# ---- block 1 ----
### Selected gate families, block 1

Bar = 50 µm.
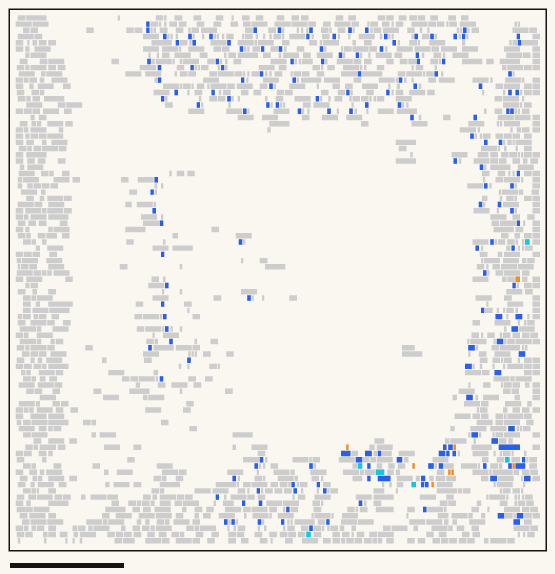

<file path="src/rtl/mig_pkg.sv">
// Shared MIG UI command encodings, data width and sequencer state types.
package mig_pkg;

  localparam logic [2:0] MIG_CMD_WRITE = 3'b000;
  localparam logic [2:0] MIG_CMD_READ  = 3'b001;
  localparam int         MIG_DATA_W    = 128;

  typedef enum logic [1:0] {IDLE, WRITE, READ} seq_state_t;

  // Side that won the most recent arbitration.
  typedef enum logic {GRANT_WRITE, GRANT_READ} grant_t;

endpackage

</file>
<file path="src/rtl/mig_read_credit.sv">
// Counts reads issued to the MIG but not yet returned; gates new read grants.
module mig_read_credit
  import mig_pkg::*;
#(
  parameter int MAX_OUTSTANDING = 16,
  localparam int CNT_W = $clog2(MAX_OUTSTANDING + 1)
) (
  input  logic i_clk,
  input  logic i_rst,
  input  logic i_issue,
  input  logic i_retire,
  output logic o_can_issue
);

  localparam logic [CNT_W-1:0] MAX_CNT = CNT_W'(MAX_OUTSTANDING);

  logic [CNT_W-1:0] r_count;

  // Saturating guards keep a misbehaving MIG from wrapping the count.
  always_ff @(posedge i_clk) begin
    if (i_rst) begin
      r_count <= '0;
    end else if (i_issue && !i_retire && r_count != MAX_CNT) begin
      r_count <= r_count + 1'b1;
    end else if (!i_issue && i_retire && r_count != '0) begin
      r_count <= r_count - 1'b1;
    end
  end

  assign o_can_issue = (r_count < MAX_CNT);

endmodule

</file>
<file path="src/rtl/mig_cmd_sequencer.sv">
// Arbitrates write beats and read requests onto the MIG UI, one command per
// transaction, and registers read data back out as a valid-only stream.
module mig_cmd_sequencer
  import mig_pkg::*;
#(
  parameter int WORD_ADDR_W     = 17,
  parameter int APP_ADDR_W      = 27,
  parameter int ADDR_SHIFT      = 3,
  parameter int MAX_OUTSTANDING = 16
) (
  input  logic                   clk_in,
  input  logic                   rst_in,
  input  logic                   calib_complete_in,
  input  logic                   write_valid_in,
  output logic                   write_ready_out,
  input  logic [MIG_DATA_W-1:0]  write_data_in,
  input  logic                   write_tuser_in,
  input  logic [WORD_ADDR_W-1:0] write_addr_in,
  output logic                   write_incr_out,
  output logic                   write_calib_out,
  input  logic                   read_valid_in,
  output logic                   read_ready_out,
  input  logic                   read_tuser_in,
  input  logic [WORD_ADDR_W-1:0] read_addr_in,
  output logic                   read_incr_out,
  output logic                   read_calib_out,
  output logic [APP_ADDR_W-1:0]  app_addr_out,
  output logic [2:0]             app_cmd_out,
  output logic                   app_en_out,
  input  logic                   app_rdy_in,
  output logic [MIG_DATA_W-1:0]  app_wdf_data_out,
  output logic                   app_wdf_wren_out,
  output logic                   app_wdf_end_out,
  input  logic                   app_wdf_rdy_in,
  input  logic [MIG_DATA_W-1:0]  app_rd_data_in,
  input  logic                   app_rd_data_valid_in,
  output logic [MIG_DATA_W-1:0]  read_data_out,
  output logic                   read_data_valid_out
);

  seq_state_t              r_state;
  grant_t                  r_last_grant;
  logic                    r_app_en;
  logic                    r_wren;
  logic [2:0]              r_app_cmd;
  logic [APP_ADDR_W-1:0]   r_app_addr;
  logic [MIG_DATA_W-1:0]   r_wdata;
  logic [MIG_DATA_W-1:0]   r_rd_data;
  logic                    r_rd_valid;

  logic                    w_can_issue;
  logic                    w_wr_elig;
  logic                    w_rd_elig;
  logic                    w_grant_wr;
  logic                    w_grant_rd;
  logic                    w_rd_issue;
  logic [APP_ADDR_W-1:0]   w_wr_app_addr;
  logic [APP_ADDR_W-1:0]   w_rd_app_addr;

  assign w_wr_elig  = calib_complete_in & write_valid_in;
  assign w_rd_elig  = calib_complete_in & read_valid_in & w_can_issue;
  assign w_grant_wr = (r_state == IDLE) & w_wr_elig &
                      (!w_rd_elig | (r_last_grant == GRANT_READ));
  assign w_grant_rd = (r_state == IDLE) & w_rd_elig &
                      (!w_wr_elig | (r_last_grant == GRANT_WRITE));

  assign write_ready_out = w_grant_wr;
  assign read_ready_out  = w_grant_rd;
  assign write_incr_out  = w_grant_wr;
  assign write_calib_out = w_grant_wr & write_tuser_in;
  assign read_incr_out   = w_grant_rd;
  assign read_calib_out  = w_grant_rd & read_tuser_in;

  assign w_wr_app_addr = APP_ADDR_W'(write_addr_in) << ADDR_SHIFT;
  assign w_rd_app_addr = APP_ADDR_W'(read_addr_in) << ADDR_SHIFT;
  assign w_rd_issue    = (r_state == READ) & r_app_en & app_rdy_in;

  mig_read_credit #(
    .MAX_OUTSTANDING(MAX_OUTSTANDING)
  ) u_credit (
    .i_clk      (clk_in),
    .i_rst      (rst_in),
    .i_issue    (w_rd_issue),
    .i_retire   (app_rd_data_valid_in),
    .o_can_issue(w_can_issue)
  );

  // In WRITE, r_app_en / r_wren double as the inverted cmd_done / data_done flags.
  always_ff @(posedge clk_in) begin
    if (rst_in) begin
      r_state      <= IDLE;
      r_last_grant <= GRANT_READ;
      r_app_en     <= 1'b0;
      r_wren       <= 1'b0;
      r_app_cmd    <= MIG_CMD_WRITE;
      r_app_addr   <= '0;
      r_wdata      <= '0;
      r_rd_data    <= '0;
      r_rd_valid   <= 1'b0;
    end else begin
      r_rd_data  <= app_rd_data_in;
      r_rd_valid <= app_rd_data_valid_in;
      case (r_state)
        IDLE: begin
          if (w_grant_wr) begin
            r_state      <= WRITE;
            r_last_grant <= GRANT_WRITE;
            r_app_addr   <= w_wr_app_addr;
            r_wdata      <= write_data_in;
            r_app_cmd    <= MIG_CMD_WRITE;
            r_app_en     <= 1'b1;
            r_wren       <= 1'b1;
          end else if (w_grant_rd) begin
            r_state      <= READ;
            r_last_grant <= GRANT_READ;
            r_app_addr   <= w_rd_app_addr;
            r_app_cmd    <= MIG_CMD_READ;
            r_app_en     <= 1'b1;
          end
        end
        WRITE: begin
          if (app_rdy_in) r_app_en <= 1'b0;
          if (app_wdf_rdy_in) r_wren <= 1'b0;
          if ((!r_app_en || app_rdy_in) && (!r_wren || app_wdf_rdy_in))
            r_state <= IDLE;
        end
        READ: begin
          if (app_rdy_in) begin
            r_app_en <= 1'b0;
            r_state  <= IDLE;
          end
        end
        default: r_state <= IDLE;
      endcase
    end
  end

  assign app_addr_out        = r_app_addr;
  assign app_cmd_out         = r_app_cmd;
  assign app_en_out          = r_app_en;
  assign app_wdf_data_out    = r_wdata;
  assign app_wdf_wren_out    = r_wren;
  assign app_wdf_end_out     = r_wren;
  assign read_data_out       = r_rd_data;
  assign read_data_valid_out = r_rd_valid;

endmodule

</file>
<file path="config.mk">
export PLATFORM = sky130hd
export DESIGN_NAME = mig_cmd_sequencer
export DESIGN_NICKNAME = d
export VERILOG_FILES = /design/src/rtl/mig_pkg.sv /design/src/rtl/mig_read_credit.sv /design/src/rtl/mig_cmd_sequencer.sv
export SDC_FILE = /design/constraint.sdc
export NUM_CORES = 1
export LEC_CHECK = 0
export CAP_MARGIN = 20
export CORE_AREA = 2 2 232 234
export DETAILED_ROUTE_END_ITERATION = 6
export DIE_AREA = 0 0 234 236
export SYNTH_ARGS = -nofsm -noshare
export SYNTH_HDL_FRONTEND = slang
export SYNTH_HIERARCHICAL = 1
export SYNTH_SLANG_ARGS = --single-unit
</file>
<file path="constraint.sdc">
create_clock -name clk_in -period 5.3 [get_ports clk_in]
set_input_delay 0.795 -clock clk_in [delete_from_list [all_inputs] [get_ports clk_in]]
set_output_delay 0.795 -clock clk_in [all_outputs]
set_load 0.005 [all_outputs]
</file>
# ---- block 2 ----
==> config.mk <==
export PLATFORM = sky130hd
export DESIGN_NAME = dual_issue_forward_ctrl
export DESIGN_NICKNAME = d
export VERILOG_FILES = /design/src/rtl/dual_issue_forward_ctrl.sv
export SDC_FILE = /design/constraint.sdc
export NUM_CORES = 1
export LEC_CHECK = 0
export CAP_MARGIN = 25
export CORE_ASPECT_RATIO = 1.2
export CORE_MARGIN = 4
export CORE_UTILIZATION = 48
export CTS_CLUSTER_SIZE = 28
export DETAILED_ROUTE_END_ITERATION = 8
export PLACE_DENSITY = 0.78
export SETUP_SLACK_MARGIN = 0.2
export SLEW_MARGIN = 20
export SYNTH_ARGS = -nofsm -noshare
export SYNTH_HDL_FRONTEND = slang
export SYNTH_SLANG_ARGS = --single-unit
==> constraint.sdc <==
create_clock -name clk -period 3.1 [get_ports clk]
set_input_delay 0.62 -clock clk [delete_from_list [all_inputs] [get_ports clk]]
set_output_delay 0.62 -clock clk [all_outputs]
set_load 0.005 [all_outputs]
==> src/rtl/dual_issue_forward_ctrl.sv <==
// Execute-stage forwarding control for a dual-issue pipeline: tracks M/W destinations,
// produces W-stage forward selects, a one-cycle load-use style stall, and a stall counter.
module dual_issue_forward_ctrl #(
  parameter int REG_AW = 5,
  parameter int CNT_W  = 16
) (
  input  logic              clk,
  input  logic              rst_n,
  input  logic [REG_AW-1:0] Rs1A_E,
  input  logic [REG_AW-1:0] Rs2A_E,
  input  logic [REG_AW-1:0] Rs1B_E,
  input  logic [REG_AW-1:0] Rs2B_E,
  input  logic [REG_AW-1:0] RdA_E,
  input  logic [REG_AW-1:0] RdB_E,
  input  logic              RegWriteA_E,
  input  logic              RegWriteB_E,
  input  logic              FlushE,
  output logic [1:0]        ForwardA1E,
  output logic [1:0]        ForwardA2E,
  output logic [1:0]        ForwardB1E,
  output logic [1:0]        ForwardB2E,
  output logic              StallE,
  output logic              BubbleM,
  output logic [CNT_W-1:0]  StallCount
);

  typedef enum logic [1:0] {
    FWD_RF  = 2'b00,
    FWD_A_W = 2'b01,
    FWD_B_W = 2'b10
  } fwd_sel_e;

  // Destination record of one issue bundle as it moves through M and W.
  typedef struct packed {
    logic              wr_a;
    logic              wr_b;
    logic [REG_AW-1:0] rd_a;
    logic [REG_AW-1:0] rd_b;
  } dest_t;

  dest_t            r_m;
  dest_t            r_w;
  logic [CNT_W-1:0] r_stall_count;

  dest_t            w_e_dest;
  logic             w_dep_m;
  logic             w_stall;
  logic             w_bubble;
  fwd_sel_e         w_fwd_a1;
  fwd_sel_e         w_fwd_a2;
  fwd_sel_e         w_fwd_b1;
  fwd_sel_e         w_fwd_b2;

  // Register x0 is hardwired zero, so it can neither produce nor consume a result.
  function automatic logic hits(input logic [REG_AW-1:0] src,
                                input logic              wr,
                                input logic [REG_AW-1:0] rd);
    return wr && (src != '0) && (rd == src);
  endfunction

  // Slot B is the younger instruction of a bundle, so its result takes priority.
  function automatic fwd_sel_e fwd_sel(input logic [REG_AW-1:0] src, input dest_t w);
    fwd_sel_e sel;
    sel = FWD_RF;
    if (hits(src, w.wr_b, w.rd_b))      sel = FWD_B_W;
    else if (hits(src, w.wr_a, w.rd_a)) sel = FWD_A_W;
    return sel;
  endfunction

  function automatic logic dep_on(input logic [REG_AW-1:0] src, input dest_t m);
    return hits(src, m.wr_a, m.rd_a) || hits(src, m.wr_b, m.rd_b);
  endfunction

  // NOTE: every signal written in always_comb gets a value on all paths, so no latch is inferred.
  always_comb begin
    w_fwd_a1 = fwd_sel(Rs1A_E, r_w);
    w_fwd_a2 = fwd_sel(Rs2A_E, r_w);
    w_fwd_b1 = fwd_sel(Rs1B_E, r_w);
    w_fwd_b2 = fwd_sel(Rs2B_E, r_w);

    w_dep_m  = dep_on(Rs1A_E, r_m) || dep_on(Rs2A_E, r_m) ||
               dep_on(Rs1B_E, r_m) || dep_on(Rs2B_E, r_m);
    w_stall  = w_dep_m && !FlushE;
    w_bubble = w_stall || FlushE;

    w_e_dest = '{wr_a: RegWriteA_E, wr_b: RegWriteB_E, rd_a: RdA_E, rd_b: RdB_E};
    if (w_bubble) begin
      w_e_dest.wr_a = 1'b0;
      w_e_dest.wr_b = 1'b0;
    end
  end

  // NOTE: sequential state uses non-blocking assignments so all registers update from pre-edge values.
  always_ff @(posedge clk or negedge rst_n) begin
    if (!rst_n) begin
      r_m           <= '0;
      r_w           <= '0;
      r_stall_count <= '0;
    end else begin
      r_w <= r_m;
      r_m <= w_e_dest;
      if (w_stall && (r_stall_count != '1)) begin
        r_stall_count <= r_stall_count + 1'b1;
      end
    end
  end

  assign ForwardA1E = w_fwd_a1;
  assign ForwardA2E = w_fwd_a2;
  assign ForwardB1E = w_fwd_b1;
  assign ForwardB2E = w_fwd_b2;
  assign StallE     = w_stall;
  assign BubbleM    = w_bubble;
  assign StallCount = r_stall_count;

endmodule

# ---- block 3 ----
[src/rtl/noc_pkg.sv]
// noc_pkg: shared router constants, flit encoding and allocator state types.
package noc_pkg;
    localparam int NPORT = 5;
    localparam int P_L = 0;
    localparam int P_N = 1;
    localparam int P_E = 2;
    localparam int P_S = 3;
    localparam int P_W = 4;
    localparam int CREDITS = 4;
    localparam int CW = $clog2(CREDITS + 1);
    localparam int FLIT_W = 40;
    localparam int FLIT_TYPE_MSB = 39;
    localparam int FLIT_TYPE_LSB = 38;
    localparam int FLIT_DST_MSB = 37;
    localparam int FLIT_DST_LSB = 32;
    localparam int FLIT_DATA_MSB = 31;
    localparam int FLIT_DATA_LSB = 0;
    typedef enum logic [1:0] {FT_SINGLE = 2'b00, FT_HEAD = 2'b01, FT_BODY = 2'b10, FT_TAIL = 2'b11} flit_type_e;
    typedef enum logic {S_IDLE, S_LOCKED} alloc_state_e;
    function automatic logic [2:0] next_port(input logic [2:0] p);
        return (p == 3'(NPORT - 1)) ? 3'd0 : p + 3'd1;
    endfunction
endpackage

[src/rtl/sa_port_allocator_if.sv]
// sa_port_allocator_if: request/grant and credit signals of one output-port allocator.
interface sa_port_allocator_if;
    logic [noc_pkg::NPORT-1:0] req;
    logic [noc_pkg::NPORT-1:0] is_tail;
    logic                      out_full;
    logic                      credit_ret;
    logic [noc_pkg::NPORT-1:0] grant;
    logic                      winc;
    logic                      locked;
    logic [2:0]                owner;
    logic [noc_pkg::CW-1:0]    credit_cnt;
    logic                      credit_err;
    modport master (output req, is_tail, out_full, credit_ret,
                    input grant, winc, locked, owner, credit_cnt, credit_err);
    modport slave (input req, is_tail, out_full, credit_ret,
                   output grant, winc, locked, owner, credit_cnt, credit_err);
endinterface

[src/rtl/rr_pick.sv]
// rr_pick: picks the first set request scanning cyclically upward from ptr_i.
module rr_pick
    import noc_pkg::*;
(
    input  logic [NPORT-1:0] req_i,
    input  logic [2:0]       ptr_i,
    output logic [NPORT-1:0] win_o,
    output logic [2:0]       idx_o
);
    // Scan from the farthest slot back towards ptr so the nearest request wins last.
    always_comb begin
        win_o = '0;
        idx_o = '0;
        for (int k = NPORT - 1; k >= 0; k--) begin
            int j;
            j = (int'(ptr_i) + k) % NPORT;
            if (req_i[j]) begin
                win_o = '0;
                win_o[j] = 1'b1;
                idx_o = 3'(j);
            end
        end
    end
endmodule

[src/rtl/sa_port_allocator.sv]
// sa_port_allocator: round-robin output-port allocator with packet locking
// and downstream credit tracking; grant is combinational from the current state.
module sa_port_allocator
    import noc_pkg::*;
(
    input logic               clk,
    input logic               rst,
    sa_port_allocator_if.slave p
);
    alloc_state_e   state_q, state_d;
    logic [2:0]     ptr_q, ptr_d, owner_q, owner_d, rr_idx, w;
    logic [CW-1:0]  cnt_q, cnt_d;
    logic           err_q, err_d, ok, xfer, tail;
    logic [NPORT-1:0] rr_win, lock_grant;
    rr_pick u_pick (.req_i(p.req), .ptr_i(ptr_q), .win_o(rr_win), .idx_o(rr_idx));
    assign ok = (cnt_q != '0) && !p.out_full && !rst;
    assign lock_grant = {{(NPORT-1){1'b0}}, p.req[owner_q]} << owner_q;
    assign p.grant = !ok ? '0 : (state_q == S_LOCKED) ? lock_grant : rr_win;
    assign xfer = |p.grant;
    assign w = (state_q == S_LOCKED) ? owner_q : rr_idx;
    assign tail = p.is_tail[w];
    assign p.winc = xfer;
    assign p.locked = (state_q == S_LOCKED) && !rst;
    assign p.owner = owner_q;
    assign p.credit_cnt = cnt_q;
    assign p.credit_err = err_q;
    always_comb begin
        state_d = xfer ? (tail ? S_IDLE : S_LOCKED) : state_q;
        ptr_d = (xfer && tail) ? next_port(w) : ptr_q;
        owner_d = (xfer && !tail) ? w : owner_q;
        // A return at full count with no transfer saturates and flags the upstream bug.
        cnt_d = (xfer && !p.credit_ret) ? cnt_q - CW'(1)
              : (!xfer && p.credit_ret && cnt_q != CW'(CREDITS)) ? cnt_q + CW'(1) : cnt_q;
        err_d = err_q | (p.credit_ret && !xfer && cnt_q == CW'(CREDITS));
    end
    always_ff @(posedge clk or posedge rst) begin
        if (rst) begin
            state_q <= S_IDLE;
            ptr_q <= '0;
            owner_q <= '0;
            cnt_q <= CW'(CREDITS);
            err_q <= 1'b0;
        end else begin
            state_q <= state_d;
            ptr_q <= ptr_d;
            owner_q <= owner_d;
            cnt_q <= cnt_d;
            err_q <= err_d;
        end
    end
endmodule

[src/flat_wrapper.sv]
// flat-port wrapper written by rule: the top's interface ports become plain ports
module sa_port_allocator_flat import noc_pkg::*;
  (clk, rst, p_req, p_is_tail, p_out_full, p_credit_ret, p_grant, p_winc, p_locked, p_owner, p_credit_cnt, p_credit_err);
  sa_port_allocator_if p_i ();
  input logic clk;
  input logic rst;
  input wire logic [$bits(p_i.req)-1:0] p_req;
  input wire logic [$bits(p_i.is_tail)-1:0] p_is_tail;
  input wire logic [$bits(p_i.out_full)-1:0] p_out_full;
  input wire logic [$bits(p_i.credit_ret)-1:0] p_credit_ret;
  output wire logic [$bits(p_i.grant)-1:0] p_grant;
  output wire logic [$bits(p_i.winc)-1:0] p_winc;
  output wire logic [$bits(p_i.locked)-1:0] p_locked;
  output wire logic [$bits(p_i.owner)-1:0] p_owner;
  output wire logic [$bits(p_i.credit_cnt)-1:0] p_credit_cnt;
  output wire logic [$bits(p_i.credit_err)-1:0] p_credit_err;
  assign p_i.req = p_req;
  assign p_i.is_tail = p_is_tail;
  assign p_i.out_full = p_out_full;
  assign p_i.credit_ret = p_credit_ret;
  assign p_grant = p_i.grant;
  assign p_winc = p_i.winc;
  assign p_locked = p_i.locked;
  assign p_owner = p_i.owner;
  assign p_credit_cnt = p_i.credit_cnt;
  assign p_credit_err = p_i.credit_err;
  sa_port_allocator u_core (.clk(clk), .rst(rst), .p(p_i));
endmodule
[config.mk]
export PLATFORM = sky130hd
export DESIGN_NAME = sa_port_allocator_flat
export DESIGN_NICKNAME = d
export VERILOG_FILES = /design/src/rtl/noc_pkg.sv /design/src/rtl/sa_port_allocator_if.sv /design/src/rtl/rr_pick.sv /design/src/rtl/sa_port_allocator.sv /design/src/flat_wrapper.sv
export SDC_FILE = /design/constraint.sdc
export NUM_CORES = 1
export LEC_CHECK = 0
export CAP_MARGIN = 10
export CORE_MARGIN = 2
export CORE_UTILIZATION = 30
export CTS_BUF_LIST = sky130_fd_sc_hd__clkbuf_2 sky130_fd_sc_hd__clkbuf_4 sky130_fd_sc_hd__clkbuf_8
export CTS_CLUSTER_SIZE = 12
export DETAILED_ROUTE_END_ITERATION = 16
export GPL_ROUTABILITY_DRIVEN = 0
export PLACE_DENSITY = 0.58
export SETUP_SLACK_MARGIN = 0.4
export SLEW_MARGIN = 20
export SYNTH_ARGS = -nofsm -noshare
export SYNTH_HDL_FRONTEND = slang
export SYNTH_SLANG_ARGS = --single-unit
[constraint.sdc]
create_clock -name clk -period 12.1 [get_ports clk]
set_clock_uncertainty 0.05 [all_clocks]
set_input_delay 1.815 -clock clk [delete_from_list [all_inputs] [get_ports clk]]
set_output_delay 1.815 -clock clk [all_outputs]
set_load 0.01 [all_outputs]

## Gallery

I/O pins on the die edge.
Pins as bars across the die edge, other pins in grey.
shot_01.png
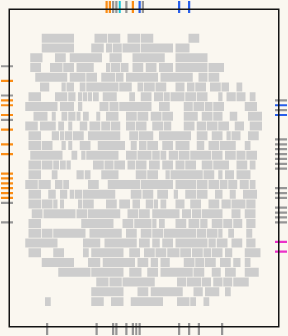
shot_02.png
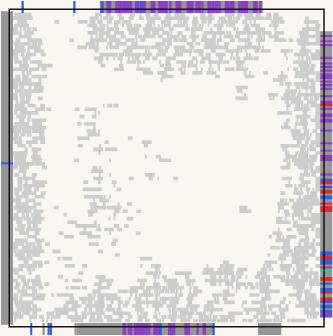
shot_03.png
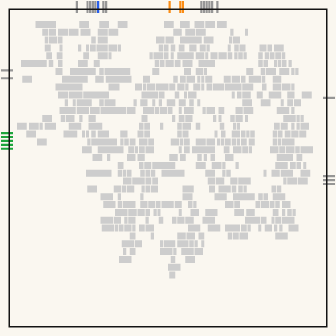
Block 1 is shot_02.png.
Block 3 is shot_03.png.
Block 2 is shot_01.png.
Of these, fewest pins: shot_03.png
Of these, most pins: shot_02.png

### Clock routing, block 1

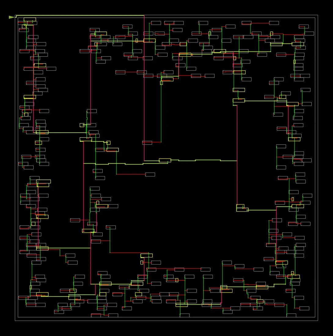
Layout clock buffers: 48
cts bufs inserted: 35
clock skew: 0.0180 ns
Sinks on Clock Net: 285

Notes on 'Selected gate families' of block 1 above:
family	colour	cells	most used
inv cells	orange	8	inv_1
aoi and oai cells	blue	168	a21oi_1
and/or cells	cyan	6	and2_1

==> impl_metrics.tcl, block 1 <==
# yosys + openroad results
set metrics [dict create \
    status "finished, final reports clean" \
    max-clock-path-buffers 3 \
    gp_congestion 0.784 \
    lay_top_count "clkdlybuf4s50_1" \
    cp_common_cell "clkdlybuf4s50_1" \
    wl_mm 36.6 \
    routedWlPerCell_um 15.9 \
    grt_setup_unrepaired "no" \
    comb_cells 659 \
    final_cells 2304 \
    logic_area_mm2 0.00333 \
    insertion_delay_ns 0.54 \
    place_inst 2237 \
    grt_pass1_wl_mm 52.2 \
    aoi_share_pct 10.7 \
    final_hold_viol_count 0 \
    synthCells 1022 \
    yosysUniqueCellTypes 42 \
    grt_pass1_vias 8836 \
    hold_end "app_wdf_data_out[111]$_SDFFE_PP0P_" \
    hold_path_depth 2 \
    synthXorXnorAreaFrac_pct 0.278 \
    arrival_ns 2.81 \
    viasPerCell 3.89 \
    core_mm2 0.0531 \
    tool_warnings 31 \
    period_used_pct 68.1 \
    drv_cap 0 \
    chipHeight_um 236 \
    ys.flops 285 \
    worstSetupEndpointType "output pin" \
    cts_setup_buffers 0 \
    fin_area_mm2 0.0170 \
    syn_to_final_growth_pct 80.2 \
    startpoint_type "input pin" \
    clock.fmax_mhz 277 \
    finalMaxSlewViolations 0 \
]
block 1: sequential cells by signal, summed over array words and instances (netlist names):
signal,flops
app_addr_out,17
app_cmd_out,1
app_en_out,1
app_wdf_data_out,128
app_wdf_end_out,1
r_last_grant,1
r_state,2
read_data_out,128
read_data_valid_out,1
u_credit/r_count,5
block 1: per-layer routing:
layer  track usage [%]  part of all wire (%)  up-vias
li1                  -                     -     4368
met1              12.5                    35     4108
met2              22.1                    50      422
met3              5.98                    12       64
met4              5.20                   3.2        6
met5                 0                  0.11        -
block 1: cells in the mapped netlist (3+ instances only):
library cell | instances | area [µm²]
dfxtp_1 | 285 | 5710
a31oi_1 | 3 | 18.8
inv_1 | 7 | 26.3
a311oi_1 | 18 | 158
nor2b_1 | 134 | 838
clkbuf_1 | 29 | 109
a21o_1 | 3 | 22.5
ha_1 | 6 | 75.1
buf_2 | 32 | 160
and2_1 | 3 | 18.8
nor2_1 | 20 | 75.1
o21ai_0 | 4 | 20.0
a21oi_1 | 135 | 676
buf_4 | 16 | 120
nand2_1 | 295 | 1110
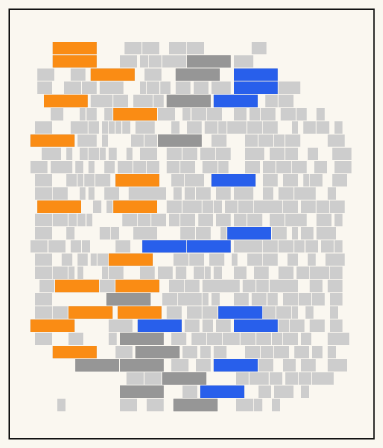
*Sequential cells grouped by signal name, block 2*
Other sequential cells in the stronger grey, the rest of the logic in the fainter grey.
name in the netlist	colour	sequential cells
r_w	blue	12
StallCount	orange	16
not coloured	12

==> impl_metrics.tcl, block 2 <==
# yosys + openroad results
set metrics [dict create \
    grt.met2_usage_pct 39.8 \
    chipHeight_um 88.1 \
    relSlewSlack_pct 40.1 \
    ys_seq_share_pct 39.0 \
    track_usage_pct 22.7 \
    syn_to_final_growth_pct 39.2 \
    top_cells_by_count "xnor2_1 (68), dfrtp_1 (40), xor2_1 (25), clkbuf_1 (23), nand2_1 (21)" \
    aoi_share_pct 1.41 \
    io_pins 61 \
    drv_cap 0 \
    grt_pass1_vias 2415 \
    setup_viol 0 \
    final_core_util_pct 70.8 \
    startpoint_type "input pin" \
    grt_overflow 0 \
    gr-usage-met1_pct 26.4 \
    path_buffers 5 \
    post-synth-top-area-cell "dfrtp_1" \
    routedWlPerCell_um 17.3 \
    cts_buffers 5 \
    ctsResizeCount 77 \
    use_met3_pct 3.79 \
    max-clock-path-buffers 2 \
    core_mm2 0.00504 \
    ant_nets 0 \
    synthCells 265 \
    status "finished, final reports clean" \
    viasPerCell 5.51 \
    cts.sinks 40 \
    hp-class "input pin to asynchronous set/reset pin" \
    dr.pass1.iters 4 \
    drive_above_1_share_pct 26.9 \
    route.met3.wl_um 448 \
    cts-root-buf "clkbuf_8" \
    simple_gate_area_share_pct 20.9 \
    synth_top_cell_by_count "xnor2_1" \
    yosys_warnings 0 \
    synthXorXnorAreaFrac_pct 31.7 \
    synth_area_mm2 0.00257 \
    synthAdderAreaFrac_pct 0.488 \
]
==> block 2: metrics by stage <==
step	setup slack (ns)	cell area [µm²]	TNS [ns]	std cells
6_report	0.125	3570	0	409
5_1_grt	0.0481	3570	0	409
4_1_cts	0.0627	3580	0	409
3_5_place_dp	-0.452	3400	-2.38	394
3_3_place_gp	-0.440	3400	-2.29	394
2_1_floorplan	0.273	2570	0	265
==> block 2: registers in the layout, summed over array words and instances (netlist names) <==
signal and flops:
StallCount 16, r_m 12, r_w 12
==> block 2: layout make-up <==
class / instances / area, µm²
Clock buffer: 5 / 68.8
Clock inverter: 3 / 18.8
Fill cell: 408 / 1470
Inverter: 3 / 11.3
Multi-Input combinational cell: 192 / 1520
Sequential cell: 40 / 1000
Tap cell: 60 / 75.1
Timing Repair Buffer: 106 / 880
### Wire density map, block 3

The die is cut into 22 by 22 equal tiles; dark blue is low, red is high, scaled to the fullest tile. Values are wire area over tile area, all layers added.
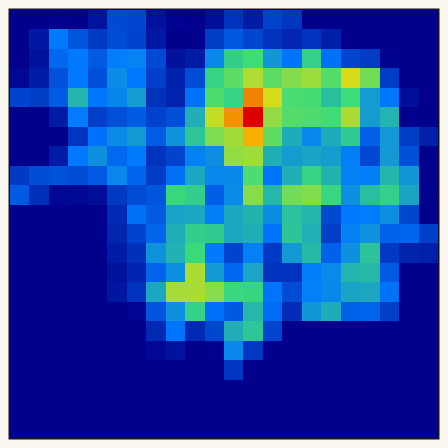
nearly empty tiles	42%
emptiest ninth of the die	bottom left
mean over tiles	0.14
fullest tile	0.81

==> impl_metrics.tcl, block 3 <==
# yosys + openroad results
set metrics [dict create \
    yosys_most_used_dff "dfrtp_1" \
    n_antenna_cell 0 \
    dp_slack_ns 3.91 \
    simple_gate_area_share_pct 25.2 \
    topCombFamilyByArea "AND-OR/OR-AND gates" \
    period_used_pct 70.5 \
    period_minus_slack_ns 8.53 \
    synthAdderAreaFrac_pct 11.8 \
    worst_slack_ns 3.57 \
    grt.met2_usage_pct 29.7 \
    status "finished, final reports clean" \
    grt_pass1_vias 3422 \
    dr.pass1.iters 5 \
    cts.sinks 11 \
    grt_max_degree 42 \
    cts-root-buf "clkbuf_8" \
    path_class "register to output pin" \
    grt_pass1_wl_mm 16.8 \
    gr-max-usage-layer "met2" \
    reg2reg_depth 22 \
    r2r_slack_ns 5.10 \
    clock.fmax_mhz 117 \
    cts_buffers 3 \
    worstSetupEndpointType "output pin" \
    relSlewSlack_pct 47.8 \
    ys_area_mm2 0.00335 \
    place_inst 596 \
    io_pins 28 \
    ctsResizeCount 0 \
    yosysUniqueCellTypes 89 \
    dr.first_iter.drc_count 331 \
    crit_end "p_winc" \
    r2r-start "u_core.ptr_q[1]$_DFFE_PP0P_" \
    min_from "u_core.p.credit_err$_DFF_PP0_" \
    finalMaxSlewViolations 0 \
    post-synth-top-area-cell "ha_1" \
    ant_nets 0 \
    viasPerCell 5.96 \
    aoi_share_pct 34.0 \
    ctsHoldBuffers 0 \
    hold_path_depth 1 \
    critPathLaunch "u_core.ptr_q[1]$_DFFE_PP0P_" \
]
block 3: routing by layer:
layer	share of wire, %	up-vias
met5	0	-
met1	45	1698
li1	-	1715
met3	6.0	12
met2	47	148
met4	1.5	0
block 3: cell type report:
type                    instances  area, µm²
fillers                      1124       7140
multi-input cells             380       2820
repair buffers                 28        278
flip-flops and latches         11        277
well taps                     140        175
inverters                      37        141
clock buffers                   4       48.8
block 3: kinds of logic (layout without fill, tap and decap cells):
kind of cell,Yosys count,count (layout)
adders and majority gates,31,31
DFF,11,11
muxes,29,29
and+or+nand+nor,158,158
xor gates and xnor gates,11,11
AOI/OAI and AO/OA,151,151
buffers and inverters,60,69
block 3: worst max-delay path, cell delays in order, from the launching register on:
cell and delay [ns]:
dfrtp_1 0.73, inv_1 0.34, ha_1 0.80, inv_1 0.26
ha_1 0.29, nor3_4 0.24, nor3_1 0.09, or2_1 0.29
ha_1 0.22, nand2b_1 0.17, a22oi_2 0.27, mux2i_1 0.62
o211ai_2 0.21, o21a_1 0.20, a211oi_1 0.24, o211ai_1 0.13
or2_1 0.27, nor4_4 0.41, inv_4 0.12, clkdlybuf4s50_1 0.51

# ---- block 4 ----
===== config.mk =====
export PLATFORM = sky130hd
export DESIGN_NAME = if_id_buffer
export DESIGN_NICKNAME = d
export VERILOG_FILES = /design/src/rtl/if_id_buffer_pkg.sv /design/src/rtl/if_id_buffer.sv
export SDC_FILE = /design/constraint.sdc
export NUM_CORES = 1
export LEC_CHECK = 0
export ABC_AREA = 1
export CAP_MARGIN = 10
export CORE_ASPECT_RATIO = 1.1
export CORE_MARGIN = 2
export CORE_UTILIZATION = 55
export CTS_CLUSTER_DIAMETER = 120
export CTS_CLUSTER_SIZE = 40
export DETAILED_ROUTE_END_ITERATION = 10
export HOLD_SLACK_MARGIN = 0.1
export PLACE_DENSITY = 0.85
export SYNTH_ARGS = -nofsm -noshare
export SYNTH_HDL_FRONTEND = slang
export SYNTH_SLANG_ARGS = --single-unit

===== constraint.sdc =====
create_clock -name clk -period 3.1 [get_ports clk]
set_input_delay 0.62 -clock clk [delete_from_list [all_inputs] [get_ports clk]]
set_output_delay 0.62 -clock clk [all_outputs]
set_load 0.03 [all_outputs]

===== src/rtl/if_id_buffer_pkg.sv =====
// ============================================================================
// Module      : if_id_buffer_pkg
// Description : Shared CPU constants and the IF/ID buffer entry type.
//               Entry carries an alignment flag only with IF_ID_ALIGN_CHK_EN.
// Revision    : 1.0 - initial release
// ============================================================================
`default_nettype none

package if_id_buffer_pkg;

  localparam logic [31:0] PC_RESET      = 32'h8000_0000;
  localparam logic [31:0] INS_NOP       = 32'h0000_0000;
  localparam int          DEPTH_DEFAULT = 2;

  typedef struct packed {
    logic [31:0] pc;
    logic [31:0] ins;
`ifdef IF_ID_ALIGN_CHK_EN
    logic        adel;
`endif
  } if_id_entry_t;

endpackage : if_id_buffer_pkg

`default_nettype wire


===== src/rtl/if_id_buffer.sv =====
// ============================================================================
// Module      : if_id_buffer
// Description : In-order FIFO decoupling fetch from decode, with a registered
//               fetch bubble. Optional macro IF_ID_ALIGN_CHK_EN adds a
//               misaligned-PC flag (id_exc_adel) per entry.
// Revision    : 1.0 - initial release
// ============================================================================
`default_nettype none

module if_id_buffer
  import if_id_buffer_pkg::*;
#(
  parameter int DEPTH = DEPTH_DEFAULT,
  parameter int PC_W  = 32
) (
  input  logic            clk,
  input  logic            rst,
  input  logic [PC_W-1:0] if_pc,
  input  logic [PC_W-1:0] if_ins,
  input  logic            if_ins_valid,
  input  logic            id_stall,
  input  logic            flush,
  output logic            if_bubble,
  output logic            id_valid,
  output logic [PC_W-1:0] id_pc,
  output logic [PC_W-1:0] id_ins,
`ifdef IF_ID_ALIGN_CHK_EN
  output logic            id_exc_adel,
`endif
  output logic            overflow
);

  localparam int c_CW = $clog2(DEPTH + 1);
  localparam int c_PW = $clog2(DEPTH);

  if_id_entry_t    r_mem [DEPTH];
  logic [c_PW-1:0] r_head;
  logic [c_PW-1:0] r_tail;
  logic [c_CW-1:0] r_count;
  logic            r_bubble;
  logic            r_overflow;

  logic            w_full;
  logic            w_push;
  logic            w_pop;
  logic [c_CW-1:0] w_count_next;
  if_id_entry_t    w_new;

  function automatic logic [c_PW-1:0] f_inc(input logic [c_PW-1:0] p);
    return (p == c_PW'(DEPTH - 1)) ? '0 : p + 1'b1;
  endfunction

  assign w_full = (r_count == c_CW'(DEPTH));
  assign w_push = if_ins_valid & ~flush & ~w_full;
  assign w_pop  = id_valid & ~id_stall & ~flush;

  assign w_count_next = flush ? '0 : (r_count + c_CW'(w_push) - c_CW'(w_pop));

  always_comb begin
    w_new     = '0;
    w_new.pc  = if_pc;
`ifdef IF_ID_ALIGN_CHK_EN
    // A misaligned fetch is marked and its word replaced so ID never decodes it
    w_new.adel = |if_pc[1:0];
    w_new.ins  = w_new.adel ? INS_NOP : if_ins;
`else
    w_new.ins  = if_ins;
`endif
  end

  always_ff @(posedge clk or negedge rst) begin
    if (!rst) begin
      for (int i = 0; i < DEPTH; i++) r_mem[i] <= '0;
      r_head     <= '0;
      r_tail     <= '0;
      r_count    <= '0;
      r_bubble   <= 1'b0;
      r_overflow <= 1'b0;
    end else begin
      if (flush) begin
        r_head <= '0;
        r_tail <= '0;
      end else begin
        if (w_push) begin
          r_mem[r_tail] <= w_new;
          r_tail        <= f_inc(r_tail);
        end
        if (w_pop) r_head <= f_inc(r_head);
      end
      r_count  <= w_count_next;
      r_bubble <= (w_count_next == c_CW'(DEPTH));
      // A fetch arriving while full is an integration error; flush wins, so it is not flagged then
      if (if_ins_valid & ~flush & w_full) r_overflow <= 1'b1;
    end
  end

  assign id_valid  = (r_count != '0);
  assign id_pc     = r_mem[r_head].pc;
  assign id_ins    = r_mem[r_head].ins;
  assign if_bubble = r_bubble;
  assign overflow  = r_overflow;
`ifdef IF_ID_ALIGN_CHK_EN
  assign id_exc_adel = id_valid & r_mem[r_head].adel;
`endif

endmodule : if_id_buffer

`default_nettype wire

# ---- block 5 ----
==> config.mk <==
export PLATFORM = sky130hd
export DESIGN_NAME = mem_port_arbiter
export DESIGN_NICKNAME = d
export VERILOG_FILES = /design/src/rtl/mem_port_arbiter.sv
export SDC_FILE = /design/constraint.sdc
export NUM_CORES = 1
export LEC_CHECK = 0
export ABC_AREA = 1
export CORE_MARGIN = 2
export CORE_UTILIZATION = 41
export DETAILED_ROUTE_END_ITERATION = 16
export HOLD_SLACK_MARGIN = 0.1
export MAX_ROUTING_LAYER = met4
export PLACE_DENSITY = 0.87
export SETUP_SLACK_MARGIN = 0.3
export SYNTH_ARGS = -nofsm -noshare
export SYNTH_HDL_FRONTEND = slang
export SYNTH_SLANG_ARGS = --single-unit
==> constraint.sdc <==
create_clock -name i_clk -period 2.4 [get_ports i_clk]
set_input_delay 0.24 -clock i_clk [delete_from_list [all_inputs] [get_ports i_clk]]
set_output_delay 0.24 -clock i_clk [all_outputs]
set_load 0.005 [all_outputs]
==> src/rtl/mem_port_arbiter.sv <==
// Arbitrates the single memory port between instruction fetch and load/store,
// LS-first with a starvation limit for IF; one transaction outstanding at a time.
module mem_port_arbiter #(
    parameter int AW         = 32,
    parameter int DW         = 32,
    parameter int STARVE_MAX = 4
) (
    input  logic              i_clk,
    input  logic              i_reset,
    input  logic              i_flush,
    input  logic              i_if_req,
    input  logic [AW-1:0]     i_if_addr,
    output logic              o_if_gnt,
    output logic              o_if_rvld,
    output logic [DW-1:0]     o_if_rdata,
    input  logic              i_ls_req,
    input  logic [AW-1:0]     i_ls_addr,
    input  logic              i_ls_wen,
    input  logic [DW-1:0]     i_ls_wdata,
    input  logic [DW/8-1:0]   i_ls_bmask,
    output logic              o_ls_gnt,
    output logic              o_ls_rvld,
    output logic [DW-1:0]     o_ls_rdata,
    output logic              o_mem_vld,
    input  logic              i_mem_rdy,
    output logic [AW-1:0]     o_mem_addr,
    output logic              o_mem_wen,
    output logic [DW-1:0]     o_mem_wdata,
    output logic [DW/8-1:0]   o_mem_bmask,
    input  logic              i_mem_rvld,
    input  logic [DW-1:0]     i_mem_rdata,
    output logic              o_busy
);

    localparam int BW = DW / 8;
    localparam int CW = $clog2(STARVE_MAX + 1);
    localparam logic [CW-1:0] STARVE_LIM = CW'(STARVE_MAX);

    typedef enum logic [1:0] {
        IDLE  = 2'd0,
        ISSUE = 2'd1,
        WAIT  = 2'd2
    } state_t;

    typedef struct packed {
        logic [AW-1:0] addr;
        logic          wen;
        logic [DW-1:0] wdata;
        logic [BW-1:0] bmask;
    } mem_req_t;

    state_t        state, state_nxt;
    mem_req_t      req_q, req_nxt;
    logic          owner_if, owner_nxt;
    logic          drop_q, drop_nxt;
    logic [CW-1:0] starve_cnt, starve_nxt;
    logic          if_rvld_q, ls_rvld_q;
    logic [DW-1:0] if_rdata_q, ls_rdata_q;
    logic          if_elig, ls_elig;
    logic          grant_if, grant_ls;
    logic          resp_take, resp_drop;

    always_comb begin
        state_nxt  = state;
        req_nxt    = req_q;
        owner_nxt  = owner_if;
        drop_nxt   = drop_q;
        starve_nxt = starve_cnt;
        grant_if   = 1'b0;
        grant_ls   = 1'b0;
        resp_take  = 1'b0;
        if_elig    = i_if_req & ~i_flush;
        ls_elig    = i_ls_req;

        case (state)
            IDLE: begin
                drop_nxt = 1'b0;
                if (!i_reset) begin
                    if (if_elig && (!ls_elig || starve_cnt == STARVE_LIM))
                        grant_if = 1'b1;
                    else if (ls_elig)
                        grant_ls = 1'b1;
                end
                if (grant_if) begin
                    req_nxt.addr  = i_if_addr;
                    req_nxt.wen   = 1'b0;
                    req_nxt.wdata = '0;
                    req_nxt.bmask = '1;
                    owner_nxt     = 1'b1;
                    starve_nxt    = '0;
                    state_nxt     = ISSUE;
                end else if (grant_ls) begin
                    req_nxt.addr  = i_ls_addr;
                    req_nxt.wen   = i_ls_wen;
                    req_nxt.wdata = i_ls_wdata;
                    req_nxt.bmask = i_ls_bmask;
                    owner_nxt     = 1'b0;
                    // Only an LS win against a waiting IF counts as an IF loss
                    if (i_if_req && starve_cnt != STARVE_LIM)
                        starve_nxt = starve_cnt + CW'(1);
                    state_nxt     = ISSUE;
                end
            end
            ISSUE: begin
                if (owner_if && i_flush)
                    drop_nxt = 1'b1;
                if (i_mem_rdy)
                    state_nxt = WAIT;
            end
            WAIT: begin
                if (owner_if && i_flush)
                    drop_nxt = 1'b1;
                if (i_mem_rvld) begin
                    resp_take = 1'b1;
                    drop_nxt  = 1'b0;
                    state_nxt = IDLE;
                end
            end
            default: state_nxt = IDLE;
        endcase

        // A flush landing on the response cycle itself still kills the fetch
        resp_drop = owner_if & (drop_q | i_flush);
    end

    always_ff @(posedge i_clk) begin
        if (i_reset) begin
            state      <= IDLE;
            req_q      <= '0;
            owner_if   <= 1'b1;
            drop_q     <= 1'b0;
            starve_cnt <= '0;
            if_rvld_q  <= 1'b0;
            ls_rvld_q  <= 1'b0;
            if_rdata_q <= '0;
            ls_rdata_q <= '0;
        end else begin
            state      <= state_nxt;
            req_q      <= req_nxt;
            owner_if   <= owner_nxt;
            drop_q     <= drop_nxt;
            starve_cnt <= starve_nxt;
            if_rvld_q  <= resp_take & owner_if & ~resp_drop;
            ls_rvld_q  <= resp_take & ~owner_if;
            if (resp_take && owner_if && !resp_drop)
                if_rdata_q <= i_mem_rdata;
            if (resp_take && !owner_if)
                ls_rdata_q <= i_mem_rdata;
        end
    end

    assign o_if_gnt    = grant_if;
    assign o_ls_gnt    = grant_ls;
    assign o_if_rvld   = if_rvld_q;
    assign o_if_rdata  = if_rdata_q;
    assign o_ls_rvld   = ls_rvld_q;
    assign o_ls_rdata  = ls_rdata_q;
    assign o_mem_vld   = (state == ISSUE);
    assign o_mem_addr  = req_q.addr;
    assign o_mem_wen   = req_q.wen;
    assign o_mem_wdata = req_q.wdata;
    assign o_mem_bmask = req_q.bmask;
    assign o_busy      = (state != IDLE);

endmodule

# ---- block 6 ----
--- src/rtl/alu_dispatch_stage_pkg.sv ---
// Shared encodings for the ALU dispatch stage: default bus widths, the
// free/NOP encodings, the ALU tag prefix and the hold-buffer state type.
package alu_dispatch_stage_pkg;

  localparam int unsigned RS_SIZE_DEF = 8;
  localparam int unsigned TAG_W_DEF   = 6;
  localparam int unsigned DATA_W_DEF  = 32;
  localparam int unsigned NAME_W_DEF  = 5;
  localparam int unsigned OP_W        = 5;
  localparam int unsigned ADDR_W      = 32;
  localparam int unsigned ROOT_W_DEF  = $clog2(RS_SIZE_DEF);

  // Upper tag bits identifying the ALU reservation station; low bits are the entry index.
  localparam logic [TAG_W_DEF-ROOT_W_DEF-1:0] ALU_TAG_PREFIX = 3'b001;

  localparam logic [TAG_W_DEF-1:0]  TAG_FREE  = '0;
  localparam logic [DATA_W_DEF-1:0] DATA_FREE = '0;
  localparam logic [NAME_W_DEF-1:0] NAME_FREE = '0;
  localparam logic [ADDR_W-1:0]     ADDR_FREE = '0;
  localparam logic [OP_W-1:0]       OP_NOP    = '0;

  typedef enum logic {
    HOLD_EMPTY = 1'b0,
    HOLD_FULL  = 1'b1
  } hold_state_e;

endpackage

--- src/rtl/alu_dispatch_stage_if.sv ---
// Decode-side input, result broadcasts, RS allocation bus and rename write
// of the ALU dispatch stage. master = dispatch stage, slave = environment.
interface alu_dispatch_stage_if
  import alu_dispatch_stage_pkg::*;
#(
  parameter int unsigned RS_SIZE = RS_SIZE_DEF,
  parameter int unsigned TAG_W   = TAG_W_DEF,
  parameter int unsigned DATA_W  = DATA_W_DEF,
  parameter int unsigned NAME_W  = NAME_W_DEF
);
  logic               flush;
  logic               inValid;
  logic               inReady;
  logic [OP_W-1:0]    inOp;
  logic [ADDR_W-1:0]  inAddr;
  logic [DATA_W-1:0]  inDataO;
  logic [TAG_W-1:0]   inTagO;
  logic [DATA_W-1:0]  inDataT;
  logic [TAG_W-1:0]   inTagT;
  logic [NAME_W-1:0]  inNameW;

  logic               enALUwrt;
  logic [TAG_W-1:0]   ALUtag;
  logic [DATA_W-1:0]  ALUdata;
  logic               enLSwrt;
  logic [TAG_W-1:0]   LStag;
  logic [DATA_W-1:0]  LSdata;

  logic [RS_SIZE-1:0] ALUfreeStatus;
  logic               ALUen;
  logic [DATA_W-1:0]  ALUoperandO;
  logic [DATA_W-1:0]  ALUoperandT;
  logic [TAG_W-1:0]   ALUtagO;
  logic [TAG_W-1:0]   ALUtagT;
  logic [TAG_W-1:0]   ALUtagW;
  logic [NAME_W-1:0]  ALUnameW;
  logic [OP_W-1:0]    ALUop;
  logic [ADDR_W-1:0]  ALUaddr;

  logic               rnEn;
  logic [NAME_W-1:0]  rnName;
  logic [TAG_W-1:0]   rnTag;

  modport master (
    input  flush, inValid, inOp, inAddr, inDataO, inTagO, inDataT, inTagT, inNameW,
    input  enALUwrt, ALUtag, ALUdata, enLSwrt, LStag, LSdata, ALUfreeStatus,
    output inReady, ALUen, ALUoperandO, ALUoperandT, ALUtagO, ALUtagT, ALUtagW,
    output ALUnameW, ALUop, ALUaddr, rnEn, rnName, rnTag
  );

  modport slave (
    output flush, inValid, inOp, inAddr, inDataO, inTagO, inDataT, inTagT, inNameW,
    output enALUwrt, ALUtag, ALUdata, enLSwrt, LStag, LSdata, ALUfreeStatus,
    input  inReady, ALUen, ALUoperandO, ALUoperandT, ALUtagO, ALUtagT, ALUtagW,
    input  ALUnameW, ALUop, ALUaddr, rnEn, rnName, rnTag
  );
endinterface

--- src/rtl/alu_dispatch_stage_cdb_fwd.sv ---
// Per-operand forwarding mux: replaces a pending operand with a matching
// ALU or LS result broadcast (ALU wins). A free tag is never matched.
module alu_dispatch_stage_cdb_fwd
  import alu_dispatch_stage_pkg::*;
#(
  parameter int unsigned TAG_W  = TAG_W_DEF,
  parameter int unsigned DATA_W = DATA_W_DEF
) (
  input  logic [TAG_W-1:0]  tag_i,
  input  logic [DATA_W-1:0] data_i,
  input  logic              alu_en_i,
  input  logic [TAG_W-1:0]  alu_tag_i,
  input  logic [DATA_W-1:0] alu_data_i,
  input  logic              ls_en_i,
  input  logic [TAG_W-1:0]  ls_tag_i,
  input  logic [DATA_W-1:0] ls_data_i,
  output logic [TAG_W-1:0]  tag_o,
  output logic [DATA_W-1:0] data_o
);
  localparam logic [TAG_W-1:0] TagFreeP = TAG_W'(TAG_FREE);

  // Two-source tag match, ALU broadcast taking priority over LS.
  always_comb begin
    tag_o  = tag_i;
    data_o = data_i;
    if (tag_i != TagFreeP) begin
      if (alu_en_i && (alu_tag_i == tag_i)) begin
        tag_o  = TagFreeP;
        data_o = alu_data_i;
      end else if (ls_en_i && (ls_tag_i == tag_i)) begin
        tag_o  = TagFreeP;
        data_o = ls_data_i;
      end
    end
  end
endmodule

--- src/rtl/alu_dispatch_stage.sv ---
// ALU dispatch stage: single-entry hold buffer between decode and the ALU
// reservation station. Allocates the lowest free RS entry, drives the rename
// write, and folds result broadcasts into operands every cycle.
// Optional build macro: ALU_DISPATCH_PERF_EN (stall/dispatch counters).
module alu_dispatch_stage
  import alu_dispatch_stage_pkg::*;
#(
  parameter int unsigned RS_SIZE = RS_SIZE_DEF,
  parameter int unsigned TAG_W   = TAG_W_DEF,
  parameter int unsigned DATA_W  = DATA_W_DEF,
  parameter int unsigned NAME_W  = NAME_W_DEF
) (
  input logic clk,
  input logic rst,
  alu_dispatch_stage_if.master bus
`ifdef ALU_DISPATCH_PERF_EN
  ,
  output logic [31:0] stallFullCnt,
  output logic [31:0] dispCnt
`endif
);
  localparam int unsigned ROOT_W   = $clog2(RS_SIZE);
  localparam int unsigned PREFIX_W = TAG_W - ROOT_W;
  localparam logic [PREFIX_W-1:0] PrefixP    = PREFIX_W'(ALU_TAG_PREFIX);
  localparam logic [TAG_W-1:0]    TagFreeP   = TAG_W'(TAG_FREE);
  localparam logic [DATA_W-1:0]   DataFreeP  = DATA_W'(DATA_FREE);
  localparam logic [NAME_W-1:0]   NameFreeP  = NAME_W'(NAME_FREE);

  // Isolate the lowest set bit (x & -x) and encode its position.
  function automatic logic [ROOT_W-1:0] lowest_free(input logic [RS_SIZE-1:0] v);
    logic [RS_SIZE-1:0] onehot;
    logic [ROOT_W-1:0]  idx;
    onehot = v & (-v);
    idx    = '0;
    for (int unsigned i = 0; i < RS_SIZE; i++) begin
      if (onehot[i]) idx = ROOT_W'(i);
    end
    return idx;
  endfunction

  hold_state_e       state_q, state_d;
  logic [OP_W-1:0]   op_q, op_d;
  logic [ADDR_W-1:0] addr_q, addr_d;
  logic [DATA_W-1:0] dataO_q, dataO_d, dataT_q, dataT_d;
  logic [TAG_W-1:0]  tagO_q, tagO_d, tagT_q, tagT_d;
  logic [NAME_W-1:0] nameW_q, nameW_d;

  logic [DATA_W-1:0] hDataO, hDataT, iDataO, iDataT;
  logic [TAG_W-1:0]  hTagO, hTagT, iTagO, iTagT;

  logic              held, canAlloc, aluEn, inReady, load;
  logic [ROOT_W-1:0] sel;

  alu_dispatch_stage_cdb_fwd #(.TAG_W(TAG_W), .DATA_W(DATA_W)) u_fwd_held_o (
    .tag_i(tagO_q), .data_i(dataO_q),
    .alu_en_i(bus.enALUwrt), .alu_tag_i(bus.ALUtag), .alu_data_i(bus.ALUdata),
    .ls_en_i(bus.enLSwrt), .ls_tag_i(bus.LStag), .ls_data_i(bus.LSdata),
    .tag_o(hTagO), .data_o(hDataO)
  );

  alu_dispatch_stage_cdb_fwd #(.TAG_W(TAG_W), .DATA_W(DATA_W)) u_fwd_held_t (
    .tag_i(tagT_q), .data_i(dataT_q),
    .alu_en_i(bus.enALUwrt), .alu_tag_i(bus.ALUtag), .alu_data_i(bus.ALUdata),
    .ls_en_i(bus.enLSwrt), .ls_tag_i(bus.LStag), .ls_data_i(bus.LSdata),
    .tag_o(hTagT), .data_o(hDataT)
  );

  alu_dispatch_stage_cdb_fwd #(.TAG_W(TAG_W), .DATA_W(DATA_W)) u_fwd_in_o (
    .tag_i(bus.inTagO), .data_i(bus.inDataO),
    .alu_en_i(bus.enALUwrt), .alu_tag_i(bus.ALUtag), .alu_data_i(bus.ALUdata),
    .ls_en_i(bus.enLSwrt), .ls_tag_i(bus.LStag), .ls_data_i(bus.LSdata),
    .tag_o(iTagO), .data_o(iDataO)
  );

  alu_dispatch_stage_cdb_fwd #(.TAG_W(TAG_W), .DATA_W(DATA_W)) u_fwd_in_t (
    .tag_i(bus.inTagT), .data_i(bus.inDataT),
    .alu_en_i(bus.enALUwrt), .alu_tag_i(bus.ALUtag), .alu_data_i(bus.ALUdata),
    .ls_en_i(bus.enLSwrt), .ls_tag_i(bus.LStag), .ls_data_i(bus.LSdata),
    .tag_o(iTagT), .data_o(iDataT)
  );

  // Allocation and handshake decisions for this cycle.
  always_comb begin
    held     = (state_q == HOLD_FULL);
    canAlloc = |bus.ALUfreeStatus;
    sel      = lowest_free(bus.ALUfreeStatus);
    aluEn    = held & canAlloc & ~bus.flush;
    inReady  = ~bus.flush & (~held | aluEn);
    load     = bus.inValid & inReady;
  end

  // Next hold-buffer contents: flush drops, load replaces (even while
  // allocating), otherwise the held operands absorb matching broadcasts.
  always_comb begin
    state_d = state_q;
    op_d    = op_q;
    addr_d  = addr_q;
    nameW_d = nameW_q;
    dataO_d = hDataO;
    tagO_d  = hTagO;
    dataT_d = hDataT;
    tagT_d  = hTagT;
    if (bus.flush) begin
      state_d = HOLD_EMPTY;
    end else if (load) begin
      state_d = HOLD_FULL;
      op_d    = bus.inOp;
      addr_d  = bus.inAddr;
      nameW_d = bus.inNameW;
      dataO_d = iDataO;
      tagO_d  = iTagO;
      dataT_d = iDataT;
      tagT_d  = iTagT;
    end else if (aluEn) begin
      state_d = HOLD_EMPTY;
    end
  end

  // Hold-buffer registers.
  always_ff @(posedge clk or posedge rst) begin
    if (rst) begin
      state_q <= HOLD_EMPTY;
      op_q    <= OP_NOP;
      addr_q  <= ADDR_FREE;
      nameW_q <= NameFreeP;
      dataO_q <= DataFreeP;
      tagO_q  <= TagFreeP;
      dataT_q <= DataFreeP;
      tagT_q  <= TagFreeP;
    end else begin
      state_q <= state_d;
      op_q    <= op_d;
      addr_q  <= addr_d;
      nameW_q <= nameW_d;
      dataO_q <= dataO_d;
      tagO_q  <= tagO_d;
      dataT_q <= dataT_d;
      tagT_q  <= tagT_d;
    end
  end

  // Allocation bus and rename write; free values whenever not allocating.
  always_comb begin
    bus.inReady     = inReady;
    bus.ALUen       = aluEn;
    bus.ALUoperandO = DataFreeP;
    bus.ALUoperandT = DataFreeP;
    bus.ALUtagO     = TagFreeP;
    bus.ALUtagT     = TagFreeP;
    bus.ALUtagW     = TagFreeP;
    bus.ALUnameW    = NameFreeP;
    bus.ALUop       = OP_NOP;
    bus.ALUaddr     = ADDR_FREE;
    if (aluEn) begin
      bus.ALUoperandO = hDataO;
      bus.ALUoperandT = hDataT;
      bus.ALUtagO     = hTagO;
      bus.ALUtagT     = hTagT;
      bus.ALUtagW     = {PrefixP, sel};
      bus.ALUnameW    = nameW_q;
      bus.ALUop       = op_q;
      bus.ALUaddr     = addr_q;
    end
    bus.rnEn   = aluEn;
    bus.rnName = bus.ALUnameW;
    bus.rnTag  = bus.ALUtagW;
  end

`ifdef ALU_DISPATCH_PERF_EN
  // Saturating counters for full-RS stall cycles and dispatched instructions.
  always_ff @(posedge clk or posedge rst) begin
    if (rst) begin
      stallFullCnt <= '0;
      dispCnt      <= '0;
    end else begin
      if (held && !canAlloc && (stallFullCnt != '1)) stallFullCnt <= stallFullCnt + 32'd1;
      if (aluEn && (dispCnt != '1)) dispCnt <= dispCnt + 32'd1;
    end
  end
`endif

endmodule

--- src/flat_wrapper.sv ---
// flat-port wrapper written by rule: the top's interface ports become plain ports
module alu_dispatch_stage_flat import alu_dispatch_stage_pkg::*;
#(
  parameter int unsigned RS_SIZE = RS_SIZE_DEF,
  parameter int unsigned TAG_W   = TAG_W_DEF,
  parameter int unsigned DATA_W  = DATA_W_DEF,
  parameter int unsigned NAME_W  = NAME_W_DEF
)
  (clk, rst, bus_flush, bus_inValid, bus_inOp, bus_inAddr, bus_inDataO, bus_inTagO, bus_inDataT, bus_inTagT, bus_inNameW, bus_enALUwrt, bus_ALUtag, bus_ALUdata, bus_enLSwrt, bus_LStag, bus_LSdata, bus_ALUfreeStatus, bus_inReady, bus_ALUen, bus_ALUoperandO, bus_ALUoperandT, bus_ALUtagO, bus_ALUtagT, bus_ALUtagW, bus_ALUnameW, bus_ALUop, bus_ALUaddr, bus_rnEn, bus_rnName, bus_rnTag);
  alu_dispatch_stage_if #(.RS_SIZE(RS_SIZE), .TAG_W(TAG_W), .DATA_W(DATA_W), .NAME_W(NAME_W)) bus_i ();
  input logic clk;
  input logic rst;
  input wire logic [$bits(bus_i.flush)-1:0] bus_flush;
  input wire logic [$bits(bus_i.inValid)-1:0] bus_inValid;
  input wire logic [$bits(bus_i.inOp)-1:0] bus_inOp;
  input wire logic [$bits(bus_i.inAddr)-1:0] bus_inAddr;
  input wire logic [$bits(bus_i.inDataO)-1:0] bus_inDataO;
  input wire logic [$bits(bus_i.inTagO)-1:0] bus_inTagO;
  input wire logic [$bits(bus_i.inDataT)-1:0] bus_inDataT;
  input wire logic [$bits(bus_i.inTagT)-1:0] bus_inTagT;
  input wire logic [$bits(bus_i.inNameW)-1:0] bus_inNameW;
  input wire logic [$bits(bus_i.enALUwrt)-1:0] bus_enALUwrt;
  input wire logic [$bits(bus_i.ALUtag)-1:0] bus_ALUtag;
  input wire logic [$bits(bus_i.ALUdata)-1:0] bus_ALUdata;
  input wire logic [$bits(bus_i.enLSwrt)-1:0] bus_enLSwrt;
  input wire logic [$bits(bus_i.LStag)-1:0] bus_LStag;
  input wire logic [$bits(bus_i.LSdata)-1:0] bus_LSdata;
  input wire logic [$bits(bus_i.ALUfreeStatus)-1:0] bus_ALUfreeStatus;
  output wire logic [$bits(bus_i.inReady)-1:0] bus_inReady;
  output wire logic [$bits(bus_i.ALUen)-1:0] bus_ALUen;
  output wire logic [$bits(bus_i.ALUoperandO)-1:0] bus_ALUoperandO;
  output wire logic [$bits(bus_i.ALUoperandT)-1:0] bus_ALUoperandT;
  output wire logic [$bits(bus_i.ALUtagO)-1:0] bus_ALUtagO;
  output wire logic [$bits(bus_i.ALUtagT)-1:0] bus_ALUtagT;
  output wire logic [$bits(bus_i.ALUtagW)-1:0] bus_ALUtagW;
  output wire logic [$bits(bus_i.ALUnameW)-1:0] bus_ALUnameW;
  output wire logic [$bits(bus_i.ALUop)-1:0] bus_ALUop;
  output wire logic [$bits(bus_i.ALUaddr)-1:0] bus_ALUaddr;
  output wire logic [$bits(bus_i.rnEn)-1:0] bus_rnEn;
  output wire logic [$bits(bus_i.rnName)-1:0] bus_rnName;
  output wire logic [$bits(bus_i.rnTag)-1:0] bus_rnTag;
  assign bus_i.flush = bus_flush;
  assign bus_i.inValid = bus_inValid;
  assign bus_i.inOp = bus_inOp;
  assign bus_i.inAddr = bus_inAddr;
  assign bus_i.inDataO = bus_inDataO;
  assign bus_i.inTagO = bus_inTagO;
  assign bus_i.inDataT = bus_inDataT;
  assign bus_i.inTagT = bus_inTagT;
  assign bus_i.inNameW = bus_inNameW;
  assign bus_i.enALUwrt = bus_enALUwrt;
  assign bus_i.ALUtag = bus_ALUtag;
  assign bus_i.ALUdata = bus_ALUdata;
  assign bus_i.enLSwrt = bus_enLSwrt;
  assign bus_i.LStag = bus_LStag;
  assign bus_i.LSdata = bus_LSdata;
  assign bus_i.ALUfreeStatus = bus_ALUfreeStatus;
  assign bus_inReady = bus_i.inReady;
  assign bus_ALUen = bus_i.ALUen;
  assign bus_ALUoperandO = bus_i.ALUoperandO;
  assign bus_ALUoperandT = bus_i.ALUoperandT;
  assign bus_ALUtagO = bus_i.ALUtagO;
  assign bus_ALUtagT = bus_i.ALUtagT;
  assign bus_ALUtagW = bus_i.ALUtagW;
  assign bus_ALUnameW = bus_i.ALUnameW;
  assign bus_ALUop = bus_i.ALUop;
  assign bus_ALUaddr = bus_i.ALUaddr;
  assign bus_rnEn = bus_i.rnEn;
  assign bus_rnName = bus_i.rnName;
  assign bus_rnTag = bus_i.rnTag;
  alu_dispatch_stage #(.RS_SIZE(RS_SIZE), .TAG_W(TAG_W), .DATA_W(DATA_W), .NAME_W(NAME_W)) u_core (.clk(clk), .rst(rst), .bus(bus_i));
endmodule
--- config.mk ---
export PLATFORM = sky130hd
export DESIGN_NAME = alu_dispatch_stage_flat
export DESIGN_NICKNAME = d
export VERILOG_FILES = /design/src/rtl/alu_dispatch_stage_pkg.sv /design/src/rtl/alu_dispatch_stage_if.sv /design/src/rtl/alu_dispatch_stage_cdb_fwd.sv /design/src/rtl/alu_dispatch_stage.sv /design/src/flat_wrapper.sv
export SDC_FILE = /design/constraint.sdc
export NUM_CORES = 1
export LEC_CHECK = 0
export CAP_MARGIN = 10
export CORE_MARGIN = 1
export CORE_UTILIZATION = 46
export DETAILED_ROUTE_END_ITERATION = 12
export GPL_TIMING_DRIVEN = 0
export PLACE_DENSITY = 0.87
export SLEW_MARGIN = 20
export SYNTH_ARGS = -nofsm -noshare
export SYNTH_HDL_FRONTEND = slang
export SYNTH_HIERARCHICAL = 1
export SYNTH_SLANG_ARGS = --single-unit
--- constraint.sdc ---
create_clock -name clk -period 5.1 [get_ports clk]
set_input_delay 1.02 -clock clk [delete_from_list [all_inputs] [get_ports clk]]
set_output_delay 1.02 -clock clk [all_outputs]
set_load 0.1 [all_outputs]
# ---- block 7 ----
==> src/rtl/fwd_select_reg.sv <==
// ---------------------------------------------------------------------------
// fwd_select_reg
//   Registered operand-source selector for the ID/EX boundary of the pipeline.
//   One register operand is taken either from the register file or from one
//   of NUM_SRC forwarding sources (youngest stage first, index 0 = highest
//   priority) by destination-address match.  A load-use hazard is flagged
//   combinationally when the winning source's result is still pending.
//   The selected operand is captured into the output register unless the
//   stage is stalled or flushed.  A saturating counter tracks captured
//   operands that came from a forwarding source.
//
// Parameters
//   WIDTH    operand data width
//   ADDR_W   register address width
//   NUM_SRC  forwarding sources (1..7), index 0 has highest priority
//   ZERO_REG 1: address 0 is never forwarded and always yields rf_data
//   CNT_W    forward-hit counter width
//
// Ports
//   clk, reset    rising-edge clock, synchronous active-high reset
//   in_valid      operand request present this cycle
//   in_addr       source register address of the request
//   rf_data       register-file read data for in_addr
//   src_en        per-source write enable
//   src_addr      per-source destination address, slice k = [k*ADDR_W +: ADDR_W]
//   src_data      per-source result, slice k = [k*WIDTH +: WIDTH]
//   src_pending   per-source "result not yet available"
//   stall         hold every output register
//   flush         clear the output register (counter holds)
//   out_valid     registered: out_data is a valid operand
//   out_data      registered selected operand
//   out_src       registered: 0 = register file, k+1 = source k
//   stall_req     combinational load-use hazard
//   fwd_count     saturating count of captured forwarded operands
// ---------------------------------------------------------------------------
module fwd_select_reg #(
    parameter int unsigned WIDTH    = 32,
    parameter int unsigned ADDR_W   = 5,
    parameter int unsigned NUM_SRC  = 3,
    parameter bit          ZERO_REG = 1'b1,
    parameter int unsigned CNT_W    = 16,
    localparam int unsigned SEL_W   = $clog2(NUM_SRC + 1)
) (
    input  logic                      clk,
    input  logic                      reset,
    input  logic                      in_valid,
    input  logic [ADDR_W-1:0]         in_addr,
    input  logic [WIDTH-1:0]          rf_data,
    input  logic [NUM_SRC-1:0]        src_en,
    input  logic [NUM_SRC*ADDR_W-1:0] src_addr,
    input  logic [NUM_SRC*WIDTH-1:0]  src_data,
    input  logic [NUM_SRC-1:0]        src_pending,
    input  logic                      stall,
    input  logic                      flush,
    output logic                      out_valid,
    output logic [WIDTH-1:0]          out_data,
    output logic [SEL_W-1:0]          out_src,
    output logic                      stall_req,
    output logic [CNT_W-1:0]          fwd_count
);

    logic [NUM_SRC-1:0] match;
    logic               addr_is_zero;
    logic               found;
    logic               win_pending;
    logic [SEL_W-1:0]   sel;
    logic [WIDTH-1:0]   data;
    logic               hazard;
    logic               accept;

    assign addr_is_zero = (in_addr == '0);

    // Address match per source; register 0 is excluded when ZERO_REG is set.
    always_comb begin
        match = '0;
        for (int unsigned k = 0; k < NUM_SRC; k++) begin
            match[k] = src_en[k]
                    && (src_addr[k*ADDR_W +: ADDR_W] == in_addr)
                    && !(ZERO_REG && addr_is_zero);
        end
    end

    // Fixed-priority pick: the first (lowest-index) matching source wins, and
    // only the winner's pending flag can raise a hazard.
    always_comb begin
        found       = 1'b0;
        win_pending = 1'b0;
        sel         = '0;
        data        = rf_data;
        for (int unsigned k = 0; k < NUM_SRC; k++) begin
            if (match[k] && !found) begin
                found       = 1'b1;
                win_pending = src_pending[k];
                sel         = SEL_W'(k + 1);
                data        = src_data[k*WIDTH +: WIDTH];
            end
        end
    end

    assign hazard    = in_valid && found && win_pending;
    assign stall_req = hazard;
    assign accept    = in_valid && !hazard;

    always_ff @(posedge clk) begin
        if (reset) begin
            out_valid <= 1'b0;
            out_data  <= '0;
            out_src   <= '0;
            fwd_count <= '0;
        end else if (flush) begin
            out_valid <= 1'b0;
            out_data  <= '0;
            out_src   <= '0;
        end else if (!stall) begin
            out_valid <= accept;
            // A bubble leaves the previous operand and source in place.
            if (accept) begin
                out_data <= data;
                out_src  <= sel;
                if ((sel != '0) && (fwd_count != '1)) begin
                    fwd_count <= fwd_count + CNT_W'(1);
                end
            end
        end
    end

endmodule

==> config.mk <==
export PLATFORM = sky130hd
export DESIGN_NAME = fwd_select_reg
export DESIGN_NICKNAME = d
export VERILOG_FILES = /design/src/rtl/fwd_select_reg.sv
export SDC_FILE = /design/constraint.sdc
export NUM_CORES = 1
export LEC_CHECK = 0
export ABC_AREA = 1
export CAP_MARGIN = 25
export CORE_MARGIN = 1
export CORE_UTILIZATION = 43
export DETAILED_ROUTE_END_ITERATION = 8
export PLACE_DENSITY = 0.93
export SLEW_MARGIN = 5
export SYNTH_ARGS = -nofsm -noshare
export SYNTH_HDL_FRONTEND = slang
export SYNTH_SLANG_ARGS = --single-unit
==> constraint.sdc <==
create_clock -name clk -period 2.9 [get_ports clk]
set_input_delay 0.58 -clock clk [delete_from_list [all_inputs] [get_ports clk]]
set_output_delay 0.58 -clock clk [all_outputs]
set_load 0.05 [all_outputs]
### I/O pins on the die edge, block 5

Pins as bars across the die edge, other pins in grey.
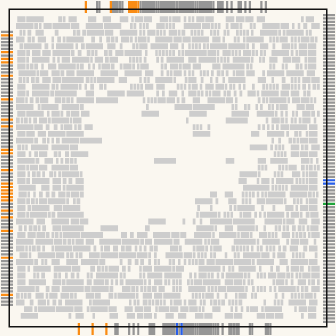
port	colour	pins	direction	edge
i_ls_wen	green	1	input	right
o_if_rdata	orange	32	output	22 left, 7 top, 3 bottom
o_mem_bmask	blue	4	output	2 right, 2 bottom
all pins by edge	92 right, 82 left, 58 top, 47 bottom

==> impl_metrics.tcl, block 5 <==
# yosys + openroad results
set metrics [dict create \
    status "finished, final reports clean" \
    hp-class "input pin to register" \
    fp_util_pct 41.6 \
    ctsResizeCount 6 \
    final_hold_viol_count 0 \
    topCombFamilyByArea "simple AND/OR/NAND/NOR gates" \
    grt_pass1_vias 5833 \
    p_per_area_mw_per_mm2 633 \
    antenna_found_initial 0 \
    seq_area_share_pct 29.1 \
    n_antenna_cell 0 \
    dr.pass1.iters 6 \
    placed_cell_area_mm2 0.00915 \
    wl_met2_mm 8.33 \
    grt_overflow 0 \
]
==> block 5: sequential cells by signal, summed over array words and instances, names as in the netlist, 2 cells and up <==
register,flops
o_if_rdata,32
o_mem_bmask,4
o_ls_rdata,32
o_mem_wdata,32
state,2
starve_cnt,3
o_mem_addr,32
==> block 5: path summary, 6_finish.rpt <==
check / slack (ns) / to / cells after the start
worst max-delay path: 0.47 / o_busy / 4
worst min-delay path: 0.42 / o_ls_rdata[17]$_SDFFE_PP0P_ / 3
worst max register to register: 0.65 / o_mem_wdata[24]$_SDFFE_PP0P_ / 11
worst min register to register: 0.44 / o_if_rdata[10]$_SDFFE_PP0P_ / 2
==> block 5: layout by cell type (no fill, tap or decap), drive strengths merged, types with 7 or more instances in the layout <==
| master | n |
|---|---|
| nor2 | 206 |
| o21ai | 98 |
| nand2 | 226 |
| buf | 11 |
| clkbuf | 19 |
| dfxtp | 142 |
| a21oi | 40 |
| clkdlybuf4s50 | 276 |
| nand3 | 7 |
| inv | 180 |
==> block 5: per-stage QoR <==
step	std cells	setup WS (ns)
after floorplan	962	0.884
after global placement	1385	0.425
after detailed placement	1385	0.381
after CTS	1417	0.335
after global routing	1418	0.380
final	1418	0.469
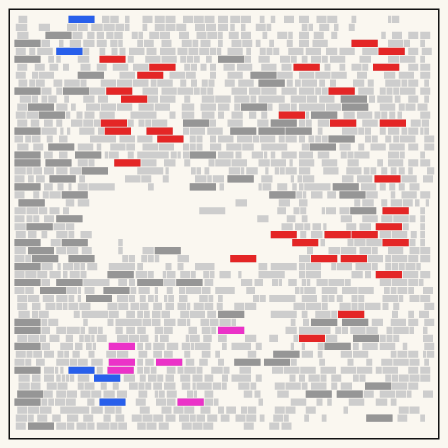
*Sequential cells grouped by signal name, block 6*
Other sequential cells in the stronger grey, the rest of the logic in the fainter grey.
name in the netlist	colour	sequential cells
u_core/dataO_q	red	32
u_core/tagT_q	magenta	6
u_core/nameW_q	blue	5
not coloured	76

### I/O pins on the die edge, block 6

Pins as bars across the die edge, other pins in grey.
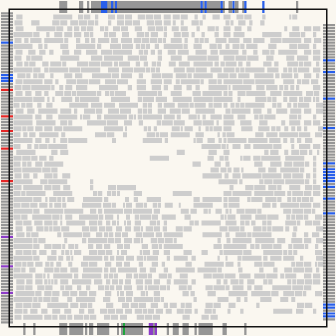
port	colour	pins	direction	edge
bus_ALUoperandO	blue	32	output	17 right, 11 top, 4 left
bus_ALUop	red	5	output	left
bus_ALUtag	purple	6	input	3 left, 3 bottom
bus_enLSwrt	green	1	input	bottom
all pins by edge	106 left, 101 right, 83 top, 56 bottom

==> impl_metrics.tcl, block 6 <==
# yosys + openroad results
set metrics [dict create \
    status "finished, final reports clean" \
    r2r_end "u_core/dataT_q[28]$_DFF_PP0_" \
    drive_above_1_share_pct 36.2 \
    fp-row-count 52 \
    yosys_most_used_dff "dfrtp_1" \
    ys_seq_share_pct 31.2 \
    dr.max_layer_used "met4" \
    seq_area_share_pct 22.0 \
    power.total_mw 4.02 \
    final_core_util_pct 66.8 \
    insertion_delay_ns 0.42 \
    post-synth-top-area-cell "dfrtp_1" \
    lay_top_count "clkdlybuf4s50_1" \
    clock_net_power_mw 1.23 \
    pg_comb_mw 1.53 \
    topCellsByArea "dfrtp_1 (31%), a2bb2oi_2 (19%), mux2_2 (12%), o22ai_1 (8.1%), and2_1 (7.7%)" \
    final_nets 1415 \
    nonClkBufAreaFrac_pct 27.3 \
    ctsResizeCount 138 \
    routedWlPerCell_um 23.1 \
    worstSetupEndpointType "output pin" \
    comb_cells 630 \
    worst_pin_slew_ns 1.07 \
    largestClassByArea "multi-input combinational cells" \
    chipHeight_um 146 \
    setup-tns-final_ns 0 \
    use_met3_pct 8.19 \
    grt_overflow 0 \
    clockBufferCount 19 \
    ys_cells 843 \
    comb_share_pct 43.7 \
    intPower_mw 2.61 \
]
==> block 6: cell usage after synthesis, types with 2 or more instances <==
library cell	instances
clkbuf_1	25
nand2_1	4
nor4_2	2
and4_4	4
xnor2_1	40
and2_1	118
nand4_1	4
o2111ai_2	4
buf_2	26
a31oi_1	2
nor4_1	4
dfrtp_1	119
xor2_1	8
mux2_2	98
a21boi_4	4
o22ai_1	124
nor2_1	11
nand3_1	4
a2bb2oi_1	8
and3_1	24
o22ai_2	4
or2_4	4
a2bb2oi_2	120
buf_6	27
a21oi_1	2
inv_1	4
nand3_2	4
buf_4	15
mux2_4	20
==> block 6: logic make-up (layout without fill, tap and decap cells) <==
group                     count (synthesis)  in the layout  share of synthesized area (%)
muxes                                   118            118                           14.7
AOI/OAI and AO/OA                       273            273                           30.3
DFF                                     119            119                           31.2
xor gates and xnor gates                 48             48                           4.41
other                                     1              4                         0.0393
and+or+nand+nor                         187            187                           12.4
buffers and inverters                    97            471                           6.87
==> block 6: critical path, cell delays in order <==
cell and delay (ns):
clkdlybuf4s50_1 0.48, nand2b_1 0.22, a21oi_1 0.19, clkbuf_1 0.58, clkbuf_1 0.44, buf_4 0.18, dlygate4sd2_1 0.84
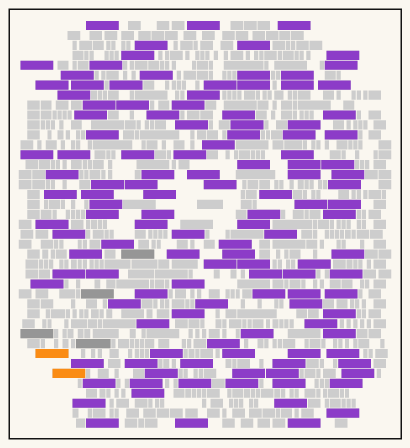
*Sequential cells grouped by signal name, block 4*
Other sequential cells in the stronger grey, the rest of the logic in the fainter grey.
name in the netlist	colour	sequential cells
r_count	orange	2
r_mem	purple	128
not coloured	4

### Clock routing, block 4

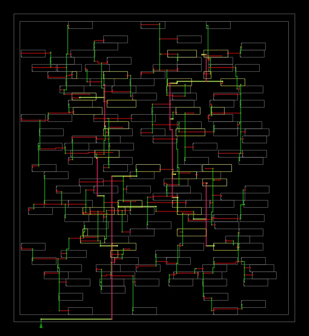
clock network power: 2.26 mW
cts bufs inserted: 17

==> impl_metrics.tcl, block 4 <==
# yosys + openroad results
set metrics [dict create \
    status "finished, final reports clean" \
    gp_congestion 0.807 \
    final_layout_top_logic_cells "nand2_1 (328), clkdlybuf4s50_1 (134), dfrtp_1 (133)" \
    drc 0 \
    logic_area_mm2 0.00241 \
    critPathRequiredTime_ns 2.48 \
    cts.sinks 134 \
    vias 5074 \
    synthCells 723 \
    nNonClkBuffers 144 \
    pwr-share-seq_pct 35.4 \
    cp_common_cell "nand2_1" \
    grt_pass1_vias 5169 \
    reg2reg_depth 10 \
    wl_met2_mm 7.74 \
    final_cells 1007 \
    yosysUniqueCellTypes 20 \
    seq_cell_count 134 \
    die_x_um 107 \
    cts-root-buf "clkbuf_16" \
    power.total_mw 7.49 \
    finalMaxSlewViolations 0 \
    tool_warnings 28 \
    worst_slack_ns 0.0941 \
    reg_top3 "r_mem x128, r_count x2" \
    cts_setup_buffers 0 \
    cp_slowest_cell "clkdlybuf4s50_1" \
    topCombFamilyByArea "simple AND/OR/NAND/NOR gates" \
    cts.clk_slew.worst_paths_ns 0.06 \
    skew_ns 0.0102 \
]
==> block 4: worst max path at each step <==
stage / slack (ns) / from / cells after the start / endpoint
after floorplan: 1.38 / if_ins_valid / 9 / if_bubble$_DFF_PN0_
after global placement: 0.66 / r_head$_DFFE_PN0P_ / 4 / id_ins[1]
after detailed placement: 0.61 / r_head$_DFFE_PN0P_ / 4 / id_pc[19]
after CTS: 0.14 / r_head$_DFFE_PN0P_ / 4 / id_pc[19]
after global routing: 0.03 / r_head$_DFFE_PN0P_ / 4 / id_ins[1]
final: 0.09 / r_head$_DFFE_PN0P_ / 4 / id_pc[19]
==> block 4: Yosys cell counts <==
library cell	count	share of area [%]
buf_2	11	0.86
buf_6	26	4.6
nand3b_4	1	0.31
buf_4	1	0.12
a31o_2	1	0.14
o21ai_0	10	0.78
ha_1	2	0.39
nand3b_1	1	0.12
nor2_1	4	0.23
o21ai_1	13	1.0
nand3_2	1	0.16
a21oi_1	1	0.078
nor2_4	1	0.18
clkbuf_1	4	0.23
nand2_2	1	0.098
nand2_1	328	19
inv_1	74	4.3
o21ai_2	106	15
nand3_1	3	0.23
dfrtp_1	134	52
### Selected gate families, block 7

Bar = 20 µm.
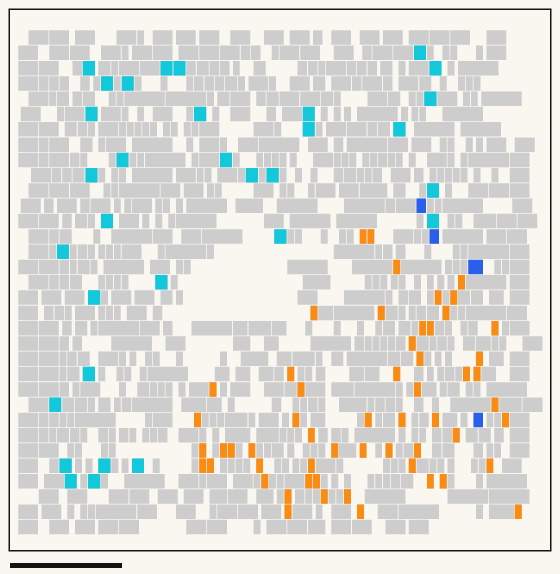
family	colour	cells	most used
aoi and oai cells	blue	4	o21ai_0
inv cells	orange	56	inv_1
and/or cells	cyan	32	or2_2

==> impl_metrics.tcl, block 7 <==
# yosys + openroad results
set metrics [dict create \
    yosysUniqueCellTypes 25 \
    io_buffers 210 \
    wl_mm 13.3 \
    io_pins 211 \
    intPower_mw 1.17 \
    routedWlPerCell_um 13.6 \
    largestClassByArea "multi-input combinational cells" \
    ys.flops 51 \
    reg2reg_depth 12 \
    yosys_most_used_dff "dfxtp_1" \
    max-clock-path-buffers 2 \
    n_antenna_cell 0 \
    skew_ns 0.00517 \
    finalMaxSlewViolations 0 \
    clock.fmax_mhz 358 \
    final_layout_top_logic_cells "nand2_1 (219), clkdlybuf4s50_1 (205), nor2_1 (117)" \
    fin_area_mm2 0.00615 \
    status "finished, final reports clean" \
    cts.clk_slew.worst_paths_ns 0.10 \
    critPathRequiredTime_ns 2.32 \
    final_hold_viol_count 0 \
    clkCellAreaFrac_pct 1.34 \
    fp_nets 834 \
    hp-class "register to register" \
    final_core_util_pct 73.4 \
    hold_path_depth 2 \
    synth.avg_cell_area_um2 5.64 \
    enable_flop_cells 0 \
    setup_viol 0 \
    final_cells 978 \
    cpPeakStageDelay_ns 0.48 \
    tap-cell-count 105 \
    cp_slowest_cell "clkdlybuf4s50_1" \
    crit_end "stall_req" \
    grt_pass1_vias 4825 \
    dp_slack_ns -0.0377 \
    drv_cap 0 \
    async_reset_ff_share_pct 0 \
    grt_overflow 0 \
    p_switching_mw 0.511 \
    seq_cell_count 51 \
    chipHeight_um 96.0 \
    cts_htree_levels 2 \
    path_class "input pin to output pin" \
]
==> block 7: cells by family after synthesis <==
| family | after synthesis | synth area share (%) |
|---|---|---|
| and+or+nand+nor | 522 | 61.3 |
| buffers and inverters | 94 | 10.4 |
| DFF | 51 | 26.9 |
| xor gates and xnor gates | 2 | 0.461 |
| AOI/OAI and AO/OA | 4 | 0.592 |
| adders and majority gates | 1 | 0.329 |
==> block 7: power by group through the flow <==
stage / Sequential [mW] / Clock, mW / Combinational (mW)
after floorplan: 0.798 / 0 / 0.186
after global placement: 0.741 / 0 / 0.537
after detailed placement: 0.742 / 0 / 0.549
after CTS: 0.726 / 0.413 / 0.550
after global routing: 0.728 / 0.455 / 0.601
final: 0.726 / 0.408 / 0.553
==> block 7: per-layer routing <==
layer / track usage, % / up-vias / share of wire, %
met3: 7.03 / 45 / 7.8
met2: 53.1 / 257 / 52
met1: 31.3 / 2257 / 37
met5: 0 / - / 0
li1: - / 2530 / -
met4: 12.3 / 0 / 3.3
==> block 7: state kept, by name (all words and copies together) (netlist names) <==
signal,count
out_data,32
fwd_count,16
out_src,2
out_valid,1


==> layout pictures side by side <==
Clock routing.
panel A
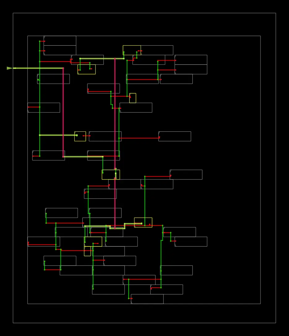
panel B
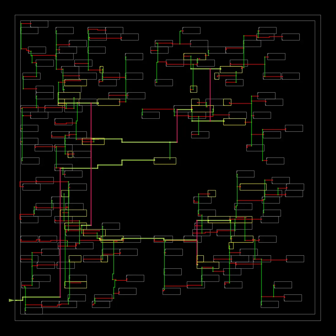
panel C
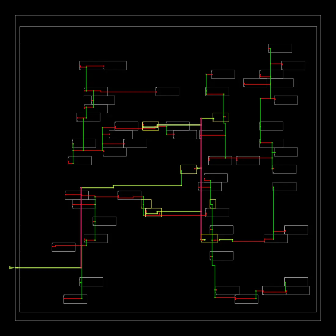
panel D
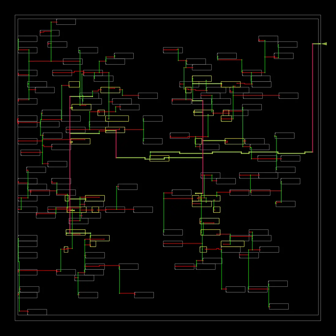
panel E
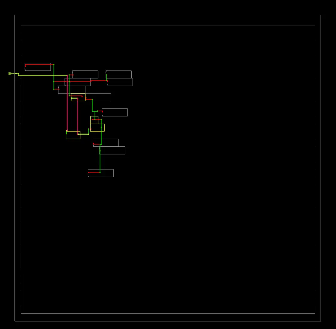
- block 2 = panel A
- block 6 = panel D
- block 3 = panel E
- block 5 = panel B
- block 7 = panel C
- fewest sequential cells: panel E
- most sequential cells: panel B


## Gallery

Metal layers overlaid.
picture 1
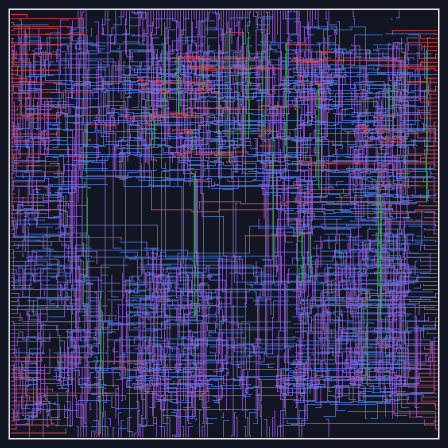
picture 2
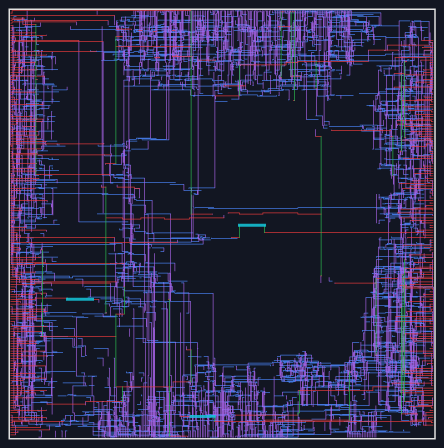
picture 3
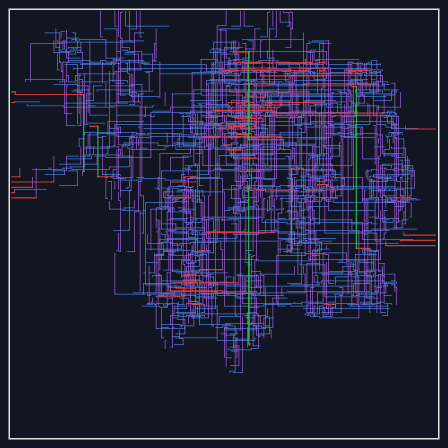
picture 4
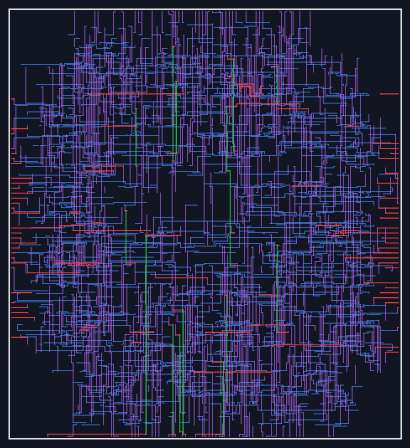
picture 5
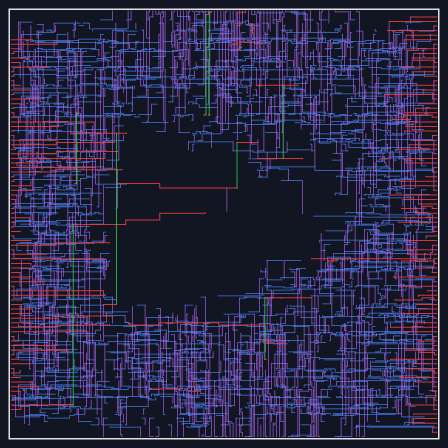
picture 6
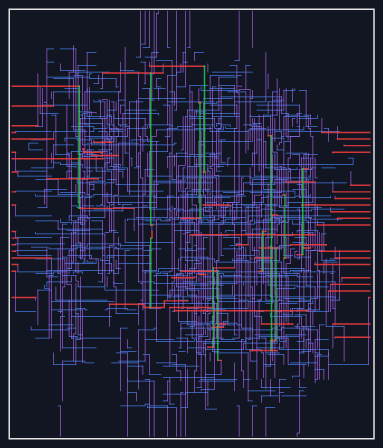
block 2: picture 6
block 5: picture 5
block 6: picture 1
block 3: picture 3
block 4: picture 4
block 1: picture 2
The one with the least wire is picture 6.

Key to picture 2:
layer	colour	wire length
M3	red	4340 µm
M4	green	1170 µm
M5	cyan	40.5 µm
M2	purple	18100 µm
M1	blue	12900 µm

No activity file was given, so power comes from the tool's default toggle rates.
